######## bubble_host_sequencer ########
### Power grid, bubble_host_sequencer

The bar under the picture is 50 um long. Pins as bars on the die edge.
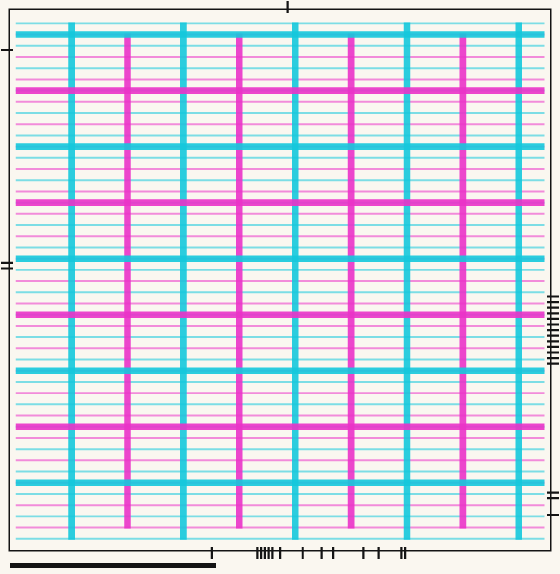

File: src/rtl/bubble_host_sequencer.sv
// Host-side Bubble System sequencer: generates nBSEN/nREPEN/nBOOTEN with parametrised boot and page timing.
// All outputs registered; no backpressure, start honoured only in IDLE, abort wins over everything but reset.
module bubble_host_sequencer #(
    parameter int          TW         = 32,
    parameter int          PW         = 12,
    parameter int unsigned BOOT_WAIT  = 25000,
    parameter int unsigned BOOT_LEN   = 2193873,
    parameter int unsigned REP_OFS    = 19,
    parameter int unsigned REP_LO     = 342,
    parameter int unsigned REP_HI     = 618,
    parameter int unsigned BOOTEN_DLY = 212,
    parameter int unsigned PAGE_GAP   = 37500,
    parameter int unsigned PAGE_LEN   = 337830
) (
    input  logic          MCLK,
    input  logic          MRST,
    input  logic          start,
    input  logic          abort,
    input  logic          skip_boot,
    input  logic [PW-1:0] page_count,
    output logic          nBSEN,
    output logic          nREPEN,
    output logic          nBOOTEN,
    output logic          busy,
    output logic          done,
    output logic [PW-1:0] page_idx
);

    typedef enum logic [2:0] {
        S_IDLE, S_BOOT_WAIT, S_BOOT_SHIFT, S_BOOT_TAIL, S_PAGE_GAP, S_PAGE_SHIFT, S_FINISH
    } state_t;

    typedef enum logic [1:0] {R_OFS, R_LO, R_HI, R_OFF} rep_t;

    localparam logic [TW-1:0] C_BW = TW'(BOOT_WAIT - 1);
    localparam logic [TW-1:0] C_BL = TW'(BOOT_LEN - 1);
    localparam logic [TW-1:0] C_RO = TW'(REP_OFS - 1);
    localparam logic [TW-1:0] C_RL = TW'(REP_LO - 1);
    localparam logic [TW-1:0] C_RH = TW'(REP_HI - 1);
    localparam logic [TW-1:0] C_BD = TW'(BOOTEN_DLY - 1);
    localparam logic [TW-1:0] C_PG = TW'(PAGE_GAP - 1);
    localparam logic [TW-1:0] C_PL = TW'(PAGE_LEN - 1);

    state_t        state_q, state_d;
    rep_t          rep_q, rep_d;
    logic [TW-1:0] cnt_q, cnt_d;
    logic [TW-1:0] sub_q, sub_d;
    logic [PW-1:0] pc_q, pc_d;
    logic [PW-1:0] page_idx_q, page_idx_d;
    logic          nbsen_q, nbsen_d;
    logic          nrepen_q, nrepen_d;
    logic          nbooten_q, nbooten_d;
    logic          busy_q, busy_d;
    logic          done_q, done_d;

    always_comb begin
        state_d    = state_q;
        rep_d      = rep_q;
        cnt_d      = cnt_q;
        sub_d      = sub_q;
        pc_d       = pc_q;
        page_idx_d = page_idx_q;
        nbsen_d    = nbsen_q;
        nrepen_d   = nrepen_q;
        nbooten_d  = nbooten_q;
        busy_d     = busy_q;
        done_d     = 1'b0;

        // Replicator sub-sequencer; the window expiry below overrides it so a pulse can be truncated.
        if (state_q == S_BOOT_SHIFT || state_q == S_PAGE_SHIFT) begin
            unique case (rep_q)
                R_OFS: if (sub_q == C_RO) begin
                    nrepen_d = 1'b0;
                    sub_d    = '0;
                    rep_d    = R_LO;
                end else sub_d = sub_q + TW'(1);
                R_LO: if (sub_q == C_RL) begin
                    nrepen_d = 1'b1;
                    sub_d    = '0;
                    rep_d    = (state_q == S_BOOT_SHIFT) ? R_HI : R_OFF;
                end else sub_d = sub_q + TW'(1);
                R_HI: if (sub_q == C_RH) begin
                    nrepen_d = 1'b0;
                    sub_d    = '0;
                    rep_d    = R_LO;
                end else sub_d = sub_q + TW'(1);
                R_OFF: sub_d = sub_q;
            endcase
        end

        case (state_q)
            S_IDLE: if (start) begin
                pc_d       = page_count;
                page_idx_d = '0;
                busy_d     = 1'b1;
                cnt_d      = '0;
                if (!skip_boot) begin
                    state_d = S_BOOT_WAIT;
                end else begin
                    nbooten_d = 1'b1;
                    if (page_count == '0) begin
                        state_d = S_FINISH;
                        done_d  = 1'b1;
                    end else begin
                        state_d = S_PAGE_GAP;
                    end
                end
            end
            S_BOOT_WAIT: if (cnt_q == C_BW) begin
                nbsen_d = 1'b0;
                cnt_d   = '0;
                sub_d   = '0;
                rep_d   = R_OFS;
                state_d = S_BOOT_SHIFT;
            end else cnt_d = cnt_q + TW'(1);
            S_BOOT_SHIFT: if (cnt_q == C_BL) begin
                nbsen_d  = 1'b1;
                nrepen_d = 1'b1;
                rep_d    = R_OFF;
                cnt_d    = '0;
                state_d  = S_BOOT_TAIL;
            end else cnt_d = cnt_q + TW'(1);
            S_BOOT_TAIL: if (cnt_q == C_BD) begin
                nbooten_d = 1'b1;
                cnt_d     = '0;
                if (pc_q == '0) begin
                    state_d = S_FINISH;
                    done_d  = 1'b1;
                end else begin
                    state_d = S_PAGE_GAP;
                end
            end else cnt_d = cnt_q + TW'(1);
            S_PAGE_GAP: if (cnt_q == C_PG) begin
                nbsen_d = 1'b0;
                cnt_d   = '0;
                sub_d   = '0;
                rep_d   = R_OFS;
                state_d = S_PAGE_SHIFT;
            end else cnt_d = cnt_q + TW'(1);
            S_PAGE_SHIFT: if (cnt_q == C_PL) begin
                nbsen_d  = 1'b1;
                nrepen_d = 1'b1;
                rep_d    = R_OFF;
                cnt_d    = '0;
                if (page_idx_q == pc_q - PW'(1)) begin
                    state_d = S_FINISH;
                    done_d  = 1'b1;
                end else begin
                    page_idx_d = page_idx_q + PW'(1);
                    state_d    = S_PAGE_GAP;
                end
            end else cnt_d = cnt_q + TW'(1);
            S_FINISH: begin
                state_d   = S_IDLE;
                busy_d    = 1'b0;
                nbooten_d = 1'b0;
            end
            default: state_d = S_IDLE;
        endcase

        // page_idx is deliberately left alone so the last index stays visible after an abort.
        if (abort) begin
            state_d   = S_IDLE;
            rep_d     = R_OFF;
            cnt_d     = '0;
            sub_d     = '0;
            nbsen_d   = 1'b1;
            nrepen_d  = 1'b1;
            nbooten_d = 1'b0;
            busy_d    = 1'b0;
            done_d    = 1'b0;
        end
    end

    always_ff @(posedge MCLK or negedge MRST) begin
        if (!MRST) begin
            state_q    <= S_IDLE;
            rep_q      <= R_OFF;
            cnt_q      <= '0;
            sub_q      <= '0;
            pc_q       <= '0;
            page_idx_q <= '0;
            nbsen_q    <= 1'b1;
            nrepen_q   <= 1'b1;
            nbooten_q  <= 1'b0;
            busy_q     <= 1'b0;
            done_q     <= 1'b0;
        end else begin
            state_q    <= state_d;
            rep_q      <= rep_d;
            cnt_q      <= cnt_d;
            sub_q      <= sub_d;
            pc_q       <= pc_d;
            page_idx_q <= page_idx_d;
            nbsen_q    <= nbsen_d;
            nrepen_q   <= nrepen_d;
            nbooten_q  <= nbooten_d;
            busy_q     <= busy_d;
            done_q     <= done_d;
        end
    end

    assign nBSEN    = nbsen_q;
    assign nREPEN   = nrepen_q;
    assign nBOOTEN  = nbooten_q;
    assign busy     = busy_q;
    assign done     = done_q;
    assign page_idx = page_idx_q;

endmodule

File: config.mk
export PLATFORM = sky130hd
export DESIGN_NAME = bubble_host_sequencer
export DESIGN_NICKNAME = d
export VERILOG_FILES = /design/src/rtl/bubble_host_sequencer.sv
export SDC_FILE = /design/constraint.sdc
export NUM_CORES = 1
export LEC_CHECK = 0
export CAP_MARGIN = 5
export CELL_PAD_IN_SITES_DETAIL_PLACEMENT = 0
export CELL_PAD_IN_SITES_GLOBAL_PLACEMENT = 2
export CORE_UTILIZATION = 40
export DETAILED_ROUTE_END_ITERATION = 10
export PLACE_DENSITY_LB_ADDON = 0.1
export SETUP_SLACK_MARGIN = 0.15
export SLEW_MARGIN = 20
export SYNTH_ARGS = -nofsm -noshare
export SYNTH_HDL_FRONTEND = slang
export SYNTH_SLANG_ARGS = --single-unit
File: constraint.sdc
create_clock -name MCLK -period 8.15 [get_ports MCLK]
set_input_delay 1.63 -clock MCLK [delete_from_list [all_inputs] [get_ports MCLK]]
set_output_delay 1.63 -clock MCLK [all_outputs]
set_load 0.01 [all_outputs]
######## rd_issue_stage_flat ########
--- src/rtl/rd_issue_stage_if.sv ---
// rd_issue_stage_if: upstream bundle, forwarding, control and downstream signals of rd_issue_stage
interface rd_issue_stage_if #(
  parameter int LANES    = 2,
  parameter int DATA_W   = 32,
  parameter int FWD_SRCS = 3,
  parameter int CNT_W    = 16
);
  logic                         in_valid;
  logic                         in_ready;
  logic [LANES-1:0]             in_lane_valid;
  logic [6*LANES-1:0]           in_opcode;
  logic [5*LANES-1:0]           in_rd;
  logic [LANES-1:0]             in_reg_write;
  logic [LANES-1:0]             in_branch;
  logic [5*LANES-1:0]           in_shamt;
  logic [6*LANES-1:0]           in_funct;
  logic [16*LANES-1:0]          in_imm;
  logic [26*LANES-1:0]          in_target;
  logic [DATA_W-1:0]            in_pc;
  logic [DATA_W*LANES-1:0]      in_rs_val;
  logic [DATA_W*LANES-1:0]      in_rt_val;
  logic [FWD_SRCS*LANES-1:0]    fwd_hit_rs;
  logic [FWD_SRCS*LANES-1:0]    fwd_hit_rt;
  logic [DATA_W*FWD_SRCS-1:0]   fwd_val;
  logic                         hazard_stall;
  logic                         flush;
  logic                         out_valid;
  logic                         out_ready;
  logic [LANES-1:0]             out_lane_valid;
  logic [6*LANES-1:0]           out_opcode;
  logic [5*LANES-1:0]           out_rd;
  logic [LANES-1:0]             out_reg_write;
  logic [LANES-1:0]             out_branch;
  logic [5*LANES-1:0]           out_shamt;
  logic [6*LANES-1:0]           out_funct;
  logic [26*LANES-1:0]          out_target;
  logic [DATA_W*LANES-1:0]      out_pc;
  logic [DATA_W*LANES-1:0]      out_val1;
  logic [DATA_W*LANES-1:0]      out_val2;
  logic [DATA_W*LANES-1:0]      out_val3;
  logic [CNT_W-1:0]             bubble_cnt;
  modport master (
    output in_valid, in_lane_valid, in_opcode, in_rd, in_reg_write, in_branch, in_shamt,
           in_funct, in_imm, in_target, in_pc, in_rs_val, in_rt_val, fwd_hit_rs, fwd_hit_rt,
           fwd_val, hazard_stall, flush, out_ready,
    input  in_ready, out_valid, out_lane_valid, out_opcode, out_rd, out_reg_write, out_branch,
           out_shamt, out_funct, out_target, out_pc, out_val1, out_val2, out_val3, bubble_cnt
  );
  modport slave (
    input  in_valid, in_lane_valid, in_opcode, in_rd, in_reg_write, in_branch, in_shamt,
           in_funct, in_imm, in_target, in_pc, in_rs_val, in_rt_val, fwd_hit_rs, fwd_hit_rt,
           fwd_val, hazard_stall, flush, out_ready,
    output in_ready, out_valid, out_lane_valid, out_opcode, out_rd, out_reg_write, out_branch,
           out_shamt, out_funct, out_target, out_pc, out_val1, out_val2, out_val3, bubble_cnt
  );
endinterface

--- src/rtl/rd_issue_stage.sv ---
// rd_issue_stage: multi-lane decode-to-execute register with operand forwarding, immediate extension and skid buffer
module rd_issue_stage #(
  parameter int LANES    = 2,
  parameter int DATA_W   = 32,
  parameter int FWD_SRCS = 3,
  parameter int CNT_W    = 16
) (
  input logic          clk,
  input logic          rst_n,
  rd_issue_stage_if.slave bus
);
  typedef struct packed {
    logic [LANES-1:0]        lane_valid;
    logic [6*LANES-1:0]      opcode;
    logic [5*LANES-1:0]      rd;
    logic [LANES-1:0]        reg_write;
    logic [LANES-1:0]        branch;
    logic [5*LANES-1:0]      shamt;
    logic [6*LANES-1:0]      funct;
    logic [26*LANES-1:0]     target;
    logic [DATA_W*LANES-1:0] pc;
    logic [DATA_W*LANES-1:0] val1;
    logic [DATA_W*LANES-1:0] val2;
    logic [DATA_W*LANES-1:0] val3;
  } bundle_t;
  bundle_t          cap, out_q, skid_q;
  logic             out_v, skid_v, slot_free, accept, bubble;
  logic [CNT_W-1:0] cnt;
  // Highest index applied first so the lowest-indexed (youngest) hit wins
  function automatic logic [DATA_W-1:0] pick(input logic [FWD_SRCS-1:0] hit,
                                             input logic [DATA_W-1:0] rf,
                                             input logic [DATA_W*FWD_SRCS-1:0] fv);
    pick = rf;
    for (int s = FWD_SRCS - 1; s >= 0; s--)
      if (hit[s]) pick = fv[DATA_W*s +: DATA_W];
  endfunction
  function automatic logic [DATA_W-1:0] ext_imm(input logic [5:0] op, input logic br,
                                                input logic [15:0] imm);
    logic [DATA_W-1:0] se;
    se = {{(DATA_W-16){imm[15]}}, imm};
    ext_imm = br ? se << 2 :
              (op == 6'd12 || op == 6'd13 || op == 6'd14) ? DATA_W'(imm) :
              op == 6'd15 ? DATA_W'({imm, 16'h0000}) : se;
  endfunction
  assign bus.in_ready = !skid_v && !bus.hazard_stall && !bus.flush;
  assign accept       = bus.in_valid && bus.in_ready;
  assign slot_free    = !out_v || bus.out_ready;
  assign bubble       = bus.hazard_stall && bus.in_valid && slot_free && !skid_v && !bus.flush;
  always_comb begin
    cap = '0;
    for (int l = 0; l < LANES; l++) begin
      cap.lane_valid[l]            = bus.in_lane_valid[l];
      cap.opcode[6*l +: 6]         = bus.in_lane_valid[l] ? bus.in_opcode[6*l +: 6] : '0;
      cap.rd[5*l +: 5]             = bus.in_lane_valid[l] ? bus.in_rd[5*l +: 5] : '0;
      cap.reg_write[l]             = bus.in_lane_valid[l] && bus.in_reg_write[l];
      cap.branch[l]                = bus.in_lane_valid[l] && bus.in_branch[l];
      cap.shamt[5*l +: 5]          = bus.in_lane_valid[l] ? bus.in_shamt[5*l +: 5] : '0;
      cap.funct[6*l +: 6]          = bus.in_lane_valid[l] ? bus.in_funct[6*l +: 6] : '0;
      cap.target[26*l +: 26]       = bus.in_lane_valid[l] ? bus.in_target[26*l +: 26] : '0;
      cap.pc[DATA_W*l +: DATA_W]   = bus.in_lane_valid[l] ? bus.in_pc + DATA_W'(4 * l) : '0;
      cap.val1[DATA_W*l +: DATA_W] = bus.in_lane_valid[l] ?
        pick(bus.fwd_hit_rs[FWD_SRCS*l +: FWD_SRCS], bus.in_rs_val[DATA_W*l +: DATA_W], bus.fwd_val) : '0;
      cap.val2[DATA_W*l +: DATA_W] = bus.in_lane_valid[l] ?
        pick(bus.fwd_hit_rt[FWD_SRCS*l +: FWD_SRCS], bus.in_rt_val[DATA_W*l +: DATA_W], bus.fwd_val) : '0;
      cap.val3[DATA_W*l +: DATA_W] = bus.in_lane_valid[l] ?
        ext_imm(bus.in_opcode[6*l +: 6], bus.in_branch[l], bus.in_imm[16*l +: 16]) : '0;
    end
  end
  // Skid only fills while the output slot is blocked; in_ready drops as soon as it is full
  always_ff @(posedge clk or negedge rst_n) begin
    if (!rst_n) begin
      out_v  <= 1'b0;
      out_q  <= '0;
      skid_v <= 1'b0;
      skid_q <= '0;
    end else if (bus.flush) begin
      out_v  <= 1'b0;
      out_q  <= '0;
      skid_v <= 1'b0;
      skid_q <= '0;
    end else if (slot_free) begin
      out_v <= skid_v || accept;
      if (skid_v) begin
        out_q  <= skid_q;
        skid_v <= 1'b0;
      end else if (accept) out_q <= cap;
    end else if (accept) begin
      skid_q <= cap;
      skid_v <= 1'b1;
    end
  end
  always_ff @(posedge clk or negedge rst_n) begin
    if (!rst_n) cnt <= '0;
    else if (bubble && cnt != '1) cnt <= cnt + CNT_W'(1);
  end
  assign bus.out_valid      = out_v;
  assign bus.out_lane_valid = out_q.lane_valid;
  assign bus.out_opcode     = out_q.opcode;
  assign bus.out_rd         = out_q.rd;
  assign bus.out_reg_write  = out_q.reg_write;
  assign bus.out_branch     = out_q.branch;
  assign bus.out_shamt      = out_q.shamt;
  assign bus.out_funct      = out_q.funct;
  assign bus.out_target     = out_q.target;
  assign bus.out_pc         = out_q.pc;
  assign bus.out_val1       = out_q.val1;
  assign bus.out_val2       = out_q.val2;
  assign bus.out_val3       = out_q.val3;
  assign bus.bubble_cnt     = cnt;
endmodule

--- src/flat_wrapper.sv ---
// flat-port wrapper written by rule: the top's interface ports become plain ports
module rd_issue_stage_flat 
#(
  parameter int LANES    = 2,
  parameter int DATA_W   = 32,
  parameter int FWD_SRCS = 3,
  parameter int CNT_W    = 16
)
  (clk, rst_n, bus_in_valid, bus_in_lane_valid, bus_in_opcode, bus_in_rd, bus_in_reg_write, bus_in_branch, bus_in_shamt, bus_in_funct, bus_in_imm, bus_in_target, bus_in_pc, bus_in_rs_val, bus_in_rt_val, bus_fwd_hit_rs, bus_fwd_hit_rt, bus_fwd_val, bus_hazard_stall, bus_flush, bus_out_ready, bus_in_ready, bus_out_valid, bus_out_lane_valid, bus_out_opcode, bus_out_rd, bus_out_reg_write, bus_out_branch, bus_out_shamt, bus_out_funct, bus_out_target, bus_out_pc, bus_out_val1, bus_out_val2, bus_out_val3, bus_bubble_cnt);
  rd_issue_stage_if #(.LANES(LANES), .DATA_W(DATA_W), .FWD_SRCS(FWD_SRCS), .CNT_W(CNT_W)) bus_i ();
  input logic clk;
  input logic rst_n;
  input wire logic [$bits(bus_i.in_valid)-1:0] bus_in_valid;
  input wire logic [$bits(bus_i.in_lane_valid)-1:0] bus_in_lane_valid;
  input wire logic [$bits(bus_i.in_opcode)-1:0] bus_in_opcode;
  input wire logic [$bits(bus_i.in_rd)-1:0] bus_in_rd;
  input wire logic [$bits(bus_i.in_reg_write)-1:0] bus_in_reg_write;
  input wire logic [$bits(bus_i.in_branch)-1:0] bus_in_branch;
  input wire logic [$bits(bus_i.in_shamt)-1:0] bus_in_shamt;
  input wire logic [$bits(bus_i.in_funct)-1:0] bus_in_funct;
  input wire logic [$bits(bus_i.in_imm)-1:0] bus_in_imm;
  input wire logic [$bits(bus_i.in_target)-1:0] bus_in_target;
  input wire logic [$bits(bus_i.in_pc)-1:0] bus_in_pc;
  input wire logic [$bits(bus_i.in_rs_val)-1:0] bus_in_rs_val;
  input wire logic [$bits(bus_i.in_rt_val)-1:0] bus_in_rt_val;
  input wire logic [$bits(bus_i.fwd_hit_rs)-1:0] bus_fwd_hit_rs;
  input wire logic [$bits(bus_i.fwd_hit_rt)-1:0] bus_fwd_hit_rt;
  input wire logic [$bits(bus_i.fwd_val)-1:0] bus_fwd_val;
  input wire logic [$bits(bus_i.hazard_stall)-1:0] bus_hazard_stall;
  input wire logic [$bits(bus_i.flush)-1:0] bus_flush;
  input wire logic [$bits(bus_i.out_ready)-1:0] bus_out_ready;
  output wire logic [$bits(bus_i.in_ready)-1:0] bus_in_ready;
  output wire logic [$bits(bus_i.out_valid)-1:0] bus_out_valid;
  output wire logic [$bits(bus_i.out_lane_valid)-1:0] bus_out_lane_valid;
  output wire logic [$bits(bus_i.out_opcode)-1:0] bus_out_opcode;
  output wire logic [$bits(bus_i.out_rd)-1:0] bus_out_rd;
  output wire logic [$bits(bus_i.out_reg_write)-1:0] bus_out_reg_write;
  output wire logic [$bits(bus_i.out_branch)-1:0] bus_out_branch;
  output wire logic [$bits(bus_i.out_shamt)-1:0] bus_out_shamt;
  output wire logic [$bits(bus_i.out_funct)-1:0] bus_out_funct;
  output wire logic [$bits(bus_i.out_target)-1:0] bus_out_target;
  output wire logic [$bits(bus_i.out_pc)-1:0] bus_out_pc;
  output wire logic [$bits(bus_i.out_val1)-1:0] bus_out_val1;
  output wire logic [$bits(bus_i.out_val2)-1:0] bus_out_val2;
  output wire logic [$bits(bus_i.out_val3)-1:0] bus_out_val3;
  output wire logic [$bits(bus_i.bubble_cnt)-1:0] bus_bubble_cnt;
  assign bus_i.in_valid = bus_in_valid;
  assign bus_i.in_lane_valid = bus_in_lane_valid;
  assign bus_i.in_opcode = bus_in_opcode;
  assign bus_i.in_rd = bus_in_rd;
  assign bus_i.in_reg_write = bus_in_reg_write;
  assign bus_i.in_branch = bus_in_branch;
  assign bus_i.in_shamt = bus_in_shamt;
  assign bus_i.in_funct = bus_in_funct;
  assign bus_i.in_imm = bus_in_imm;
  assign bus_i.in_target = bus_in_target;
  assign bus_i.in_pc = bus_in_pc;
  assign bus_i.in_rs_val = bus_in_rs_val;
  assign bus_i.in_rt_val = bus_in_rt_val;
  assign bus_i.fwd_hit_rs = bus_fwd_hit_rs;
  assign bus_i.fwd_hit_rt = bus_fwd_hit_rt;
  assign bus_i.fwd_val = bus_fwd_val;
  assign bus_i.hazard_stall = bus_hazard_stall;
  assign bus_i.flush = bus_flush;
  assign bus_i.out_ready = bus_out_ready;
  assign bus_in_ready = bus_i.in_ready;
  assign bus_out_valid = bus_i.out_valid;
  assign bus_out_lane_valid = bus_i.out_lane_valid;
  assign bus_out_opcode = bus_i.out_opcode;
  assign bus_out_rd = bus_i.out_rd;
  assign bus_out_reg_write = bus_i.out_reg_write;
  assign bus_out_branch = bus_i.out_branch;
  assign bus_out_shamt = bus_i.out_shamt;
  assign bus_out_funct = bus_i.out_funct;
  assign bus_out_target = bus_i.out_target;
  assign bus_out_pc = bus_i.out_pc;
  assign bus_out_val1 = bus_i.out_val1;
  assign bus_out_val2 = bus_i.out_val2;
  assign bus_out_val3 = bus_i.out_val3;
  assign bus_bubble_cnt = bus_i.bubble_cnt;
  rd_issue_stage #(.LANES(LANES), .DATA_W(DATA_W), .FWD_SRCS(FWD_SRCS), .CNT_W(CNT_W)) u_core (.clk(clk), .rst_n(rst_n), .bus(bus_i));
endmodule
--- config.mk ---
export PLATFORM = sky130hd
export DESIGN_NAME = rd_issue_stage_flat
export DESIGN_NICKNAME = d
export VERILOG_FILES = /design/src/rtl/rd_issue_stage_if.sv /design/src/rtl/rd_issue_stage.sv /design/src/flat_wrapper.sv
export SDC_FILE = /design/constraint.sdc
export NUM_CORES = 2
export LEC_CHECK = 0
export ABC_AREA = 1
export CAP_MARGIN = 10
export CORE_MARGIN = 2
export CORE_UTILIZATION = 35
export CTS_CLUSTER_DIAMETER = 120
export CTS_CLUSTER_SIZE = 40
export DETAILED_ROUTE_END_ITERATION = 7
export GPL_ROUTABILITY_DRIVEN = 0
export PLACE_DENSITY_LB_ADDON = 0.25
export SYNTH_ARGS = -nofsm -noshare
export SYNTH_HDL_FRONTEND = slang
export SYNTH_SLANG_ARGS = --single-unit
--- constraint.sdc ---
create_clock -name clk -period 2.9 [get_ports clk]
set_clock_uncertainty 0.2 [all_clocks]
set_input_delay 0.58 -clock clk [delete_from_list [all_inputs] [get_ports clk]]
set_output_delay 0.58 -clock clk [all_outputs]
set_load 0.02 [all_outputs]
######## led_index_sequencer_flat ########
`src/rtl/led_index_sequencer_if.sv`:
```
// Signal bundle between the index sequencer and whatever controls it.
// The controller (master) drives run/mode/load; the sequencer (slave) returns index, step and dir.
interface led_index_sequencer_if;
    logic       enable;
    logic [1:0] mode;
    logic       load;
    logic [2:0] load_val;
    logic [2:0] index;
    logic       step;
    logic       dir;

    modport master (
        output enable,
        output mode,
        output load,
        output load_val,
        input  index,
        input  step,
        input  dir
    );

    modport slave (
        input  enable,
        input  mode,
        input  load,
        input  load_val,
        output index,
        output step,
        output dir
    );
endinterface

```
`src/rtl/led_index_sequencer.sv`:
```
// Prescaled 3-bit LED position generator with up-wrap, down-wrap, bounce and hold patterns.
// All outputs come straight from flops; load beats enable, reset beats everything.
module led_index_sequencer #(
    parameter int unsigned DIV = 4
) (
    input  logic                 clk,
    input  logic                 rst,
    led_index_sequencer_if.slave bus
);

    typedef enum logic [1:0] {
        MODE_UP     = 2'b00,
        MODE_DOWN   = 2'b01,
        MODE_BOUNCE = 2'b10,
        MODE_HOLD   = 2'b11
    } mode_e;

    localparam logic [15:0] LAST_CNT = 16'(DIV - 1);

    logic [15:0] pcnt_q, pcnt_d;
    logic [2:0]  index_q, index_d;
    logic        dir_q, dir_d;
    logic        step_q, step_d;
    logic        tick;
    mode_e       mode;

    assign mode = mode_e'(bus.mode);
    assign tick = bus.enable && (pcnt_q == LAST_CNT);

    always_comb begin
        pcnt_d  = pcnt_q;
        index_d = index_q;
        dir_d   = dir_q;
        step_d  = 1'b0;
        if (bus.load) begin
            index_d = bus.load_val;
            pcnt_d  = '0;
        end else if (tick) begin
            pcnt_d = '0;
            unique case (mode)
                MODE_UP: begin
                    index_d = index_q + 3'd1;
                    dir_d   = 1'b0;
                    step_d  = 1'b1;
                end
                MODE_DOWN: begin
                    index_d = index_q - 3'd1;
                    dir_d   = 1'b1;
                    step_d  = 1'b1;
                end
                MODE_BOUNCE: begin
                    step_d = 1'b1;
                    // Reversal happens on the end value itself, so each end is shown for one step only.
                    if (!dir_q) begin
                        if (index_q == 3'd7) begin
                            index_d = 3'd6;
                            dir_d   = 1'b1;
                        end else begin
                            index_d = index_q + 3'd1;
                        end
                    end else begin
                        if (index_q == 3'd0) begin
                            index_d = 3'd1;
                            dir_d   = 1'b0;
                        end else begin
                            index_d = index_q - 3'd1;
                        end
                    end
                end
                default: begin
                    step_d = 1'b0;
                end
            endcase
        end else if (bus.enable) begin
            pcnt_d = pcnt_q + 16'd1;
        end
    end

    always_ff @(posedge clk) begin
        if (rst) begin
            pcnt_q  <= '0;
            index_q <= '0;
            dir_q   <= 1'b0;
            step_q  <= 1'b0;
        end else begin
            pcnt_q  <= pcnt_d;
            index_q <= index_d;
            dir_q   <= dir_d;
            step_q  <= step_d;
        end
    end

    assign bus.index = index_q;
    assign bus.step  = step_q;
    assign bus.dir   = dir_q;

endmodule

```
`src/flat_wrapper.sv`:
```
// flat-port wrapper written by rule: the top's interface ports become plain ports
module led_index_sequencer_flat 
#(
    parameter int unsigned DIV = 4
)
  (clk, rst, bus_enable, bus_mode, bus_load, bus_load_val, bus_index, bus_step, bus_dir);
  led_index_sequencer_if bus_i ();
  input  logic clk;
  input  logic rst;
  input wire logic [$bits(bus_i.enable)-1:0] bus_enable;
  input wire logic [$bits(bus_i.mode)-1:0] bus_mode;
  input wire logic [$bits(bus_i.load)-1:0] bus_load;
  input wire logic [$bits(bus_i.load_val)-1:0] bus_load_val;
  output wire logic [$bits(bus_i.index)-1:0] bus_index;
  output wire logic [$bits(bus_i.step)-1:0] bus_step;
  output wire logic [$bits(bus_i.dir)-1:0] bus_dir;
  assign bus_i.enable = bus_enable;
  assign bus_i.mode = bus_mode;
  assign bus_i.load = bus_load;
  assign bus_i.load_val = bus_load_val;
  assign bus_index = bus_i.index;
  assign bus_step = bus_i.step;
  assign bus_dir = bus_i.dir;
  led_index_sequencer #(.DIV(DIV)) u_core (.clk(clk), .rst(rst), .bus(bus_i));
endmodule
```
`config.mk`:
```
export PLATFORM = sky130hd
export DESIGN_NAME = led_index_sequencer_flat
export DESIGN_NICKNAME = d
export VERILOG_FILES = /design/src/rtl/led_index_sequencer_if.sv /design/src/rtl/led_index_sequencer.sv /design/src/flat_wrapper.sv
export SDC_FILE = /design/constraint.sdc
export NUM_CORES = 1
export LEC_CHECK = 0
export ABC_AREA = 1
export ABC_CLOCK_PERIOD_IN_PS = 1320
export CAP_MARGIN = 20
export CORE_MARGIN = 10
export CORE_UTILIZATION = 55
export CTS_BUF_LIST = sky130_fd_sc_hd__clkbuf_8
export DETAILED_ROUTE_END_ITERATION = 8
export DONT_BUFFER_PORTS = 1
export PLACE_DENSITY = 0.72
export SLEW_MARGIN = 20
export SYNTH_ARGS = -nofsm -noshare
export SYNTH_HDL_FRONTEND = slang
export SYNTH_SLANG_ARGS = --single-unit
```
`constraint.sdc`:
```
create_clock -name clk -period 1.32 [get_ports clk]
set_input_delay 0.264 -clock clk [delete_from_list [all_inputs] [get_ports clk]]
set_output_delay 0.264 -clock clk [all_outputs]
set_load 0.01 [all_outputs]
```
######## full_adder_bist ########
--- src/rtl/full_adder_bist.sv ---
// full_adder_bist: exhaustive 8-vector self-test for an external full adder
module full_adder_bist #(
    parameter int SETTLE_CYCLES = 1,
    parameter int LOOPS = 1
) (
    input  logic       clk,
    input  logic       rst_n,
    input  logic       start,
    output logic       a,
    output logic       b,
    output logic       cin,
    input  logic       out,
    input  logic       cout,
    output logic       busy,
    output logic       done,
    output logic       pass,
    output logic [3:0] err_count,
    output logic [2:0] first_fail_vec
);
    typedef enum logic [1:0] {IDLE, DRIVE, CHECK, DONE} state_t;
    localparam logic [3:0] SETTLE_LOAD = 4'(SETTLE_CYCLES - 1);
    localparam logic [3:0] LAST_LOOP = 4'(LOOPS - 1);
    state_t state, state_nx;
    logic [2:0] v, v_nx, abc, ffv_nx;
    logic [3:0] loop_cnt, loop_nx, settle, settle_nx, err_nx;
    logic mismatch;
    assign {cin, b, a} = abc;
    assign busy = state == DRIVE || state == CHECK;
    assign done = state == DONE;
    assign pass = done && err_count == 4'd0;
    assign mismatch = (out != (a ^ b ^ cin)) || (cout != ((a & b) | (a & cin) | (b & cin)));
    always_comb begin
        state_nx = state;
        v_nx = v;
        loop_nx = loop_cnt;
        settle_nx = settle;
        err_nx = err_count;
        ffv_nx = first_fail_vec;
        case (state)
            IDLE, DONE: if (start) begin
                state_nx = DRIVE;
                v_nx = 3'd0;
                loop_nx = 4'd0;
                settle_nx = SETTLE_LOAD;
                err_nx = 4'd0;
                ffv_nx = 3'd0;
            end
            DRIVE: begin
                state_nx = settle == 4'd0 ? CHECK : DRIVE;
                settle_nx = settle == 4'd0 ? settle : settle - 4'd1;
            end
            CHECK: begin
                // err_count only leaves zero once an error is seen, so it marks the first failure
                if (mismatch) begin
                    err_nx = err_count == 4'd15 ? err_count : err_count + 4'd1;
                    ffv_nx = err_count == 4'd0 ? v : first_fail_vec;
                end
                settle_nx = SETTLE_LOAD;
                if (v != 3'd7) begin
                    state_nx = DRIVE;
                    v_nx = v + 3'd1;
                end else if (loop_cnt != LAST_LOOP) begin
                    state_nx = DRIVE;
                    v_nx = 3'd0;
                    loop_nx = loop_cnt + 4'd1;
                end else begin
                    state_nx = DONE;
                end
            end
            default: state_nx = IDLE;
        endcase
    end
    always_ff @(posedge clk) begin
        if (!rst_n) begin
            state <= IDLE;
            v <= 3'd0;
            loop_cnt <= 4'd0;
            settle <= 4'd0;
            err_count <= 4'd0;
            first_fail_vec <= 3'd0;
            abc <= 3'd0;
        end else begin
            state <= state_nx;
            v <= v_nx;
            loop_cnt <= loop_nx;
            settle <= settle_nx;
            err_count <= err_nx;
            first_fail_vec <= ffv_nx;
            abc <= (state_nx == DRIVE || state_nx == CHECK) ? v_nx : 3'd0;
        end
    end
endmodule

--- config.mk ---
export PLATFORM = sky130hd
export DESIGN_NAME = full_adder_bist
export DESIGN_NICKNAME = d
export VERILOG_FILES = /design/src/rtl/full_adder_bist.sv
export SDC_FILE = /design/constraint.sdc
export NUM_CORES = 1
export LEC_CHECK = 0
export CAP_MARGIN = 20
export CORE_ASPECT_RATIO = 1.1
export CORE_MARGIN = 2
export CORE_UTILIZATION = 55
export DETAILED_ROUTE_END_ITERATION = 8
export PLACE_DENSITY_LB_ADDON = 0.25
export SETUP_SLACK_MARGIN = 0.4
export SYNTH_ARGS = -nofsm -noshare
export SYNTH_HDL_FRONTEND = slang
export SYNTH_SLANG_ARGS = --single-unit
export TNS_END_PERCENT = 50
--- constraint.sdc ---
create_clock -name clk -period 3 [get_ports clk]
set_input_delay 0.3 -clock clk [delete_from_list [all_inputs] [get_ports clk]]
set_output_delay 0.3 -clock clk [all_outputs]
set_load 0.1 [all_outputs]
### Wiring by layer, led_index_sequencer_flat

The bar under the picture is 20 um long. Two of the layers only.
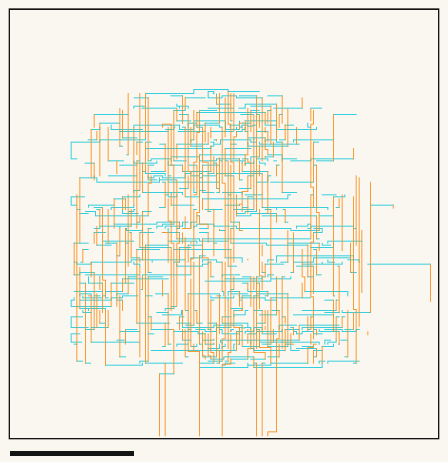
Key: M1 = cyan [wire length 1390 um]; M2 = orange [wire length 1700 um]

### Metal 2, led_index_sequencer_flat

The bar under the picture is 20 um long.
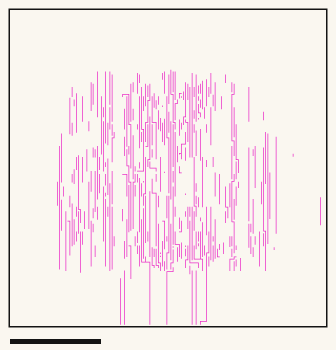
The layer carries 1700 um of wire. The wires run mostly vertical.

==> flow_summary.yaml, led_index_sequencer_flat <==
# implementation run metrics
outcome:
  status: "finished with violations"
  violations: "negative setup slack"
global_route:
  grt_pass1_wl_um: 5630
  grt_antenna_before_repair: 0
  grt_pass1_vias: 1226
pwr:
  sequentialPowerShare: 0.510
synthesis:
  synth.distinct_cells: 24
  syn-num-nets: 213
  ys_ff: 21
  synthTopCellsByCount: "nand2_1, nor2_1, inv_1"
timing:
  fin_ws_ps: -108
  rsz0062_at_grt: "true"
  max_freq_ghz: 0.700
  min_period_ps: 1430
  setup_violations: 21
cts:
  hold_buffers: 0
  worstSkewPairLatency_ps: 260
  cts_tree: "built"
  h-tree-depth: 1
  post_cts_resized: 22
layout:
  combGateArea_um2: 888
  n_all_buffers: 26
  logic_gate_count: 143
placed_design:
  dp_hpwl_um: 2380
floorplan:
  chip_area_um2: 4770
  dieHeight_um: 69.1
  rows: 17
route:
  dr.pass1.iters: 4
  viasPerCell: 5.27
worst_setup_path:
  critPathRequiredTime_ps: 1510
  startpoint: "u_core.pcnt_q[0]$_SDFFE_PP0P_"
-- led_index_sequencer_flat: critical path, cell delays in order (launching register included) --
cell	delay, ps
dfxtp_2	360
ha_4	160
inv_2	30
nor2_1	110
nand2_1	90
nor2_2	120
nand2_2	100
a21boi_4	180
nand2_1	80
a21oi_1	120
-- led_index_sequencer_flat: cells in the final DEF (no fill, tap or decap), drive strengths merged, types with 2 or more instances in the layout --
cell type and n:
nand2 46, nor2 39, inv 28, buf 26, dfxtp 21, a21oi 12, ha 11, nand3 9
o21ai 8, xnor2 4, nor3 4, xor2 3, clkbuf 3, nand4 2
-- led_index_sequencer_flat: per-layer routing --
metal  track usage  vias up  share of wire
met1         0.165      612           0.41
li1              -      657              -
met4        0.0532        0          0.018
met3        0.0357        7          0.063
met5             0        -              0
met2         0.219       37           0.51
-- led_index_sequencer_flat: flip-flops by register name, summed over array words and instances, names as in the netlist --
| register | count |
|---|---|
| u_core.bus.step | 1 |
| u_core.bus.dir | 1 |
| u_core.pcnt_q | 16 |
| u_core.bus.index | 3 |
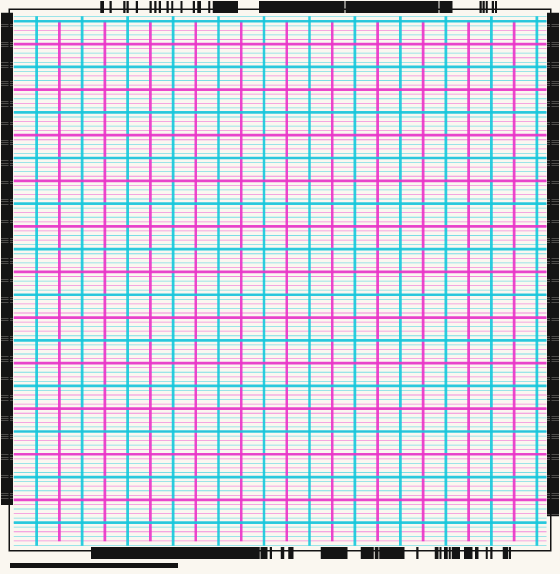
*Power grid, rd_issue_stage_flat*
The bar under the picture is 100 um long. Pins as bars on the die edge.
Key: VDD = magenta; VSS = cyan
784 signal pins sit on the boundary. The core has 116 rows. 23 straps on met4.

==> flow_summary.yaml, rd_issue_stage_flat <==
# implementation run metrics
outcome:
  status: "finished clean"
placed_design:
  dp_hpwl_um: 101000
  placed_cell_area_um2: 45500
  io_buffer_count: 783
timing:
  worst_pin_slew_ps: 918
  finalHoldViolCount: 0
layout:
  logic_gate_count: 3175
  largest_reg_flops: 358
  regMostFlops: "u_core.skid_q"
floorplan:
  die_w_um: 322
  io_pins: 784
synthesis:
  synth_cells: 4445
  edf_count: 0
  yosys_warnings: 0
  synth-async-reset-ratio: 1.00
  logic_family: "AND-OR/OR-AND gates"
worst_setup_path:
  cp_num_cells: 1
cts:
  post_cts_buffers: 0
## rd_issue_stage_flat: layer usage
metal / vias to the layer above / share of wire / track usage
met4: 0 / 0.034 / 0.0865
met3: 198 / 0.078 / 0.0463
met5: - / 0 / 0
li1: 16000 / - / -
met2: 1473 / 0.47 / 0.424
met1: 16600 / 0.42 / 0.347
## rd_issue_stage_flat: synth_stat cells, types with 7 or more instances
library cell / instances / area [um2]
a21oi_1: 132 / 661
a22o_1: 128 / 1120
a22oi_1: 115 / 863
buf_1: 20 / 75.1
buf_2: 69 / 345
buf_4: 24 / 180
clkbuf_1: 218 / 818
dfrtp_1: 734 / 18400
inv_1: 199 / 747
nand2_1: 1674 / 6280
nand3_1: 102 / 510
nor2_1: 79 / 297
nor3_1: 7 / 35.0
o211ai_1: 51 / 383
o21ai_0: 668 / 3340
o21ai_1: 56 / 280
o22ai_1: 129 / 807
xor2_1: 14 / 123
## rd_issue_stage_flat: worst register-to-register path, stage by stage (launching register included)
cell	delay, ps
dfrtp_4	600
nor3_2	230
nand2_2	140
buf_4	180
nor3_4	290
inv_4	80
buf_12	180
o21ai_0	310
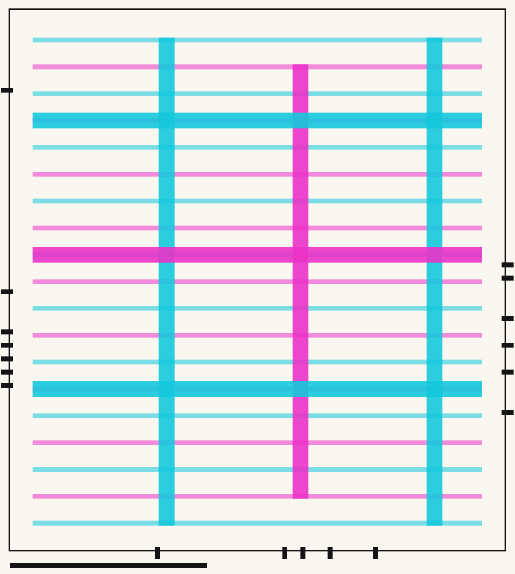
*Power grid, full_adder_bist*
The bar under the picture is 20 um long. Pins as bars on the die edge.
Key: VDD = magenta; VSS = cyan
The core has 18 rows. 3 straps on met4. 19 met1 rails follow the rows. 18 signal pins sit on the boundary. 3 straps on met5.

==> flow_summary.yaml, full_adder_bist <==
# implementation run metrics
outcome:
  status: "finished clean"
timing:
  setup_violations: 0
  worst_pin_slew_ps: 962
  final-max-slew-violation-count: 0
layout:
  nonClkBufAreaFrac: 0.103
  insertedDiodeCount: 0
  fin_nets: 178
  flop_area_um2: 460
pwr:
  power_w: 0.000801
  powerDensity_nw_per_um2: 540
floorplan:
  chip_area_um2: 2740
  taps: 30
  dieHeight_um: 54.7
worst_setup_path:
  critPathRequiredTime_ps: 2700
  crit_path_start_kind: "flop"
  reg2reg_depth: 5
placed_design:
  placed_cell_area_um2: 1460
  dp_hpwl_um: 1810
global_route:
  grt_max_degree: 15
  met2_usage: 0.357
  grt_antenna_before_repair: 0
  grt_pass1_wl_um: 4200
synthesis:
  synth_cells: 143
  mux_share: 0.00778
cts:
  numClockSinks: 23
  h-tree-depth: 1
route:
  top_layer_used: "met4"
worst_hold_path:
  hp-start: "first_fail_vec[1]$_SDFFE_PN0P_"
## full_adder_bist: synthesized netlist by cell type (all sizes together) (2+ instances only)
cell type	count	area share
and2	3	0.015
nor3	2	0.0078
o21ai	4	0.016
inv	11	0.032
nor2	8	0.023
xor2	3	0.020
and3	2	0.0097
o22ai	4	0.024
clkbuf	2	0.0058
xnor2	4	0.033
nand2	17	0.050
a21boi	3	0.018
a21oi	5	0.019
nand3	7	0.027
nor3b	4	0.031
buf	2	0.0078
nor2b	11	0.067
nand4	4	0.019
a22oi	3	0.025
dfxtp	23	0.36
ha	10	0.097
## full_adder_bist: power by group
part           total (W)  internal (W)  switching (W)
Combinational   0.000332      0.000106       0.000226
Sequential      0.000327      0.000317     0.00000988
Clock           0.000142     0.0000519      0.0000903
## full_adder_bist: sequential cells by signal (all words and copies together), names as in the netlist
name and cells:
err_count 4, loop_cnt 4, settle 4, abc 3, first_fail_vec 3, v 3, state 2
## full_adder_bist: cells by family (layout without fill, tap and decap cells)
kind of cell,count (synthesis),in the layout
muxes,1,1
buffers and inverters,15,33
xor gates and xnor gates,7,7
AOI/OAI and AO/OA,25,25
adders and majority gates,11,11
and+or+nand+nor,61,61
DFF,23,23
### Wiring by layer, bubble_host_sequencer

The bar under the picture is 50 um long. Two of the layers only.
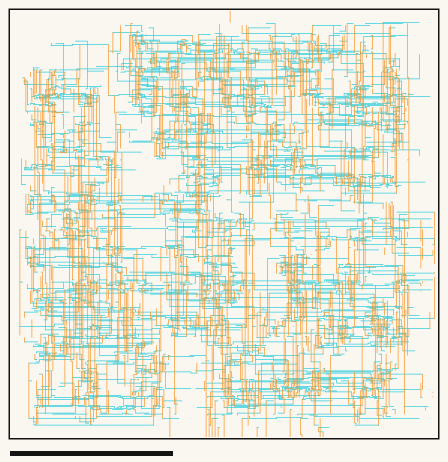
Key: M1 = cyan [wire length 9270 um]; M2 = orange [wire length 8920 um]

### Clock nets, bubble_host_sequencer

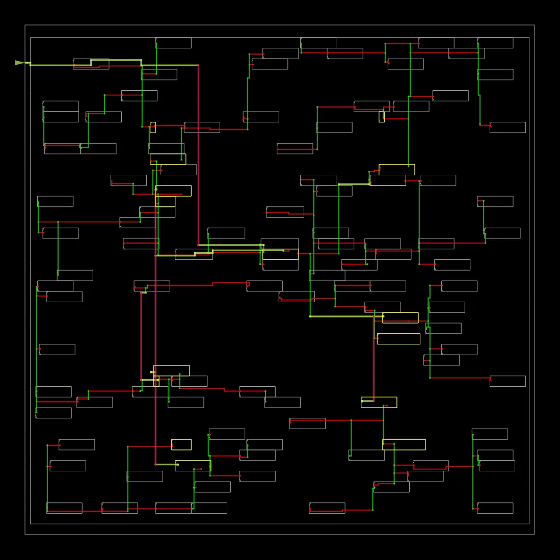
CTS sink count: 98
Worst Skew: 8.74 ps
CTS Buf Count: 9
Clock Power: 0.000478 W
Flops: 98

About 'Power grid' of bubble_host_sequencer:
Key: VSS = cyan; VDD = magenta
34 signal pins sit on the boundary. 9 straps on met4. 47 met1 rails follow the rows.

==> flow_summary.yaml, bubble_host_sequencer <==
# implementation run metrics
outcome:
  status: "finished clean"
floorplan:
  taps: 216
  die_w_um: 131
  core_util_floorplan: 0.415
cts:
  h-tree-depth: 3
  cts.clk_slew.worst_paths_ps: 70
  post_cts_resized: 0
layout:
  nClkBuffers: 14
  mostFrequentLayoutCell: "nand2_1"
  insertedDiodeCount: 0
  sh_seq_area: 0.330
  nFillCells: 1599
  n_all_buffers: 43
  reg_top3: "cnt_q: 32 flops, sub_q: 32 flops"
worst_setup_path:
  startpoint: "start"
  crit_fanout: 15
  slowest_stage: "or4_2"
  path_buffers: 1
pwr:
  leakage_nw: 2.88
  p_int_w: 0.00107
  swShare: 0.419
  clock_power_share: 0.260
  sequentialPowerShare: 0.354
  power_w: 0.00184
synthesis:
  yosys_warnings: 0
  synth_top_area_share: 0.353
  syn-cell-area_um2: 6670
  synth.distinct_cells: 72
  ys_ff: 98
  ys_cells: 829
  ys_area_um2: 6670
route:
  viasPerCell: 6.01
  top_layer_used: "met4"
  routed_wl_um: 19100
  dr_wl_met3_um: 673
  ant_nets: 0
timing:
  rsz0062_at_grt: "false"
  worst_pin_slew_ps: 852
  setup_violations: 0
  setup_tns_ps: 0
  slew_headroom: 0.432
flow_run:
  tool_warnings: 31
global_route:
  grt-ovfl-total: 0
  use_met3: 0.0260
  grt_pass1_wl_um: 31600
placed_design:
  dp_hpwl_um: 13300
  placed_cells: 1044
  io_buffer_count: 33
-- bubble_host_sequencer: logic make-up after synthesis --
group,Yosys count,synth area share
AND-OR/OR-AND,212,0.206
flip-flops,98,0.369
multiplexers,3,0.00451
buffers and inverters,70,0.0484
adder cells (fa/ha/maj),10,0.0188
AND/OR/NAND/NOR,420,0.332
XOR/XNOR,16,0.0210
-- bubble_host_sequencer: worst min path at each step --
stage                           from                    end  slack (ps)  cells after the start
2_1_floorplan   pc_q[10]$_DFFE_PN0P_   pc_q[10]$_DFFE_PN0P_         480                      2
3_3_place_gp   cnt_q[31]$_DFFE_PN0P_  cnt_q[31]$_DFFE_PN0P_         510                      1
3_5_place_dp   cnt_q[31]$_DFFE_PN0P_  cnt_q[31]$_DFFE_PN0P_         520                      1
4_1_cts        cnt_q[31]$_DFFE_PN0P_  cnt_q[31]$_DFFE_PN0P_         540                      1
5_1_grt        cnt_q[31]$_DFFE_PN0P_  cnt_q[31]$_DFFE_PN0P_         560                      1
6_report       cnt_q[31]$_DFFE_PN0P_  cnt_q[31]$_DFFE_PN0P_         530                      1

==> layout pictures side by side <==
Metal 3.
Plate I
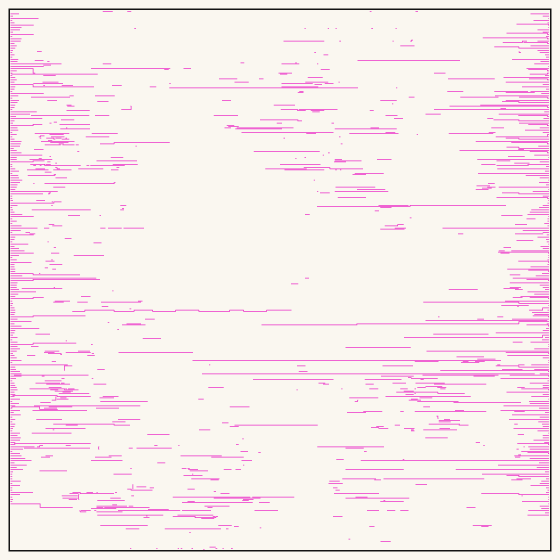
Plate II
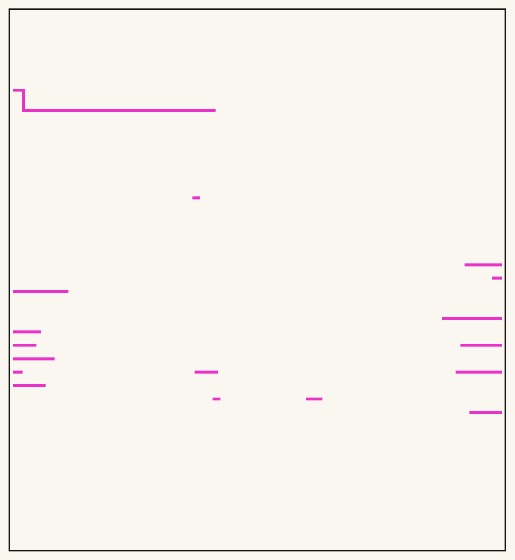
Plate III
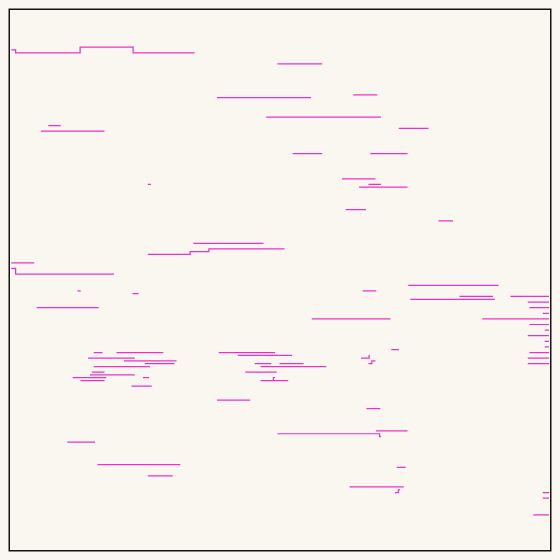
Plate IV
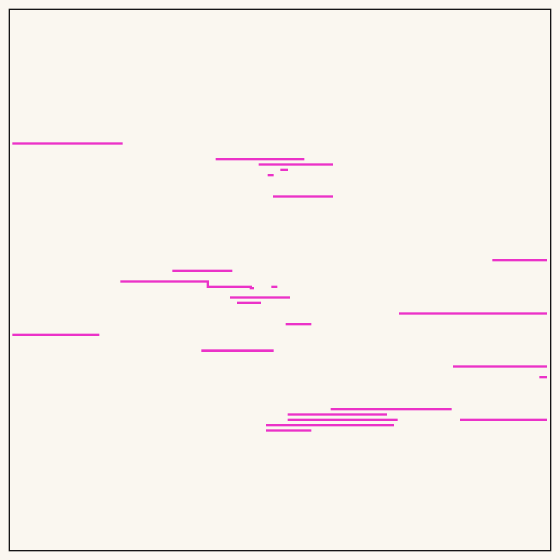
| picture | from |
|---|---|
| Plate II | full_adder_bist |
| Plate I | rd_issue_stage_flat |
| Plate IV | led_index_sequencer_flat |
| Plate III | bubble_host_sequencer |

Key to Plate IV:
20 nets have wire on it. The layer holds 6.3% of the routed length.


######## mem_arbiter ########
### Wiring by layer, mem_arbiter

The bar under the picture is 20 um long. Two of the layers only.
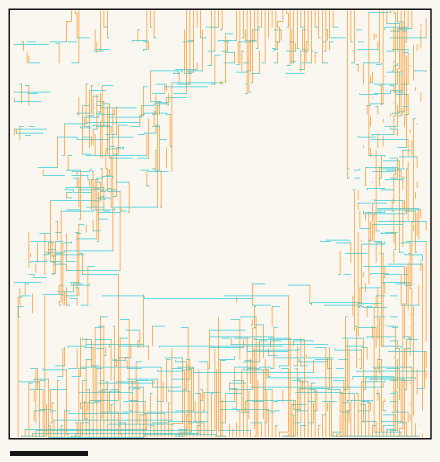

<file path="config.mk">
export PLATFORM = sky130hd
export DESIGN_NAME = mem_arbiter
export DESIGN_NICKNAME = d
export VERILOG_FILES = /design/src/rtl/mem_arbiter.sv
export SDC_FILE = /design/constraint.sdc
export NUM_CORES = 1
export LEC_CHECK = 0
export CAP_MARGIN = 40
export CORE_AREA = 2 2 106 108
export CTS_CLUSTER_SIZE = 14
export DETAILED_ROUTE_END_ITERATION = 8
export DIE_AREA = 0 0 108 110
export GPL_TIMING_DRIVEN = 0
export PLACE_DENSITY = 0.76
export SYNTH_ARGS = -nofsm -noshare
export SYNTH_HDL_FRONTEND = slang
export SYNTH_SLANG_ARGS = --single-unit
</file>
<file path="constraint.sdc">
create_clock -name clk_i -period 2.35 [get_ports clk_i]
set_clock_uncertainty 0.15 [all_clocks]
set_input_delay 0.47 -clock clk_i [delete_from_list [all_inputs] [get_ports clk_i]]
set_output_delay 0.47 -clock clk_i [all_outputs]
set_load 0.05 [all_outputs]
</file>
<file path="src/rtl/mem_arbiter.sv">
`default_nettype none
// ============================================================================
// Module   : mem_arbiter
// Purpose  : Two-requester (instruction/data) arbiter in front of one
//            in-order memory port; a source-tag FIFO routes the responses.
//            Define MEM_ARBITER_ROUND_ROBIN_EN for round-robin grant,
//            otherwise data has fixed priority over instruction.
// Revision : 1.0 - initial release
// ============================================================================
module mem_arbiter #(
    parameter int MAX_OUTSTANDING = 4
) (
    input  logic        clk_i,
    input  logic        rst_i,

    input  logic [27:0] ireq_addr_i,
    input  logic        ireq_valid_i,
    output logic        ireq_ready_o,

    output logic [27:0] iresp_addr_o,
    output logic [31:0] iresp_data_o,
    output logic        iresp_valid_o,
    input  logic        iresp_ready_i,

    input  logic [27:0] dreq_addr_i,
    input  logic        dreq_valid_i,
    output logic        dreq_ready_o,

    output logic [27:0] dresp_addr_o,
    output logic [31:0] dresp_data_o,
    output logic        dresp_valid_o,
    input  logic        dresp_ready_i,

    output logic [27:0] mreq_addr_o,
    output logic        mreq_valid_o,
    input  logic        mreq_ready_i,

    input  logic [27:0] mresp_addr_i,
    input  logic [31:0] mresp_data_i,
    input  logic        mresp_valid_i,
    output logic        mresp_ready_o
);

    localparam int               C_PTR_W = (MAX_OUTSTANDING > 1) ? $clog2(MAX_OUTSTANDING) : 1;
    localparam int               C_CNT_W = C_PTR_W + 1;
    localparam logic [C_CNT_W-1:0] C_FULL = C_CNT_W'(MAX_OUTSTANDING);
    localparam logic             C_SRC_I = 1'b0;
    localparam logic             C_SRC_D = 1'b1;

    logic               tag_q [MAX_OUTSTANDING];
    logic [C_PTR_W-1:0] wr_ptr_q, wr_ptr_d;
    logic [C_PTR_W-1:0] rd_ptr_q, rd_ptr_d;
    logic [C_CNT_W-1:0] count_q, count_d;
    logic               lock_q, lock_d;
    logic               lock_src_q, lock_src_d;

    logic gnt;
    logic req_valid;
    logic full;
    logic empty;
    logic push;
    logic pop;
    logic head;

`ifdef MEM_ARBITER_ROUND_ROBIN_EN
    logic last_gnt_q, last_gnt_d;
`endif

    // A stalled request keeps its grant so mreq_addr_o cannot change under it.
    always_comb begin
        gnt = C_SRC_I;
        if (lock_q) begin
            gnt = lock_src_q;
        end else if (ireq_valid_i && dreq_valid_i) begin
`ifdef MEM_ARBITER_ROUND_ROBIN_EN
            gnt = ~last_gnt_q;
`else
            gnt = C_SRC_D;
`endif
        end else if (dreq_valid_i) begin
            gnt = C_SRC_D;
        end
    end

    assign full      = (count_q == C_FULL);
    assign empty     = (count_q == '0);
    assign req_valid = (gnt == C_SRC_D) ? dreq_valid_i : ireq_valid_i;

    assign mreq_valid_o = !rst_i && req_valid && !full;
    assign mreq_addr_o  = (gnt == C_SRC_D) ? dreq_addr_i : ireq_addr_i;
    assign ireq_ready_o = !rst_i && (gnt == C_SRC_I) && mreq_ready_i && !full;
    assign dreq_ready_o = !rst_i && (gnt == C_SRC_D) && mreq_ready_i && !full;
    assign push         = mreq_valid_o && mreq_ready_i;

    assign head          = tag_q[rd_ptr_q];
    assign iresp_valid_o = !rst_i && !empty && (head == C_SRC_I) && mresp_valid_i;
    assign dresp_valid_o = !rst_i && !empty && (head == C_SRC_D) && mresp_valid_i;
    assign mresp_ready_o = !rst_i && !empty && ((head == C_SRC_D) ? dresp_ready_i : iresp_ready_i);
    assign pop           = mresp_valid_i && mresp_ready_o;

    assign iresp_addr_o = mresp_addr_i;
    assign iresp_data_o = mresp_data_i;
    assign dresp_addr_o = mresp_addr_i;
    assign dresp_data_o = mresp_data_i;

    always_comb begin
        wr_ptr_d   = push ? wr_ptr_q + C_PTR_W'(1) : wr_ptr_q;
        rd_ptr_d   = pop  ? rd_ptr_q + C_PTR_W'(1) : rd_ptr_q;
        count_d    = count_q;
        lock_d     = mreq_valid_o && !mreq_ready_i;
        lock_src_d = gnt;
        case ({push, pop})
            2'b10:   count_d = count_q + C_CNT_W'(1);
            2'b01:   count_d = count_q - C_CNT_W'(1);
            default: count_d = count_q;
        endcase
    end

    always_ff @(posedge clk_i or posedge rst_i) begin
        if (rst_i) begin
            wr_ptr_q   <= '0;
            rd_ptr_q   <= '0;
            count_q    <= '0;
            lock_q     <= 1'b0;
            lock_src_q <= C_SRC_I;
        end else begin
            wr_ptr_q   <= wr_ptr_d;
            rd_ptr_q   <= rd_ptr_d;
            count_q    <= count_d;
            lock_q     <= lock_d;
            lock_src_q <= lock_src_d;
        end
    end

    // Tag storage needs no reset: the pointers and count define what is live.
    always_ff @(posedge clk_i) begin
        if (push) begin
            tag_q[wr_ptr_q] <= gnt;
        end
    end

`ifdef MEM_ARBITER_ROUND_ROBIN_EN
    assign last_gnt_d = push ? gnt : last_gnt_q;

    always_ff @(posedge clk_i or posedge rst_i) begin
        if (rst_i) begin
            last_gnt_q <= C_SRC_D;
        end else begin
            last_gnt_q <= last_gnt_d;
        end
    end
`endif

endmodule
`default_nettype wire

</file>
######## sram_ctrl_flat ########
`config.mk`:
```
export PLATFORM = sky130hd
export DESIGN_NAME = sram_ctrl_flat
export DESIGN_NICKNAME = d
export VERILOG_FILES = /design/src/rtl/sram_ctrl_pkg.sv /design/src/rtl/sram_ctrl_if.sv /design/src/rtl/sram_ctrl_fifo.sv /design/src/rtl/sram_ctrl.sv /design/src/flat_wrapper.sv
export SDC_FILE = /design/constraint.sdc
export NUM_CORES = 1
export LEC_CHECK = 0
export CORE_MARGIN = 8
export CORE_UTILIZATION = 44
export DETAILED_ROUTE_END_ITERATION = 6
export GPL_ROUTABILITY_DRIVEN = 1
export PLACE_DENSITY = 0.71
export SLEW_MARGIN = 20
export SYNTH_ARGS = -nofsm -noshare
export SYNTH_HDL_FRONTEND = slang
export SYNTH_SLANG_ARGS = --single-unit
```
`constraint.sdc`:
```
create_clock -name Clk -period 2.2 [get_ports Clk]
set_input_delay 0.33 -clock Clk [delete_from_list [all_inputs] [get_ports Clk]]
set_output_delay 0.33 -clock Clk [all_outputs]
set_load 0.1 [all_outputs]
```
`src/rtl/sram_ctrl_pkg.sv`:
```
// Shared types for the SRAM initiator: FSM states and the queued command word.
package sram_ctrl_pkg;

    localparam int CMD_DATA_W = 4;
    localparam int CMD_ADDR_W = 2;

    typedef enum logic [1:0] {
        S_INIT,
        S_IDLE,
        S_CMD,
        S_RWAIT
    } state_t;

    typedef struct packed {
        logic                  we;
        logic [CMD_ADDR_W-1:0] addr;
        logic [CMD_DATA_W-1:0] wdata;
    } sram_cmd_t;

endpackage

```
`src/rtl/sram_ctrl_if.sv`:
```
// Request/response port of the SRAM initiator.
interface sram_ctrl_if
    import sram_ctrl_pkg::*;
#(
    parameter int DATA_W = CMD_DATA_W,
    parameter int ADDR_W = CMD_ADDR_W
);

    logic              req_valid;
    logic              req_ready;
    logic              req_we;
    logic [ADDR_W-1:0] req_addr;
    logic [DATA_W-1:0] req_wdata;
    logic              rsp_valid;
    logic [DATA_W-1:0] rsp_rdata;

    modport master (
        output req_valid, req_we, req_addr, req_wdata,
        input  req_ready, rsp_valid, rsp_rdata
    );

    modport slave (
        input  req_valid, req_we, req_addr, req_wdata,
        output req_ready, rsp_valid, rsp_rdata
    );

endinterface

```
`src/rtl/sram_ctrl_fifo.sv`:
```
// Two-entry in-order command queue between the request port and the FSM.
module sram_req_fifo
    import sram_ctrl_pkg::*;
(
    input  logic      clk_i,
    input  logic      rst_ni,
    input  logic      push_i,
    input  logic      pop_i,
    input  sram_cmd_t data_i,
    output sram_cmd_t data_o,
    output logic      full_o,
    output logic      empty_o
);

    sram_cmd_t  mem_q [2];
    logic       wp_q;
    logic       rp_q;
    logic [1:0] cnt_q;
    logic [1:0] cnt_d;

    always_comb begin
        cnt_d = cnt_q + {1'b0, push_i} - {1'b0, pop_i};
    end

    always_ff @(posedge clk_i or negedge rst_ni) begin
        if (!rst_ni) begin
            mem_q[0] <= '0;
            mem_q[1] <= '0;
            wp_q     <= 1'b0;
            rp_q     <= 1'b0;
            cnt_q    <= 2'd0;
        end else begin
            if (push_i) begin
                mem_q[wp_q] <= data_i;
                wp_q        <= ~wp_q;
            end
            if (pop_i) begin
                rp_q <= ~rp_q;
            end
            cnt_q <= cnt_d;
        end
    end

    assign data_o  = mem_q[rp_q];
    assign full_o  = (cnt_q == 2'd2);
    assign empty_o = (cnt_q == 2'd0);

endmodule

```
`src/rtl/sram_ctrl.sv`:
```
// SRAM bus initiator: queues requests, sequences registered SRAM commands,
// returns read data on a one-cycle strobe and optionally zero-fills after reset.
module sram_ctrl
    import sram_ctrl_pkg::*;
#(
    parameter int DATA_W  = CMD_DATA_W,
    parameter int ADDR_W  = CMD_ADDR_W,
    parameter bit INIT_EN = 1'b1
) (
    input  logic              Clk,
    input  logic              Rst_n,
    sram_ctrl_if.slave        rq,
    output logic              init_done,
    output logic              sram_CS,
    output logic              sram_WE,
    output logic              sram_RD,
    output logic [ADDR_W-1:0] sram_Addr,
    output logic [DATA_W-1:0] sram_dataIn,
    input  logic [DATA_W-1:0] sram_Q
);

    localparam logic [ADDR_W-1:0] LAST = '1;
    localparam logic [ADDR_W-1:0] ONE  = 1;

    state_t            state_q, state_d;
    logic [ADDR_W-1:0] cnt_q, cnt_d;
    logic              done_q, done_d;
    logic              cs_q, cs_d;
    logic              we_q, we_d;
    logic              rd_q, rd_d;
    logic [ADDR_W-1:0] addr_q, addr_d;
    logic [DATA_W-1:0] din_q, din_d;
    logic              rv_q, rv_d;
    logic [DATA_W-1:0] rdata_q, rdata_d;

    logic      push;
    logic      pop;
    logic      full;
    logic      empty;
    sram_cmd_t wr_cmd;
    sram_cmd_t head;

    assign rq.req_ready = done_q & ~full;
    assign push         = rq.req_valid & rq.req_ready;
    assign wr_cmd       = '{we: rq.req_we, addr: rq.req_addr, wdata: rq.req_wdata};

    sram_req_fifo u_fifo (
        .clk_i  (Clk),
        .rst_ni (Rst_n),
        .push_i (push),
        .pop_i  (pop),
        .data_i (wr_cmd),
        .data_o (head),
        .full_o (full),
        .empty_o(empty)
    );

    always_comb begin
        state_d = state_q;
        cnt_d   = cnt_q;
        done_d  = done_q;
        cs_d    = 1'b0;
        we_d    = 1'b0;
        rd_d    = 1'b0;
        addr_d  = addr_q;
        din_d   = din_q;
        rv_d    = 1'b0;
        rdata_d = rdata_q;
        pop     = 1'b0;
        unique case (state_q)
            S_INIT: begin
                cs_d   = 1'b1;
                we_d   = 1'b1;
                addr_d = cnt_q;
                din_d  = '0;
                cnt_d  = cnt_q + ONE;
                if (cnt_q == LAST) begin
                    state_d = S_IDLE;
                    done_d  = 1'b1;
                end
            end
            S_IDLE: begin
                done_d = 1'b1;
                if (!empty) begin
                    pop     = 1'b1;
                    state_d = S_CMD;
                end
            end
            S_CMD: begin
                // writes stream one per cycle; a read needs a turnaround cycle
                if (we_q && !empty) begin
                    pop = 1'b1;
                end else if (we_q) begin
                    state_d = S_IDLE;
                end else begin
                    state_d = S_RWAIT;
                end
            end
            S_RWAIT: begin
                rv_d    = 1'b1;
                rdata_d = sram_Q;
                if (!empty) begin
                    pop     = 1'b1;
                    state_d = S_CMD;
                end else begin
                    state_d = S_IDLE;
                end
            end
            default: state_d = S_IDLE;
        endcase
        if (pop) begin
            cs_d   = 1'b1;
            we_d   = head.we;
            rd_d   = ~head.we;
            addr_d = head.addr;
            din_d  = head.wdata;
        end
    end

    always_ff @(posedge Clk or negedge Rst_n) begin
        if (!Rst_n) begin
            if (INIT_EN) state_q <= S_INIT;
            else         state_q <= S_IDLE;
            cnt_q   <= '0;
            done_q  <= 1'b0;
            cs_q    <= 1'b0;
            we_q    <= 1'b0;
            rd_q    <= 1'b0;
            addr_q  <= '0;
            din_q   <= '0;
            rv_q    <= 1'b0;
            rdata_q <= '0;
        end else begin
            state_q <= state_d;
            cnt_q   <= cnt_d;
            done_q  <= done_d;
            cs_q    <= cs_d;
            we_q    <= we_d;
            rd_q    <= rd_d;
            addr_q  <= addr_d;
            din_q   <= din_d;
            rv_q    <= rv_d;
            rdata_q <= rdata_d;
        end
    end

    assign init_done    = done_q;
    assign sram_CS      = cs_q;
    assign sram_WE      = we_q;
    assign sram_RD      = rd_q;
    assign sram_Addr    = addr_q;
    assign sram_dataIn  = din_q;
    assign rq.rsp_valid = rv_q;
    assign rq.rsp_rdata = rdata_q;

endmodule
```
`src/flat_wrapper.sv`:
```
// flat-port wrapper written by rule: the top's interface ports become plain ports
module sram_ctrl_flat import sram_ctrl_pkg::*;
#(
    parameter int DATA_W  = CMD_DATA_W,
    parameter int ADDR_W  = CMD_ADDR_W,
    parameter bit INIT_EN = 1'b1
)
  (Clk, Rst_n, init_done, sram_CS, sram_WE, sram_RD, sram_Addr, sram_dataIn, sram_Q, rq_req_valid, rq_req_we, rq_req_addr, rq_req_wdata, rq_req_ready, rq_rsp_valid, rq_rsp_rdata);
  sram_ctrl_if #(.DATA_W(DATA_W), .ADDR_W(ADDR_W)) rq_i ();
  input  logic Clk;
  input  logic Rst_n;
  output logic init_done;
  output logic sram_CS;
  output logic sram_WE;
  output logic sram_RD;
  output logic [ADDR_W-1:0] sram_Addr;
  output logic [DATA_W-1:0] sram_dataIn;
  input  logic [DATA_W-1:0] sram_Q;
  input wire logic [$bits(rq_i.req_valid)-1:0] rq_req_valid;
  input wire logic [$bits(rq_i.req_we)-1:0] rq_req_we;
  input wire logic [$bits(rq_i.req_addr)-1:0] rq_req_addr;
  input wire logic [$bits(rq_i.req_wdata)-1:0] rq_req_wdata;
  output wire logic [$bits(rq_i.req_ready)-1:0] rq_req_ready;
  output wire logic [$bits(rq_i.rsp_valid)-1:0] rq_rsp_valid;
  output wire logic [$bits(rq_i.rsp_rdata)-1:0] rq_rsp_rdata;
  assign rq_i.req_valid = rq_req_valid;
  assign rq_i.req_we = rq_req_we;
  assign rq_i.req_addr = rq_req_addr;
  assign rq_i.req_wdata = rq_req_wdata;
  assign rq_req_ready = rq_i.req_ready;
  assign rq_rsp_valid = rq_i.rsp_valid;
  assign rq_rsp_rdata = rq_i.rsp_rdata;
  sram_ctrl #(.DATA_W(DATA_W), .ADDR_W(ADDR_W), .INIT_EN(INIT_EN)) u_core (.Clk(Clk), .Rst_n(Rst_n), .rq(rq_i), .init_done(init_done), .sram_CS(sram_CS), .sram_WE(sram_WE), .sram_RD(sram_RD), .sram_Addr(sram_Addr), .sram_dataIn(sram_dataIn), .sram_Q(sram_Q));
endmodule
```
######## mini_core_pipe ########
===== src/rtl/mini_core_pipe.sv =====
// Four-stage (IF, LD, EX, WB) memory-to-memory ALU core with EX/WB operand
// forwarding, a multi-cycle multiply stall, a start/halt lifecycle and host memory ports.
module mini_core_pipe #(
  parameter int DW      = 8,
  parameter int AW      = 6,
  parameter int PW      = 5,
  parameter int MUL_LAT = 3
) (
  input  logic            clk,
  input  logic            rst,
  input  logic            start,
  input  logic            im_we,
  input  logic [PW-1:0]   im_addr,
  input  logic [3*AW+1:0] im_wdata,
  input  logic            dm_we,
  input  logic [AW-1:0]   dm_addr,
  input  logic [DW-1:0]   dm_wdata,
  output logic [DW-1:0]   dm_rdata,
  output logic            running,
  output logic            halted
);
  // state    | meaning
  // S_IDLE   | out of reset, waiting for start
  // S_RUN    | pipeline fetching and executing
  // S_HALTED | HALT retired, waiting for start to rerun from PC 0
  localparam int IW = 2 + 3*AW;
  localparam int CW = (MUL_LAT > 1) ? $clog2(MUL_LAT) : 1;

  typedef enum logic [1:0] {OP_ADD, OP_SUB, OP_MUL, OP_HALT} op_t;
  typedef enum logic [1:0] {S_IDLE, S_RUN, S_HALTED} state_t;

  state_t state_q, state_d;

  logic [DW-1:0] mem [2**AW];
  logic [IW-1:0] im  [2**PW];

  logic [PW-1:0] pc_q;
  logic          if_v;
  logic [IW-1:0] if_ins;
  logic          ex_v;
  op_t           ex_op;
  logic [AW-1:0] ex_dst;
  logic [DW-1:0] ex_a, ex_b;
  logic          wb_v;
  op_t           wb_op;
  logic [AW-1:0] wb_dst;
  logic [DW-1:0] wb_data;
  logic [CW-1:0] mul_cnt;

  logic          run, mul_last, stall, halt_ex, halt_wb, fetch_en;
  logic          ex_fwd_ok, wb_fwd_ok;
  logic [DW-1:0] ex_res, opa, opb;
  op_t           ld_op;
  logic [AW-1:0] ld_s1, ld_s2, ld_dst;

  assign run      = (state_q == S_RUN);
  assign running  = run;
  assign halted   = (state_q == S_HALTED);
  assign dm_rdata = mem[dm_addr];

  assign ld_op  = op_t'(if_ins[IW-1 -: 2]);
  assign ld_s1  = if_ins[3*AW-1 -: AW];
  assign ld_s2  = if_ins[2*AW-1 -: AW];
  assign ld_dst = if_ins[AW-1:0];

  assign mul_last  = (mul_cnt == CW'(MUL_LAT-1));
  assign stall     = ex_v && (ex_op == OP_MUL) && !mul_last;
  assign halt_ex   = ex_v && (ex_op == OP_HALT);
  assign halt_wb   = wb_v && (wb_op == OP_HALT);
  assign fetch_en  = run && !stall && !halt_ex && !halt_wb;
  assign ex_fwd_ok = ex_v && ((ex_op == OP_ADD) || (ex_op == OP_SUB) ||
                              ((ex_op == OP_MUL) && mul_last));
  assign wb_fwd_ok = wb_v && (wb_op != OP_HALT);

  always_comb begin
    case (ex_op)
      OP_SUB:  ex_res = ex_a - ex_b;
      OP_MUL:  ex_res = ex_a * ex_b;
      default: ex_res = ex_a + ex_b;
    endcase
  end

  // Youngest producer wins: EX result, then the value WB is about to write.
  always_comb begin
    opa = mem[ld_s1];
    if (ex_fwd_ok && ex_dst == ld_s1)      opa = ex_res;
    else if (wb_fwd_ok && wb_dst == ld_s1) opa = wb_data;
    opb = mem[ld_s2];
    if (ex_fwd_ok && ex_dst == ld_s2)      opb = ex_res;
    else if (wb_fwd_ok && wb_dst == ld_s2) opb = wb_data;
  end

  always_ff @(posedge clk) begin
    if (rst) state_q <= S_IDLE;
    else     state_q <= state_d;
  end

  always_comb begin
    state_d = state_q;
    case (state_q)
      S_IDLE:   if (start) state_d = S_RUN;
      S_RUN:    if (halt_wb) state_d = S_HALTED;
      S_HALTED: if (start) state_d = S_RUN;
      default:  state_d = S_IDLE;
    endcase
  end

  always_ff @(posedge clk) begin
    if (rst || !run) begin
      pc_q    <= '0;
      if_v    <= 1'b0;
      ex_v    <= 1'b0;
      wb_v    <= 1'b0;
      mul_cnt <= '0;
    end else begin
      wb_v    <= ex_v && !stall;
      wb_op   <= ex_op;
      wb_dst  <= ex_dst;
      wb_data <= ex_res;
      mul_cnt <= stall ? mul_cnt + 1'b1 : '0;
      if (!stall) begin
        ex_v   <= if_v && !halt_ex;
        ex_op  <= ld_op;
        ex_dst <= ld_dst;
        ex_a   <= opa;
        ex_b   <= opb;
        if_v   <= fetch_en;
        if_ins <= im[pc_q];
        if (fetch_en) pc_q <= pc_q + 1'b1;
      end
    end
  end

  always_ff @(posedge clk) begin
    if (!rst && run && wb_v && wb_op != OP_HALT) mem[wb_dst] <= wb_data;
    else if (!run && dm_we)                      mem[dm_addr] <= dm_wdata;
    if (!run && im_we) im[im_addr] <= im_wdata;
  end
endmodule


===== config.mk =====
export PLATFORM = sky130hd
export DESIGN_NAME = mini_core_pipe
export DESIGN_NICKNAME = d
export VERILOG_FILES = /design/src/rtl/mini_core_pipe.sv
export SDC_FILE = /design/constraint.sdc
export NUM_CORES = 2
export LEC_CHECK = 0
export CAP_MARGIN = 20
export CORE_AREA = 2 2 336 338
export DETAILED_ROUTE_END_ITERATION = 12
export DIE_AREA = 0 0 338 340
export PLACE_DENSITY = 0.73
export SETUP_SLACK_MARGIN = 0.02
export SYNTH_ARGS = -nofsm -noshare
export SYNTH_HDL_FRONTEND = slang
export SYNTH_SLANG_ARGS = --single-unit

===== constraint.sdc =====
create_clock -name clk -period 5.2 [get_ports clk]
set_input_delay 1.04 -clock clk [delete_from_list [all_inputs] [get_ports clk]]
set_output_delay 1.04 -clock clk [all_outputs]
set_load 0.05 [all_outputs]

### Power grid, sram_ctrl_flat

The bar under the picture is 20 um long. Pins as bars on the die edge.
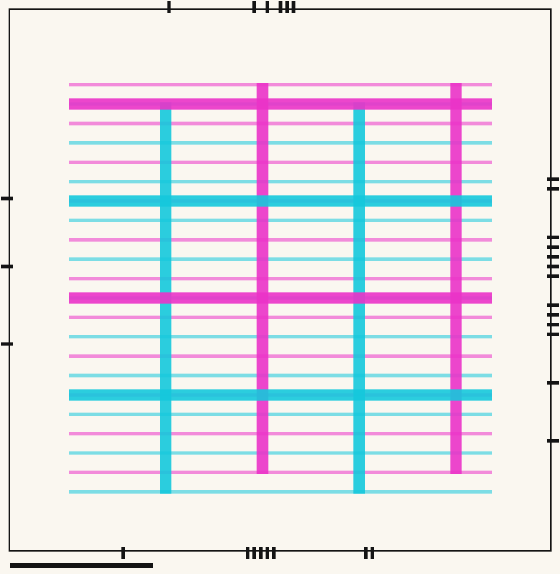
Key: VSS = cyan; VDD = magenta
22 met1 rails follow the rows. 4 straps on met4. 30 signal pins sit on the boundary. The core has 21 rows. 4 straps on met5.

==> flow_summary.yaml, sram_ctrl_flat <==
# implementation run metrics
synthesis:
  synth_cells: 110
  top_area_cell: "dfrtp_1"
  synth-async-reset-ratio: 1.00
  top_cell: "dfrtp_1"
  mux_share: 0.235
  xor_area_frac: 0.0279
  logic_family: "multiplexers"
  synth.cellmix.compoundShare: 0.0303
placed_design:
  io_buffer_count: 29
worst_setup_path:
  critPathRequiredTime_ps: 2460
  crit_path_start_kind: "flop"
  reg2reg_depth: 7
  crit_chain: "a21oi_1, nor2_4, ha_1, inv_1, ha_1, xnor2_1, xnor2_1"
  crit_fanout: 10
  r2r-end: "u_core.u_fifo.cnt_q[1]$_DFF_PN0_"
  cp_top_family: "adder cells"
timing:
  setup_tns_ps: 0
  min_period_ps: 1860
  slew_headroom: 0.663
  fin_ws_ps: 337
floorplan:
  core_util_floorplan: 0.464
  rows: 21
  taps: 46
  chip_area_um2: 5740
layout:
  lay_top_cells: "dfrtp_1, buf_4, mux2i_1, clkdlybuf4s50_1, mux2_2"
  comb-cell-share: 0.313
  synthToLayoutAreaGrowth_pct: 25.4
  n_all_buffers: 32
  drive_gt1_frac: 0.354
route:
  routed_wl_um: 2870
  dr_total_vias: 940
  ant_nets: 0
cts:
  numClockSinks: 37
  h-tree-depth: 2
  cts_root_buf: "clkbuf_4"
  cts.clk_slew.worst_paths_ps: 110
worst_hold_path:
  hp-class: "input pin to asynchronous set/reset pin"
outcome:
  status: "finished clean"
global_route:
  grt_pass1_wl_um: 4550
  grt_max_degree: 21
==> sram_ctrl_flat: per-stage QoR <==
stage / area (um2) / util / instances
2_1_floorplan: 1570 / - / 110
3_3_place_gp: 1880 / 0.555 / 185
3_5_place_dp: 1880 / 0.555 / 185
4_1_cts: 1970 / 0.581 / 193
5_1_grt: 1970 / 0.581 / 193
6_report: 1970 / 0.581 / 193
==> sram_ctrl_flat: worst register-to-register path: cells and delay by family, from the launching register on <==
family                     cells  cell delay (ps)
DFF                            1              440
buffers and inverters          1               40
AOI/OAI and AO/OA              1              350
xor gates and xnor gates       2              310
adders and majority gates      2              490
and+or+nand+nor                1              150
==> sram_ctrl_flat: routing by layer <==
layer | part of all wire | track usage | vias up
met3 | 0.068 | 0.0395 | 7
li1 | - | - | 451
met2 | 0.51 | 0.189 | 23
met1 | 0.39 | 0.113 | 459
met4 | 0.028 | 0.0768 | 0
met5 | 0 | 0 | -
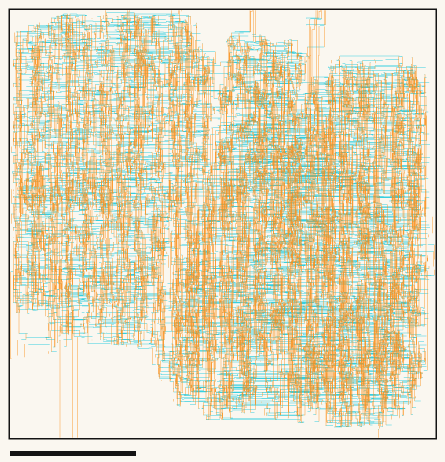
*Wiring by layer, mini_core_pipe*
The bar under the picture is 100 um long. Two of the layers only.
Key: M2 = orange [wire length 79.9 mm]; M1 = cyan [wire length 59.3 mm]

==> flow_summary.yaml, mini_core_pipe <==
# implementation run metrics
worst_setup_path:
  critPathRequiredTime_ps: 4160
  path_buffers: 3
  cp_top_family: "multiplexers"
  slowest_stage: "buf_6"
  cp_common_cell: "mux4_2"
synthesis:
  synth_seq_share: 0.639
  edf_count: 1212
  ys_sh_simple: 0.0335
  syn-num-nets: 3068
  mux_share: 0.256
  ys_dominant_reg_cell: "edfxtp_1"
  ys_area_um2: 57300
  synth-async-reset-ratio: 0
  synth_cells: 2984
layout:
  insertedDiodeCount: 2
  layoutNonFillerInstCount: 4765
  inv_count: 47
  mostFrequentLayoutCell: "edfxtp_1"
cts:
  cts_root_buf: "clkbuf_16"
  cts_tree: "built"
  post_cts_buffers: 0
floorplan:
  core_util_floorplan: 0.514
  taps: 1500
  rows: 123
  die_w_um: 338
route:
  drtIter0Drc: 4267
  wl_per_cell_um: 34.5
global_route:
  grt_pass1_wl_um: 237000
outcome:
  status: "finished clean"
timing:
  fin_ws_ps: 406
  setup_violations: 0
mini_core_pipe: cell families after synthesis:
group / after synthesis
xor gates and xnor gates: 49
adders and majority gates: 40
buffers and inverters: 252
muxes: 759
and+or+nand+nor: 401
AOI/OAI and AO/OA: 259
DFF: 1224
mini_core_pipe: registers in the layout, indices dropped and copies added, names as in the netlist:
| name | flops |
|---|---|
| ex_a | 8 |
| ex_b | 8 |
| ex_dst | 6 |
| ex_op | 2 |
| ex_v | 1 |
| if_ins | 20 |
| if_v | 1 |
| im | 640 |
| mem | 512 |
| mul_cnt | 2 |
| pc_q | 5 |
| state_q | 2 |
| wb_data | 8 |
| wb_dst | 6 |
| wb_op | 2 |
| wb_v | 1 |
mini_core_pipe: worst paths after layout:
check	cells after the start	endpoint	slack, ps
max reg2reg	13	ex_a[7]$_DFFE_PP_	800
min reg2reg	1	mul_cnt[0]$_SDFF_PP0_	420
min	1	mul_cnt[0]$_SDFF_PP0_	420
max	6	dm_rdata[6]	410
mini_core_pipe: routing by layer:
layer,global-route usage,share of wire
met5,0,0.000097
met4,0.145,0.058
met1,0.381,0.36
met2,0.464,0.49
met3,0.0574,0.095
### Clock nets, mem_arbiter

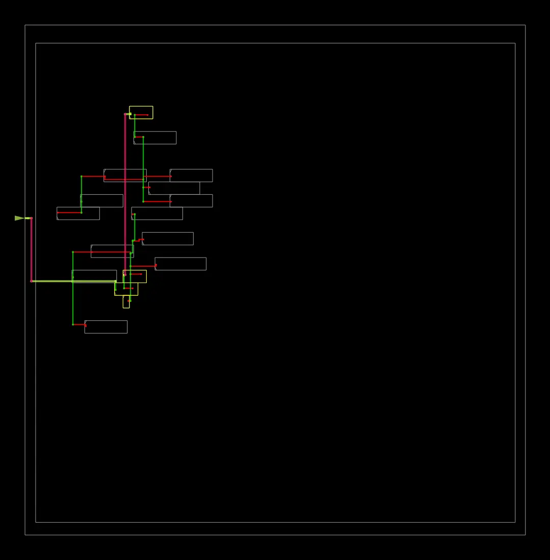
clk latency late pin: 250 ps
Flops: 13
CTS Buf Count: 3
CTS sink count: 13

### Metal 3, mem_arbiter

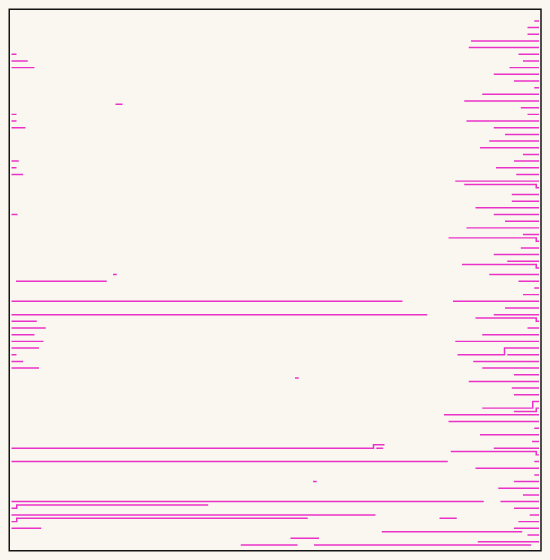
The longest straight run is 95.9 um. 112 nets have wire on it. The layer carries 1410 um of wire.

About 'Wiring by layer' of mem_arbiter:
Key: M1 = cyan [wire length 2530 um]; M2 = orange [wire length 4700 um]

==> flow_summary.yaml, mem_arbiter <==
# implementation run metrics
outcome:
  status: "finished with violations"
  violations: "negative setup slack"
timing:
  setup_violations: 16
  slew_headroom: 0.651
  setup_tns_ps: -305
  rsz0062_at_grt: "true"
  fin_ws_ps: -87.7
  worst_pin_slew_ps: 521
cts:
  h-tree-depth: 1
  cts_buffer_depth: 2
  cts_tree: "built"
worst_setup_path:
  crit_fanout: 3
  cp-end-kind: "flop"
  cp_common_cell: "xor2_1"
  endpoint: "count_q[2]$_DFFE_PP0P_"
  cp_top_family: "multiplexers"
  rrSetupSlack_ps: -90
  path_buffers: 1
  rr_startpoint: "rd_ptr_q[0]$_DFFE_PP0P_"
synthesis:
  ys_area_um2: 1950
  mux_share: 0.197
  top_cell: "buf_4"
  synth_cells: 212
  syn_avg_cell_area_um2: 9.18
  synth.cellmix.compoundShare: 0.00835
  ys_dominant_reg_cell: "dfrtp_1"
  synth_seq_share: 0.177
  top_area_cell: "buf_4"
  ys_ff: 13
  ys_cells: 212
  synth-async-reset-ratio: 0.692
  syn-num-nets: 342
route:
  wl_met1_um: 2530
  drtIter0Drc: 36
  drc: 0
floorplan:
  io_pins: 278
  dieHeight_um: 110
global_route:
  grt_util_met1: 0.116
  met2_usage: 0.254
  grt-ovfl-total: 0
  grt_pass1_vias: 2148
  grt_antenna_before_repair: 0
placed_design:
  placed_cells: 569
  dp_slack_ps: -943
  placed_cell_area_um2: 4300
flow_run:
  tool_warnings: 32
layout:
  mostFrequentLayoutCell: "clkdlybuf4s50_1"
  finalCoreUtilization: 0.451
  stdcell_area_um2: 4820
-- mem_arbiter: sequential cells by signal (all words and copies together) (netlist names) --
name        flops
lock_src_q      1
rd_ptr_q        2
count_q         3
wr_ptr_q        2
tag_q           4
lock_q          1
-- mem_arbiter: tightest hold or removal path, stage by stage --
cell,delay (ps)
dlygate4sd2_1,290
clkinvlp_4,150
buf_4,120
-- mem_arbiter: layout make-up --
| cell class | count | area (um2) | share of cell area |
|---|---|---|---|
| plain buffers | 122 | 931 | 0.193 |
| repair buffers | 231 | 2480 | 0.513 |
| flip-flops and latches | 13 | 347 | 0.0719 |
| inverters | 8 | 33.8 | 0.00701 |
| clock buffers | 4 | 45.0 | 0.00934 |
| multi-input cells | 68 | 815 | 0.169 |
| well taps | 140 | 175 | 0.0363 |

######## spart_rx_param ########
### Metal 2, spart_rx_param

The bar under the picture is 20 um long.
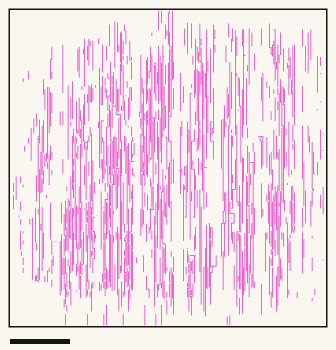

**config.mk**
```make
export PLATFORM = sky130hd
export DESIGN_NAME = spart_rx_param
export DESIGN_NICKNAME = d
export VERILOG_FILES = /design/src/rtl/spart_rx_param.sv
export SDC_FILE = /design/constraint.sdc
export NUM_CORES = 1
export LEC_CHECK = 0
export ABC_CLOCK_PERIOD_IN_PS = 5000
export CELL_PAD_IN_SITES_DETAIL_PLACEMENT = 2
export CELL_PAD_IN_SITES_GLOBAL_PLACEMENT = 2
export CORE_MARGIN = 1.5
export CORE_UTILIZATION = 42
export CTS_CLUSTER_SIZE = 40
export DETAILED_ROUTE_END_ITERATION = 6
export GPL_TIMING_DRIVEN = 1
export PLACE_DENSITY = 0.87
export SYNTH_ARGS = -nofsm -noshare
export SYNTH_HDL_FRONTEND = slang
export SYNTH_SLANG_ARGS = --single-unit
```
**constraint.sdc**
```tcl
create_clock -name clk -period 5 [get_ports clk]
set_input_delay 1.25 -clock clk [delete_from_list [all_inputs] [get_ports clk]]
set_output_delay 1.25 -clock clk [all_outputs]
set_load 0.05 [all_outputs]
```
**src/rtl/spart_rx_param.sv**
```systemverilog
// SPART receive channel: rxd synchroniser, 16x oversampling baud tick, start/data/parity/stop
// FSM with 3-sample majority vote, and a first-word-fall-through RX FIFO with sticky errors.
module spart_rx_param #(
  parameter int DATA_W     = 8,
  parameter int FIFO_DEPTH = 4,
  parameter int DIV_W      = 16
) (
  input  logic                          clk,
  input  logic                          rst_n,
  input  logic [DIV_W-1:0]              divisor,
  input  logic [1:0]                    parity_mode,
  input  logic                          rxd,
  input  logic                          rd_en,
  output logic [DATA_W-1:0]             rd_data,
  output logic                          rda,
  output logic [$clog2(FIFO_DEPTH):0]   rx_count,
  output logic                          frame_err,
  output logic                          parity_err,
  output logic                          overrun_err,
  input  logic                          err_clr
);
  localparam int PW = $clog2(FIFO_DEPTH);
  localparam int CW = PW + 1;
  localparam int BW = $clog2(DATA_W);

  typedef enum logic [2:0] {IDLE, START, DATA, PARITY, STOP} state_e;

  state_e              state_q, state_d;
  logic                sync1_q, sync2_q, prev_q;
  logic [DIV_W-1:0]    tcnt_q, tcnt_d;
  logic [3:0]          os_q, os_d;
  logic [1:0]          samp_q, samp_d;
  logic [BW-1:0]       idx_q, idx_d;
  logic [DATA_W-1:0]   shreg_q, shreg_d;
  logic                wr_q, wr_d;
  logic                frame_err_q, parity_err_q, overrun_err_q;
  logic                fr_set, par_set, ovr_set;
  logic                start_edge, tick, at_res, at_end, vbit, par_bad;

  logic [DATA_W-1:0]   mem [FIFO_DEPTH];
  logic [PW-1:0]       wp_q, rp_q, rp_nxt;
  logic [CW-1:0]       cnt_q;
  logic [DATA_W-1:0]   rd_data_q;
  logic                do_rd, do_wr, full;

  assign start_edge = (state_q == IDLE) && prev_q && !sync2_q;
  assign tick       = (state_q != IDLE) && (tcnt_q == '0);
  assign at_res     = tick && (os_q == 4'd9);
  assign at_end     = tick && (os_q == 4'd15);
  // Samples at os_cnt 7 and 8 are held; the third vote is the live os_cnt 9 sample.
  assign vbit       = (samp_q[0] & samp_q[1]) | (samp_q[0] & sync2_q) | (samp_q[1] & sync2_q);
  assign par_bad    = ((^shreg_q) ^ vbit) != (parity_mode == 2'b10);

  always_comb begin
    state_d = state_q;
    tcnt_d  = tcnt_q;
    os_d    = os_q;
    samp_d  = samp_q;
    idx_d   = idx_q;
    shreg_d = shreg_q;
    wr_d    = 1'b0;
    fr_set  = 1'b0;
    par_set = 1'b0;
    if (start_edge) begin
      tcnt_d = divisor;
      os_d   = 4'd0;
    end else if (state_q != IDLE) begin
      tcnt_d = tick ? divisor : tcnt_q - 1'b1;
    end
    if (tick) begin
      os_d = os_q + 4'd1;
      if (os_q == 4'd7) samp_d[0] = sync2_q;
      if (os_q == 4'd8) samp_d[1] = sync2_q;
    end
    case (state_q)
      IDLE:   if (start_edge) state_d = START;
      START: begin
        if (at_res && vbit) state_d = IDLE;
        else if (at_end) begin
          state_d = DATA;
          idx_d   = '0;
        end
      end
      DATA: begin
        if (at_res) shreg_d = {vbit, shreg_q[DATA_W-1:1]};
        if (at_end) begin
          if (idx_q == BW'(DATA_W-1))
            state_d = (parity_mode == 2'b01 || parity_mode == 2'b10) ? PARITY : STOP;
          else
            idx_d = idx_q + 1'b1;
        end
      end
      PARITY: begin
        if (at_res && par_bad) par_set = 1'b1;
        if (at_end) state_d = STOP;
      end
      STOP: begin
        if (at_res) begin
          state_d = IDLE;
          wr_d    = vbit;
          fr_set  = !vbit;
        end
      end
      default: state_d = IDLE;
    endcase
  end

  always_ff @(posedge clk or negedge rst_n) begin
    if (!rst_n) begin
      sync1_q       <= 1'b1;
      sync2_q       <= 1'b1;
      prev_q        <= 1'b1;
      state_q       <= IDLE;
      tcnt_q        <= '0;
      os_q          <= '0;
      samp_q        <= '0;
      idx_q         <= '0;
      shreg_q       <= '0;
      wr_q          <= 1'b0;
      frame_err_q   <= 1'b0;
      parity_err_q  <= 1'b0;
      overrun_err_q <= 1'b0;
    end else begin
      sync1_q       <= rxd;
      sync2_q       <= sync1_q;
      prev_q        <= sync2_q;
      state_q       <= state_d;
      tcnt_q        <= tcnt_d;
      os_q          <= os_d;
      samp_q        <= samp_d;
      idx_q         <= idx_d;
      shreg_q       <= shreg_d;
      wr_q          <= wr_d;
      frame_err_q   <= fr_set  | (frame_err_q   & !err_clr);
      parity_err_q  <= par_set | (parity_err_q  & !err_clr);
      overrun_err_q <= ovr_set | (overrun_err_q & !err_clr);
    end
  end

  // FIFO: shreg_q stays stable while the FSM idles, so it is the write data for wr_q.
  assign full    = (cnt_q == CW'(FIFO_DEPTH));
  assign do_rd   = rd_en && (cnt_q != '0);
  assign do_wr   = wr_q && (!full || do_rd);
  assign ovr_set = wr_q && full && !do_rd;
  assign rp_nxt  = rp_q + PW'(1);

  always_ff @(posedge clk) begin
    if (do_wr) mem[wp_q] <= shreg_q;
  end

  always_ff @(posedge clk or negedge rst_n) begin
    if (!rst_n) begin
      wp_q      <= '0;
      rp_q      <= '0;
      cnt_q     <= '0;
      rd_data_q <= '0;
    end else begin
      if (do_wr) wp_q <= wp_q + PW'(1);
      if (do_rd) rp_q <= rp_nxt;
      case ({do_wr, do_rd})
        2'b10:   cnt_q <= cnt_q + CW'(1);
        2'b01:   cnt_q <= cnt_q - CW'(1);
        default: cnt_q <= cnt_q;
      endcase
      if (do_rd) begin
        if (cnt_q > CW'(1)) rd_data_q <= mem[rp_nxt];
        else if (do_wr)     rd_data_q <= shreg_q;
      end else if (do_wr && cnt_q == '0) begin
        rd_data_q <= shreg_q;
      end
    end
  end

  assign rd_data     = rd_data_q;
  assign rda         = (cnt_q != '0);
  assign rx_count    = cnt_q;
  assign frame_err   = frame_err_q;
  assign parity_err  = parity_err_q;
  assign overrun_err = overrun_err_q;
endmodule

```
######## clk_div_gen ########
===== src/rtl/clk_div_gen.sv =====
// -----------------------------------------------------------------------------
// clk_div_gen
//
// Run-time programmable 50%-duty divided clock with edge strobes.
//
// sclk toggles every hp_reg cycles of i_clk, so one period is 2*hp_reg
// cycles. Starting and stopping never shorten a half-period. A new divisor
// is loaded through a handshake and only takes effect on a period boundary
// (the falling toggle) while running, or right away while idle.
//
// Optional feature macro: CLKDIV_BURST_EN
//   When defined, adds i_burst_len / o_burst_done. The block then stops by
//   itself after i_burst_len rising edges of sclk and stays stopped until
//   i_en has been seen low. i_burst_len = 0 means free-running.
//
// Ports
//   i_clk         system clock, all logic on the rising edge
//   i_rst_n       asynchronous active-low reset
//   i_en          run request (level)
//   i_div_half    requested half-period in i_clk cycles (0 behaves as 1)
//   i_div_load    one-cycle strobe capturing i_div_half
//   o_div_ack     one-cycle pulse when a loaded divisor has taken effect
//   o_sclk        divided clock, idles low
//   o_sclk_rise   one-cycle pulse in the first cycle o_sclk is high
//   o_sclk_fall   one-cycle pulse in the first cycle o_sclk is low again
//   o_active      high while running or finishing the last half-period
//   i_burst_len   (CLKDIV_BURST_EN) number of rises per burst, 0 = endless
//   o_burst_done  (CLKDIV_BURST_EN) pulse together with the final fall
//
// States
//   ST_IDLE     | sclk low, counter cleared, waiting for a run request
//   ST_RUN      | counting and toggling, run request present
//   ST_STOPPING | run request gone, finishing the current half-period
// -----------------------------------------------------------------------------
module clk_div_gen #(
    parameter int CNT_W       = 16,
    parameter int DIV_DEFAULT = 100
) (
    input  logic             i_clk,
    input  logic             i_rst_n,
    input  logic             i_en,
    input  logic [CNT_W-1:0] i_div_half,
    input  logic             i_div_load,
    output logic             o_div_ack,
    output logic             o_sclk,
    output logic             o_sclk_rise,
    output logic             o_sclk_fall,
    output logic             o_active
`ifdef CLKDIV_BURST_EN
    ,
    input  logic [15:0]      i_burst_len,
    output logic             o_burst_done
`endif
);

    typedef enum logic [1:0] {
        ST_IDLE     = 2'd0,
        ST_RUN      = 2'd1,
        ST_STOPPING = 2'd2
    } state_t;

    state_t           r_state;
    state_t           w_state_nxt;

    logic [CNT_W-1:0] r_cnt;
    logic [CNT_W-1:0] w_cnt_nxt;
    logic [CNT_W-1:0] r_hp;
    logic [CNT_W-1:0] w_hp_nxt;
    logic [CNT_W-1:0] r_pend;
    logic [CNT_W-1:0] w_pend_nxt;
    logic             r_pending;
    logic             w_pending_nxt;

    logic             r_sclk;
    logic             w_sclk_nxt;
    logic             r_rise;
    logic             w_rise_nxt;
    logic             r_fall;
    logic             w_fall_nxt;
    logic             r_active;
    logic             r_apply;
    logic             w_apply;
    logic             r_ack;

    logic             w_term;
    logic             w_run_req;
    logic [CNT_W-1:0] w_div_clamped;

    assign w_div_clamped = (i_div_half == '0) ? CNT_W'(1) : i_div_half;

    // hp_reg is never 0, so hp_reg-1 cannot underflow.
    assign w_term = (r_cnt == (r_hp - CNT_W'(1)));

`ifdef CLKDIV_BURST_EN
    logic [15:0] r_burst_cnt;
    logic        r_burst_hold;
    logic        r_burst_done;

    // Once a burst has completed, the run request is masked until i_en
    // has been observed low, which re-arms the burst counter.
    assign w_run_req = i_en & ~r_burst_hold;

    always_ff @(posedge i_clk or negedge i_rst_n) begin
        if (!i_rst_n) begin
            r_burst_cnt  <= '0;
            r_burst_hold <= 1'b0;
            r_burst_done <= 1'b0;
        end else begin
            r_burst_done <= w_fall_nxt & r_burst_hold & (w_state_nxt == ST_IDLE);
            if (!i_en) begin
                r_burst_cnt  <= '0;
                r_burst_hold <= 1'b0;
            end else if (w_rise_nxt && (i_burst_len != 16'd0)) begin
                r_burst_cnt <= r_burst_cnt + 16'd1;
                // >= keeps the burst bounded if i_burst_len is lowered mid-burst
                if ((r_burst_cnt + 16'd1) >= i_burst_len) begin
                    r_burst_hold <= 1'b1;
                end
            end
        end
    end

    assign o_burst_done = r_burst_done;
`else
    assign w_run_req = i_en;
`endif

    // -------------------------------------------------------------------------
    // State register
    // -------------------------------------------------------------------------
    always_ff @(posedge i_clk or negedge i_rst_n) begin
        if (!i_rst_n) begin
            r_state <= ST_IDLE;
        end else begin
            r_state <= w_state_nxt;
        end
    end

    // -------------------------------------------------------------------------
    // Next state, half-period counter and sclk
    // -------------------------------------------------------------------------
    always_comb begin
        w_state_nxt = r_state;
        w_cnt_nxt   = r_cnt;
        w_sclk_nxt  = r_sclk;
        w_rise_nxt  = 1'b0;
        w_fall_nxt  = 1'b0;

        case (r_state)
            ST_IDLE: begin
                w_cnt_nxt  = '0;
                w_sclk_nxt = 1'b0;
                if (w_run_req) begin
                    w_state_nxt = ST_RUN;
                end
            end

            ST_RUN, ST_STOPPING: begin
                if (w_term) begin
                    w_cnt_nxt = '0;
                    if (r_sclk) begin
                        w_sclk_nxt = 1'b0;
                        w_fall_nxt = 1'b1;
                    end else if (w_run_req) begin
                        w_sclk_nxt = 1'b1;
                        w_rise_nxt = 1'b1;
                    end
                end else begin
                    w_cnt_nxt = r_cnt + CNT_W'(1);
                end

                // Without a run request, the end of whichever half-period is
                // in progress is the stopping point: a high half ends with a
                // fall, a low half simply ends without a new rise.
                if (w_run_req) begin
                    w_state_nxt = ST_RUN;
                end else if (w_term) begin
                    w_state_nxt = ST_IDLE;
                end else begin
                    w_state_nxt = ST_STOPPING;
                end
            end

            default: begin
                w_state_nxt = ST_IDLE;
                w_cnt_nxt   = '0;
                w_sclk_nxt  = 1'b0;
            end
        endcase
    end

    // -------------------------------------------------------------------------
    // Divisor load / apply
    // -------------------------------------------------------------------------
    always_comb begin
        w_hp_nxt      = r_hp;
        w_pend_nxt    = r_pend;
        w_pending_nxt = r_pending;
        w_apply       = 1'b0;

        if (i_div_load) begin
            if (r_state == ST_IDLE) begin
                // Idle: take the value directly so that a load coinciding
                // with the run request governs the first half-period.
                w_hp_nxt      = w_div_clamped;
                w_pending_nxt = 1'b0;
                w_apply       = 1'b1;
            end else begin
                // A load landing on a boundary overwrites the pending value
                // and waits for the next boundary.
                w_pend_nxt    = w_div_clamped;
                w_pending_nxt = 1'b1;
            end
        end else if (r_pending && ((r_state == ST_IDLE) || w_fall_nxt)) begin
            w_hp_nxt      = r_pend;
            w_pending_nxt = 1'b0;
            w_apply       = 1'b1;
        end
    end

    // -------------------------------------------------------------------------
    // Datapath and output registers
    // -------------------------------------------------------------------------
    always_ff @(posedge i_clk or negedge i_rst_n) begin
        if (!i_rst_n) begin
            r_cnt     <= '0;
            r_hp      <= CNT_W'(DIV_DEFAULT);
            r_pend    <= CNT_W'(DIV_DEFAULT);
            r_pending <= 1'b0;
            r_sclk    <= 1'b0;
            r_rise    <= 1'b0;
            r_fall    <= 1'b0;
            r_active  <= 1'b0;
            r_apply   <= 1'b0;
            r_ack     <= 1'b0;
        end else begin
            r_cnt     <= w_cnt_nxt;
            r_hp      <= w_hp_nxt;
            r_pend    <= w_pend_nxt;
            r_pending <= w_pending_nxt;
            r_sclk    <= w_sclk_nxt;
            r_rise    <= w_rise_nxt;
            r_fall    <= w_fall_nxt;
            r_active  <= (w_state_nxt != ST_IDLE);
            // The ack trails the divisor update by one cycle.
            r_apply   <= w_apply;
            r_ack     <= r_apply;
        end
    end

    assign o_sclk      = r_sclk;
    assign o_sclk_rise = r_rise;
    assign o_sclk_fall = r_fall;
    assign o_active    = r_active;
    assign o_div_ack   = r_ack;

endmodule


===== config.mk =====
export PLATFORM = sky130hd
export DESIGN_NAME = clk_div_gen
export DESIGN_NICKNAME = d
export VERILOG_FILES = /design/src/rtl/clk_div_gen.sv
export SDC_FILE = /design/constraint.sdc
export NUM_CORES = 1
export LEC_CHECK = 0
export ABC_CLOCK_PERIOD_IN_PS = 7440
export CAP_MARGIN = 40
export CORE_MARGIN = 1.5
export CORE_UTILIZATION = 45
export DETAILED_ROUTE_END_ITERATION = 7
export HOLD_SLACK_MARGIN = 0.03
export PLACE_DENSITY = 0.73
export SLEW_MARGIN = 10
export SYNTH_ARGS = -nofsm -noshare
export SYNTH_HDL_FRONTEND = slang
export SYNTH_SLANG_ARGS = --single-unit

===== constraint.sdc =====
create_clock -name i_clk -period 7.44 [get_ports i_clk]
set_input_delay 2.232 -clock i_clk [delete_from_list [all_inputs] [get_ports i_clk]]
set_output_delay 2.232 -clock i_clk [all_outputs]
set_load 0.05 [all_outputs]

######## ah_snoop_dedup_tx ########
[src/rtl/ah_credit_pkg.sv]
// Shared types and defaults for credit-based senders.
package ah_credit_pkg;

    typedef enum logic [1:0] {
        IDLE  = 2'd0,
        SNOOP = 2'd1,
        SEND  = 2'd2
    } state_e;

    localparam int unsigned DEF_DW      = 140;
    localparam int unsigned DEF_CREDITS = 78;

    // Smallest r with 2**r >= v.
    function automatic int unsigned clog2(input int unsigned v);
        int unsigned r;
        r = 0;
        for (int i = 0; i < 32; i++) begin
            if ((64'(1) << i) < 64'(v)) begin
                r = 32'(i + 1);
            end
        end
        return r;
    endfunction

    localparam int unsigned DEF_CW = clog2(DEF_CREDITS + 1);

endpackage

[src/rtl/ah_credit_counter.sv]
// Local credit counter for a credit-based write port; saturates at CREDITS
// and flags any return that would exceed it.
module ah_credit_counter
    import ah_credit_pkg::*;
#(
    parameter int unsigned CREDITS = DEF_CREDITS,
    parameter int unsigned CW      = DEF_CW
) (
    input  logic          clk,
    input  logic          rst,
    input  logic          consume,
    input  logic          ret,
    output logic [CW-1:0] count,
    output logic          avail,
    output logic          ovf
);

    logic [CW-1:0] count_q, count_d;
    logic          ovf_q, ovf_d;

    always_comb begin
        count_d = count_q;
        ovf_d   = ovf_q;
        if (ret && !consume) begin
            if (count_q == CW'(CREDITS)) begin
                ovf_d = 1'b1;
            end else begin
                count_d = count_q + CW'(1);
            end
        end else if (consume && !ret && (count_q != '0)) begin
            count_d = count_q - CW'(1);
        end
    end

    always_ff @(posedge clk) begin
        if (rst) begin
            count_q <= CW'(CREDITS);
            ovf_q   <= 1'b0;
        end else begin
            count_q <= count_d;
            ovf_q   <= ovf_d;
        end
    end

    assign count = count_q;
    assign avail = (count_q != '0);
    assign ovf   = ovf_q;

endmodule

[src/rtl/ah_snoop_dedup_tx.sv]
// Request feeder for a snoopable credit FIFO: snoops each request against the
// queued entries, drops duplicates, and pushes the rest under credit control.
module ah_snoop_dedup_tx
    import ah_credit_pkg::*;
#(
    parameter int unsigned DW       = DEF_DW,
    parameter int unsigned CREDITS  = DEF_CREDITS,
    parameter int unsigned CW       = clog2(CREDITS + 1),
    parameter bit          DEDUP_EN = 1'b1
) (
    input  logic          clk,
    input  logic          rst,
    input  logic [DW-1:0] in_data,
    input  logic          in_valid,
    output logic          in_ready,
    output logic [DW-1:0] wdata,
    output logic          wvalid,
    input  logic          wcredit,
    output logic [DW-1:0] sdata,
    output logic          svalid,
    input  logic          smatch,
    output logic [CW-1:0] credits_avail,
    output logic [15:0]   drop_cnt,
    output logic          err_credit_ovf
);

    state_e        state_q;
    logic [DW-1:0] hold_q;
    logic [15:0]   drop_q;
    logic          credit_avail;

    ah_credit_counter #(
        .CREDITS (CREDITS),
        .CW      (CW)
    ) u_credit (
        .clk     (clk),
        .rst     (rst),
        .consume (wvalid),
        .ret     (wcredit),
        .count   (credits_avail),
        .avail   (credit_avail),
        .ovf     (err_credit_ovf)
    );

    // Strobes are pure state decodes so the FIFO sees them in the state's cycle.
    assign in_ready = (state_q == IDLE);
    assign svalid   = (state_q == SNOOP);
    assign wvalid   = (state_q == SEND) && credit_avail;
    assign wdata    = hold_q;
    assign sdata    = hold_q;
    assign drop_cnt = drop_q;

    always_ff @(posedge clk) begin
        if (rst) begin
            state_q <= IDLE;
            hold_q  <= '0;
            drop_q  <= '0;
        end else begin
            case (state_q)
                IDLE: begin
                    if (in_valid) begin
                        hold_q  <= in_data;
                        state_q <= DEDUP_EN ? SNOOP : SEND;
                    end
                end
                SNOOP: begin
                    if (smatch) begin
                        if (drop_q != 16'hFFFF) begin
                            drop_q <= drop_q + 16'd1;
                        end
                        state_q <= IDLE;
                    end else begin
                        state_q <= SEND;
                    end
                end
                SEND: begin
                    if (credit_avail) begin
                        state_q <= IDLE;
                    end
                end
                default: state_q <= IDLE;
            endcase
        end
    end

endmodule

[config.mk]
export PLATFORM = sky130hd
export DESIGN_NAME = ah_snoop_dedup_tx
export DESIGN_NICKNAME = d
export VERILOG_FILES = /design/src/rtl/ah_credit_pkg.sv /design/src/rtl/ah_credit_counter.sv /design/src/rtl/ah_snoop_dedup_tx.sv
export SDC_FILE = /design/constraint.sdc
export NUM_CORES = 1
export LEC_CHECK = 0
export ABC_AREA = 0
export CORE_AREA = 5 5 170 172
export CTS_BUF_LIST = sky130_fd_sc_hd__clkbuf_8
export DETAILED_ROUTE_END_ITERATION = 8
export DIE_AREA = 0 0 175 177
export GPL_ROUTABILITY_DRIVEN = 0
export PLACE_DENSITY = 0.71
export SYNTH_ARGS = -nofsm -noshare
export SYNTH_HDL_FRONTEND = slang
export SYNTH_HIERARCHICAL = 1
export SYNTH_SLANG_ARGS = --single-unit
[constraint.sdc]
create_clock -name clk -period 2.4 [get_ports clk]
set_input_delay 0.6 -clock clk [delete_from_list [all_inputs] [get_ports clk]]
set_output_delay 0.6 -clock clk [all_outputs]
set_load 0.005 [all_outputs]
### Metal 2, ah_snoop_dedup_tx

The bar under the picture is 50 um long.
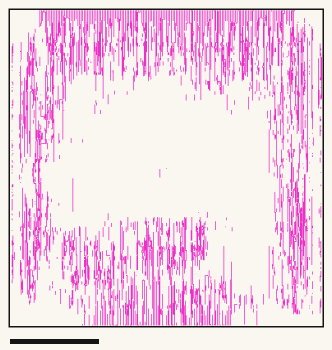
The longest straight run is 75.0 um. The layer holds 51% of the routed length. The wires run mostly vertical.

==> flow_summary.yaml, ah_snoop_dedup_tx <==
# implementation run metrics
floorplan:
  dieHeight_um: 177
  core_util_floorplan: 0.271
  taps: 346
  io_pins: 452
synthesis:
  yosys_warnings: 6
  syn-num-nets: 1070
  area_leaders: "dfxtp_1, nand2_1, buf_4, a21oi_1, clkbuf_1"
  synth_cells: 917
  syn_avg_cell_area_um2: 8.08
  synthTopCellsByCount: "nand2_1, dfxtp_1, a21oi_1"
  logic_family: "simple AND/OR/NAND/NOR gates"
  synth_top_area_share: 0.449
  synth-async-reset-ratio: 0
  mux_share: 0.00558
  ys_sh_adder: 0.0145
  synth.distinct_cells: 63
worst_setup_path:
  crit_fanout: 6
  critPathRequiredTime_ps: 2780
  endpoint: "u_credit/count[6]$_SDFFE_PP1P_"
  cp_num_cells: 11
  rr_startpoint: "u_credit/count[6]$_SDFFE_PP1P_"
  reg2reg_depth: 11
route:
  viasPerCell: 4.43
  dr_total_vias: 7011
  wl_per_cell_um: 15.6
  routed-wl-met2_um: 12700
timing:
  setup_violations: 3
  period_used_share: 1.05
  hold_slack_ps: 476
  fin_ws_ps: -119
  worst_pin_slew_ps: 489
  rsz0062_at_grt: "true"
layout:
  flop_area_um2: 3330
  combGateArea_um2: 2860
  inv_count: 5
  sh_seq_area: 0.282
  n_all_buffers: 477
flow_run:
  max-cap-violations: 0
  tool_warnings: 30
worst_hold_path:
  min_to: "sdata[5]$_SDFFE_PP0P_"
outcome:
  status: "finished with violations"
  violations: "negative setup slack"
global_route:
  grt_max_degree: 77
  grt_pass1_vias: 6769
cts:
  cts_tree: "built"
  cts_buffer_depth: 2
  post_cts_buffers: 0
pwr:
  leakage_nw: 4.30
  powerDensity_nw_per_um2: 617
placed_design:
  placed_cells: 1549
[ah_snoop_dedup_tx: stage by stage]
step,power (W),setup WS (ps)
floorplan,0.00421,-82.5
global placement,0.00530,-298
detailed placement,0.00534,-333
CTS,0.00732,-122
global route,0.00770,-279
finish,0.00727,-119
[ah_snoop_dedup_tx: cells in the final DEF, fill, tap and decap left out, types with 3 or more instances in the layout]
cell type        instances
a21oi_1                152
ha_1                     5
nand3_1                  3
nand4_1                  4
nor4_1                   3
inv_1                    5
buf_4                   21
nor2_1                  13
o31ai_1                  4
inv_6                    6
mux2i_1                  3
xor2_1                   3
clkinvlp_4               4
nor2b_1                  3
buf_12                   6
o21ai_0                  6
clkdlybuf4s50_1        449
nand3b_1                 3
dfxtp_1                164
or3_1                    5
clkbuf_8                18
o41ai_1                  3
nor4_4                   3
nand2_1                287
[ah_snoop_dedup_tx: report_power, final]
group	switching [W]	total [W]	internal (W)
clock network	0.00114	0.00192	0.000773
registers	0.000182	0.00315	0.00297
logic	0.000893	0.00220	0.00131
[ah_snoop_dedup_tx: flip-flops by register name (all words and copies together) (netlist names)]
signal	flops
u_credit/count	7
state_q	2
sdata	140
u_credit/ovf	1
drop_cnt	16
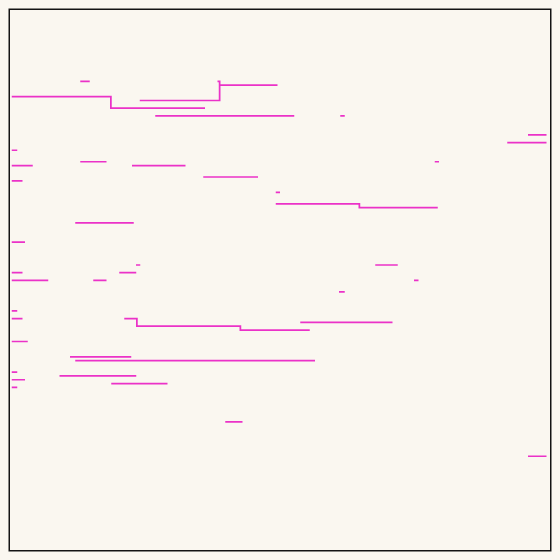
*Metal 3, clk_div_gen*
The layer holds 3.8% of the routed length. The wires run mostly horizontal.

### Metal 2, clk_div_gen

The bar under the picture is 20 um long.
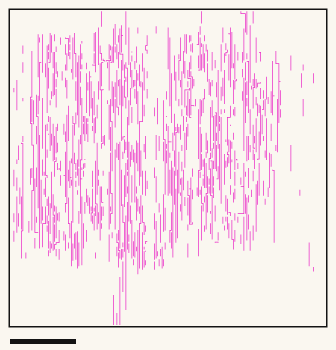
366 nets have wire on it. The wires run mostly vertical.

==> flow_summary.yaml, clk_div_gen <==
# implementation run metrics
outcome:
  status: "finished clean"
cts:
  post_cts_buffers: 0
worst_setup_path:
  critPathRequiredTime_ps: 7660
  reg2reg_depth: 10
  slowest_stage: "nand2b_1"
  cp_top_family: "simple AND/OR/NAND/NOR gates"
floorplan:
  core-area_um2: 8300
global_route:
  grt_pass1_vias: 3057
  grt-ovfl-total: 0
  use_met3: 0.0490
layout:
  finalCoreUtilization: 0.518
  lay_top_cells: "dfrtp_1, nor2_1, mux2i_1, mux2_2, clkdlybuf4s50_1"
  layoutNonFillerInstCount: 523
  synthToLayoutAreaGrowth_pct: 10.5
route:
  dr_wl_met3_um: 328
  drc: 0
timing:
  clock_skew_ps: 9.55
  worst_pin_slew_ps: 883
  hold_slack_ps: 349
  slew_headroom: 0.411
synthesis:
  mux_share: 0.164
  top_area_cell: "dfrtp_1"
  synth.distinct_cells: 60
  synth_top_area_share: 0.328
pwr:
  combPwrFrac: 0.468
## clk_div_gen: flip-flops by register name (all words and copies together) (netlist names)
name / count
o_active: 1
o_div_ack: 1
o_sclk: 1
o_sclk_fall: 1
o_sclk_rise: 1
r_apply: 1
r_cnt: 16
r_hp: 16
r_pend: 16
r_pending: 1
r_state: 2
## clk_div_gen: cell type report
cell class / count / area (um2)
Clock buffer: 11 / 141
Clock inverter: 5 / 55.1
Fill cell: 727 / 4000
Inverter: 9 / 33.8
Multi-Input combinational cell: 306 / 2220
Sequential cell: 57 / 1430
Tap cell: 105 / 131
Timing Repair Buffer: 30 / 280
## clk_div_gen: worst paths after layout
kind / start / to / slack, ps
max: i_div_load / r_hp[0]$_DFFE_PN0P_ / 3310
min: r_apply$_DFF_PN0_ / o_div_ack$_DFF_PN0_ / 350
max reg2reg: r_hp[0]$_DFFE_PN0P_ / r_hp[15]$_DFFE_PN0P_ / 3890
min reg2reg: r_apply$_DFF_PN0_ / o_div_ack$_DFF_PN0_ / 350
max in group asynchronous: i_rst_n / r_pend[1]$_DFFE_PN0P_ / 4940
min in group asynchronous: i_rst_n / r_cnt[13]$_DFF_PN0_ / 2040
### Wiring by layer, spart_rx_param

The bar under the picture is 20 um long. Two of the layers only.
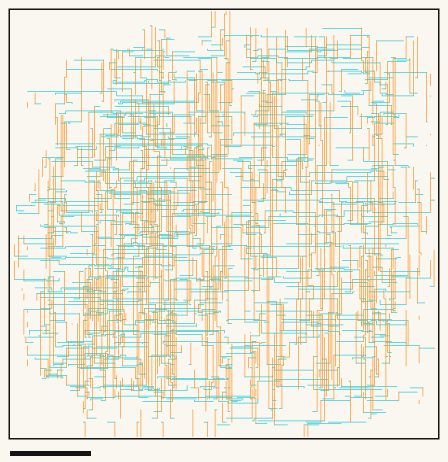
Key: M1 = cyan [wire length 4870 um]; M2 = orange [wire length 6430 um]

## Picture notes: 'Metal 2' of spart_rx_param
The layer holds 54% of the routed length. 435 nets have wire on it. The wires run mostly vertical. The longest straight run is 49.0 um.

==> flow_summary.yaml, spart_rx_param <==
# implementation run metrics
cts:
  cts_root_buf: "clkbuf_8"
  cts_tree: "built"
outcome:
  status: "finished clean"
layout:
  finalCoreUtilization: 0.502
  clock_cell_area_share: 0.0435
  flop_area_um2: 2420
placed_design:
  place.gp.congestion: 0.824
  dp_slack_ps: 1350
pwr:
  clock_power_share: 0.292
  seq_cell_power_w: 0.000962
  maxPowerGroup: "sequential cells"
  power_w: 0.00198
  pg_comb_w: 0.000439
  ir_worst_vdd_v: 0.000191
worst_hold_path:
  hp-class: "flop to flop"
global_route:
  grt-busiest-layer: "met2"
  grt_pass1_wl_um: 19700
  grt_max_degree: 37
  grt_util_met1: 0.272
timing:
  slew_headroom: 0.373
  rsz0062_at_grt: "false"
  final-max-slew-violation-count: 0
worst_setup_path:
  path_buffers: 2
  critical_path_class: "flop to primary output"
  arrival_ps: 2100
  cp_top_family: "buffers and inverters"
  cp-end-kind: "primary output"
  crit_path_start_kind: "flop"
synthesis:
  synthTopCellsByCount: "dfrtp_1, nor2_1, a21oi_1"
  synth_seq_share: 0.541
  synth.distinct_cells: 54
  ys_ff: 90
  area_leaders: "dfrtp_1, edfxtp_1, ha_1, a21oi_1, mux4_2"
  ys_cells: 401
  syn-num-nets: 441
route:
  wl_per_cell_um: 20.6
  routed_wl_um: 11900
  top_layer_used: "met4"
  ant_nets: 0
  dr_wl_met3_um: 335
  drtIter0Drc: 88
  drc: 0
  wl_met1_um: 4870
flow_run:
  max-cap-violations: 0
floorplan:
  taps: 136
==> spart_rx_param: layout by cell type (no fill, tap or decap), types with 4 or more instances in the layout <==
cell	n
inv_1	18
nand2b_1	5
nor2_1	39
o21ai_0	26
mux2_2	10
xnor2_1	11
a21oi_1	37
edfxtp_1	32
clkdlybuf4s50_1	36
nor3_1	5
clkbuf_8	9
ha_1	17
xor2_1	5
mux4_2	8
and3_1	5
nand3_1	9
mux2i_1	9
nand2_1	34
dfrtp_1	55
nor4_1	4
a31oi_1	5
o22ai_1	6
==> spart_rx_param: how the worst max path moves through the flow <==
stage	slack [ps]	endpoint	startpoint
floorplan	2100	rd_data[6]$_DFFE_PN0P_	rx_count[0]$_DFFE_PN0P_
global placement	1650	rd_data[6]$_DFFE_PN0P_	rd_en
detailed placement	1350	rd_data[6]$_DFFE_PN0P_	rd_en
CTS	1620	rda	rx_count[0]$_DFFE_PN0P_
global route	1500	rd_data[7]$_DFFE_PN0P_	rd_en
finish	1650	rda	rx_count[0]$_DFFE_PN0P_

==> notes/layouts.md <==
Pictures saved along the way, in no particular order.

Power grid.
shot_01.png
The bar under the picture is 20 um long. Pins as bars on the die edge.
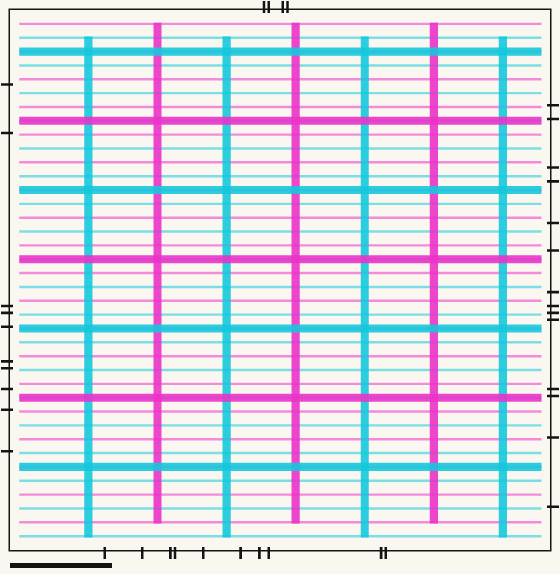
shot_02.png
The bar under the picture is 20 um long. Pins as bars on the die edge.
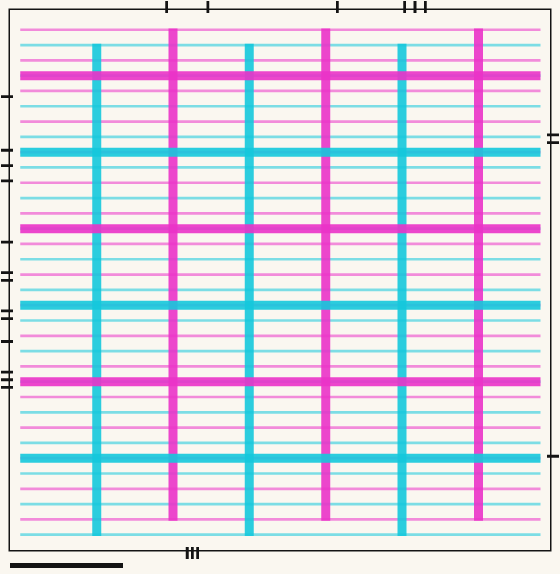
shot_03.png
The bar under the picture is 50 um long. Pins as bars on the die edge.
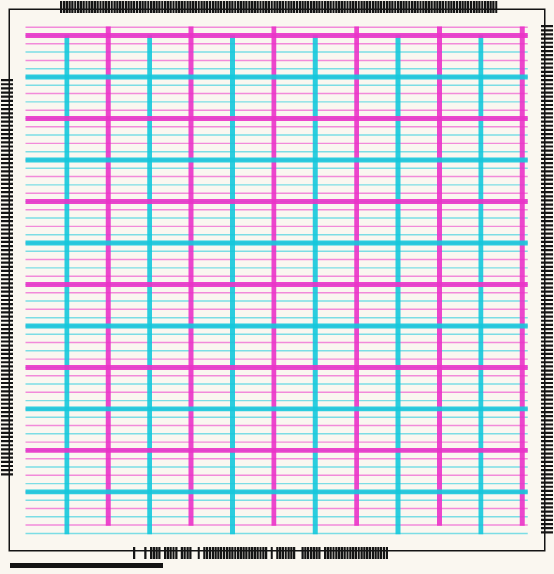
The one with the largest die is shot_03.png.
shot_01.png -> spart_rx_param
shot_03.png -> ah_snoop_dedup_tx
shot_02.png -> clk_div_gen



==> layout pictures side by side <==
Wiring by layer.
image #1
The bar under the picture is 20 um long. Two of the layers only.
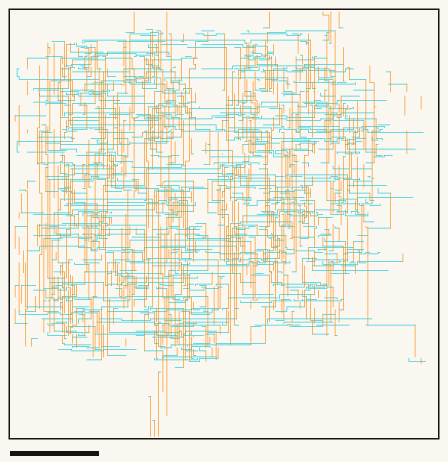
image #2
The bar under the picture is 100 um long. Two of the layers only.
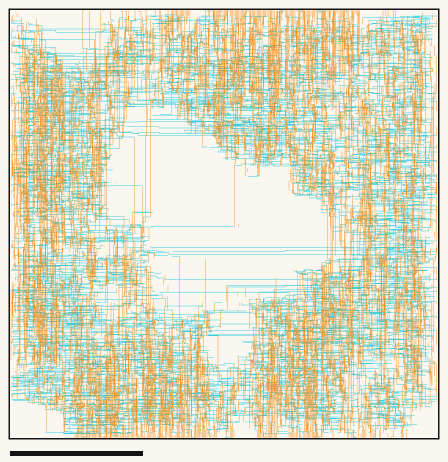
image #3
The bar under the picture is 50 um long. Two of the layers only.
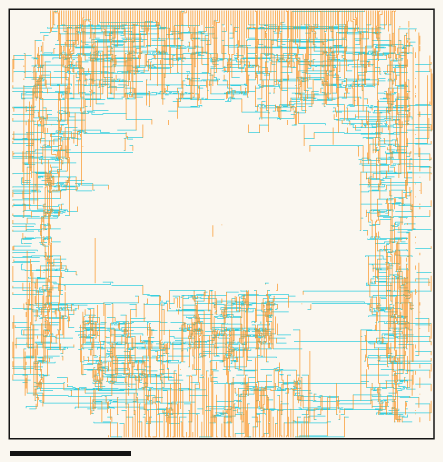
image #4
The bar under the picture is 20 um long. Two of the layers only.
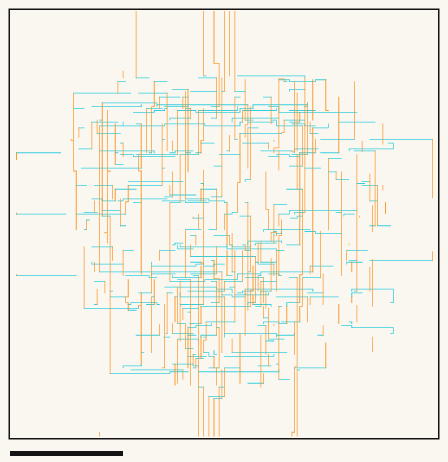
image #5
The bar under the picture is 20 um long. Two of the layers only.
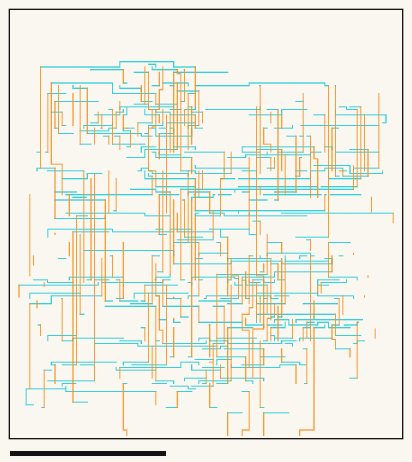
- most wire: image #2
- smallest die: image #5
sram_ctrl_flat is image #4.
rd_issue_stage_flat is image #2.
ah_snoop_dedup_tx is image #3.
full_adder_bist is image #5.
clk_div_gen is image #1.


## Gallery

Clock nets.
(a)
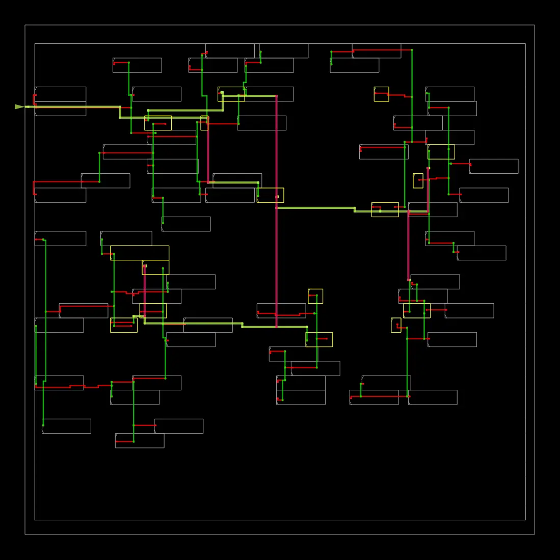
(b)
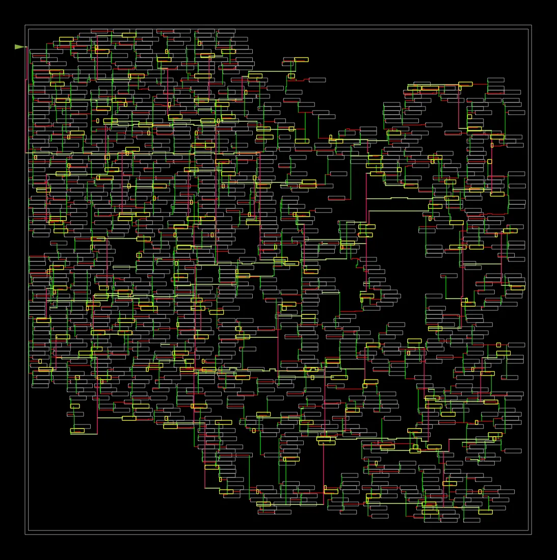
(c)
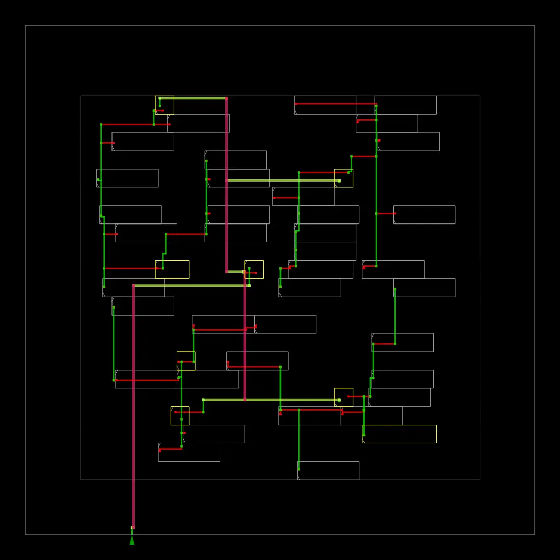
(d)
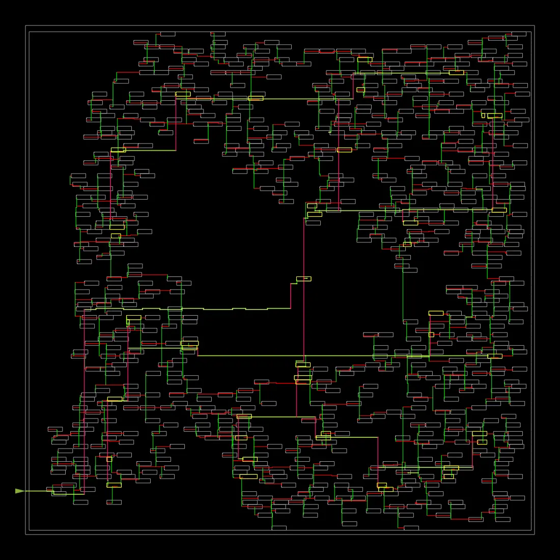
(e)
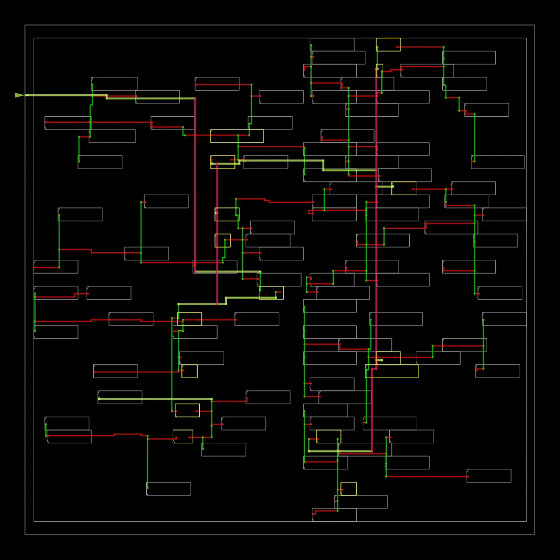
(f)
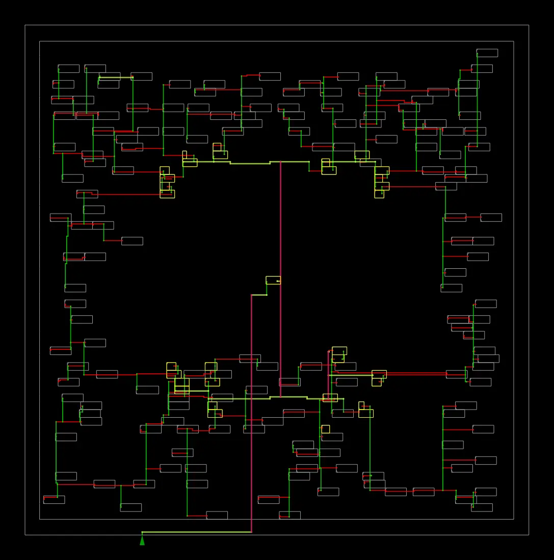
sram_ctrl_flat: (c)
clk_div_gen: (a)
mini_core_pipe: (b)
rd_issue_stage_flat: (d)
spart_rx_param: (e)
ah_snoop_dedup_tx: (f)

Power and IR drop assume default switching activity.
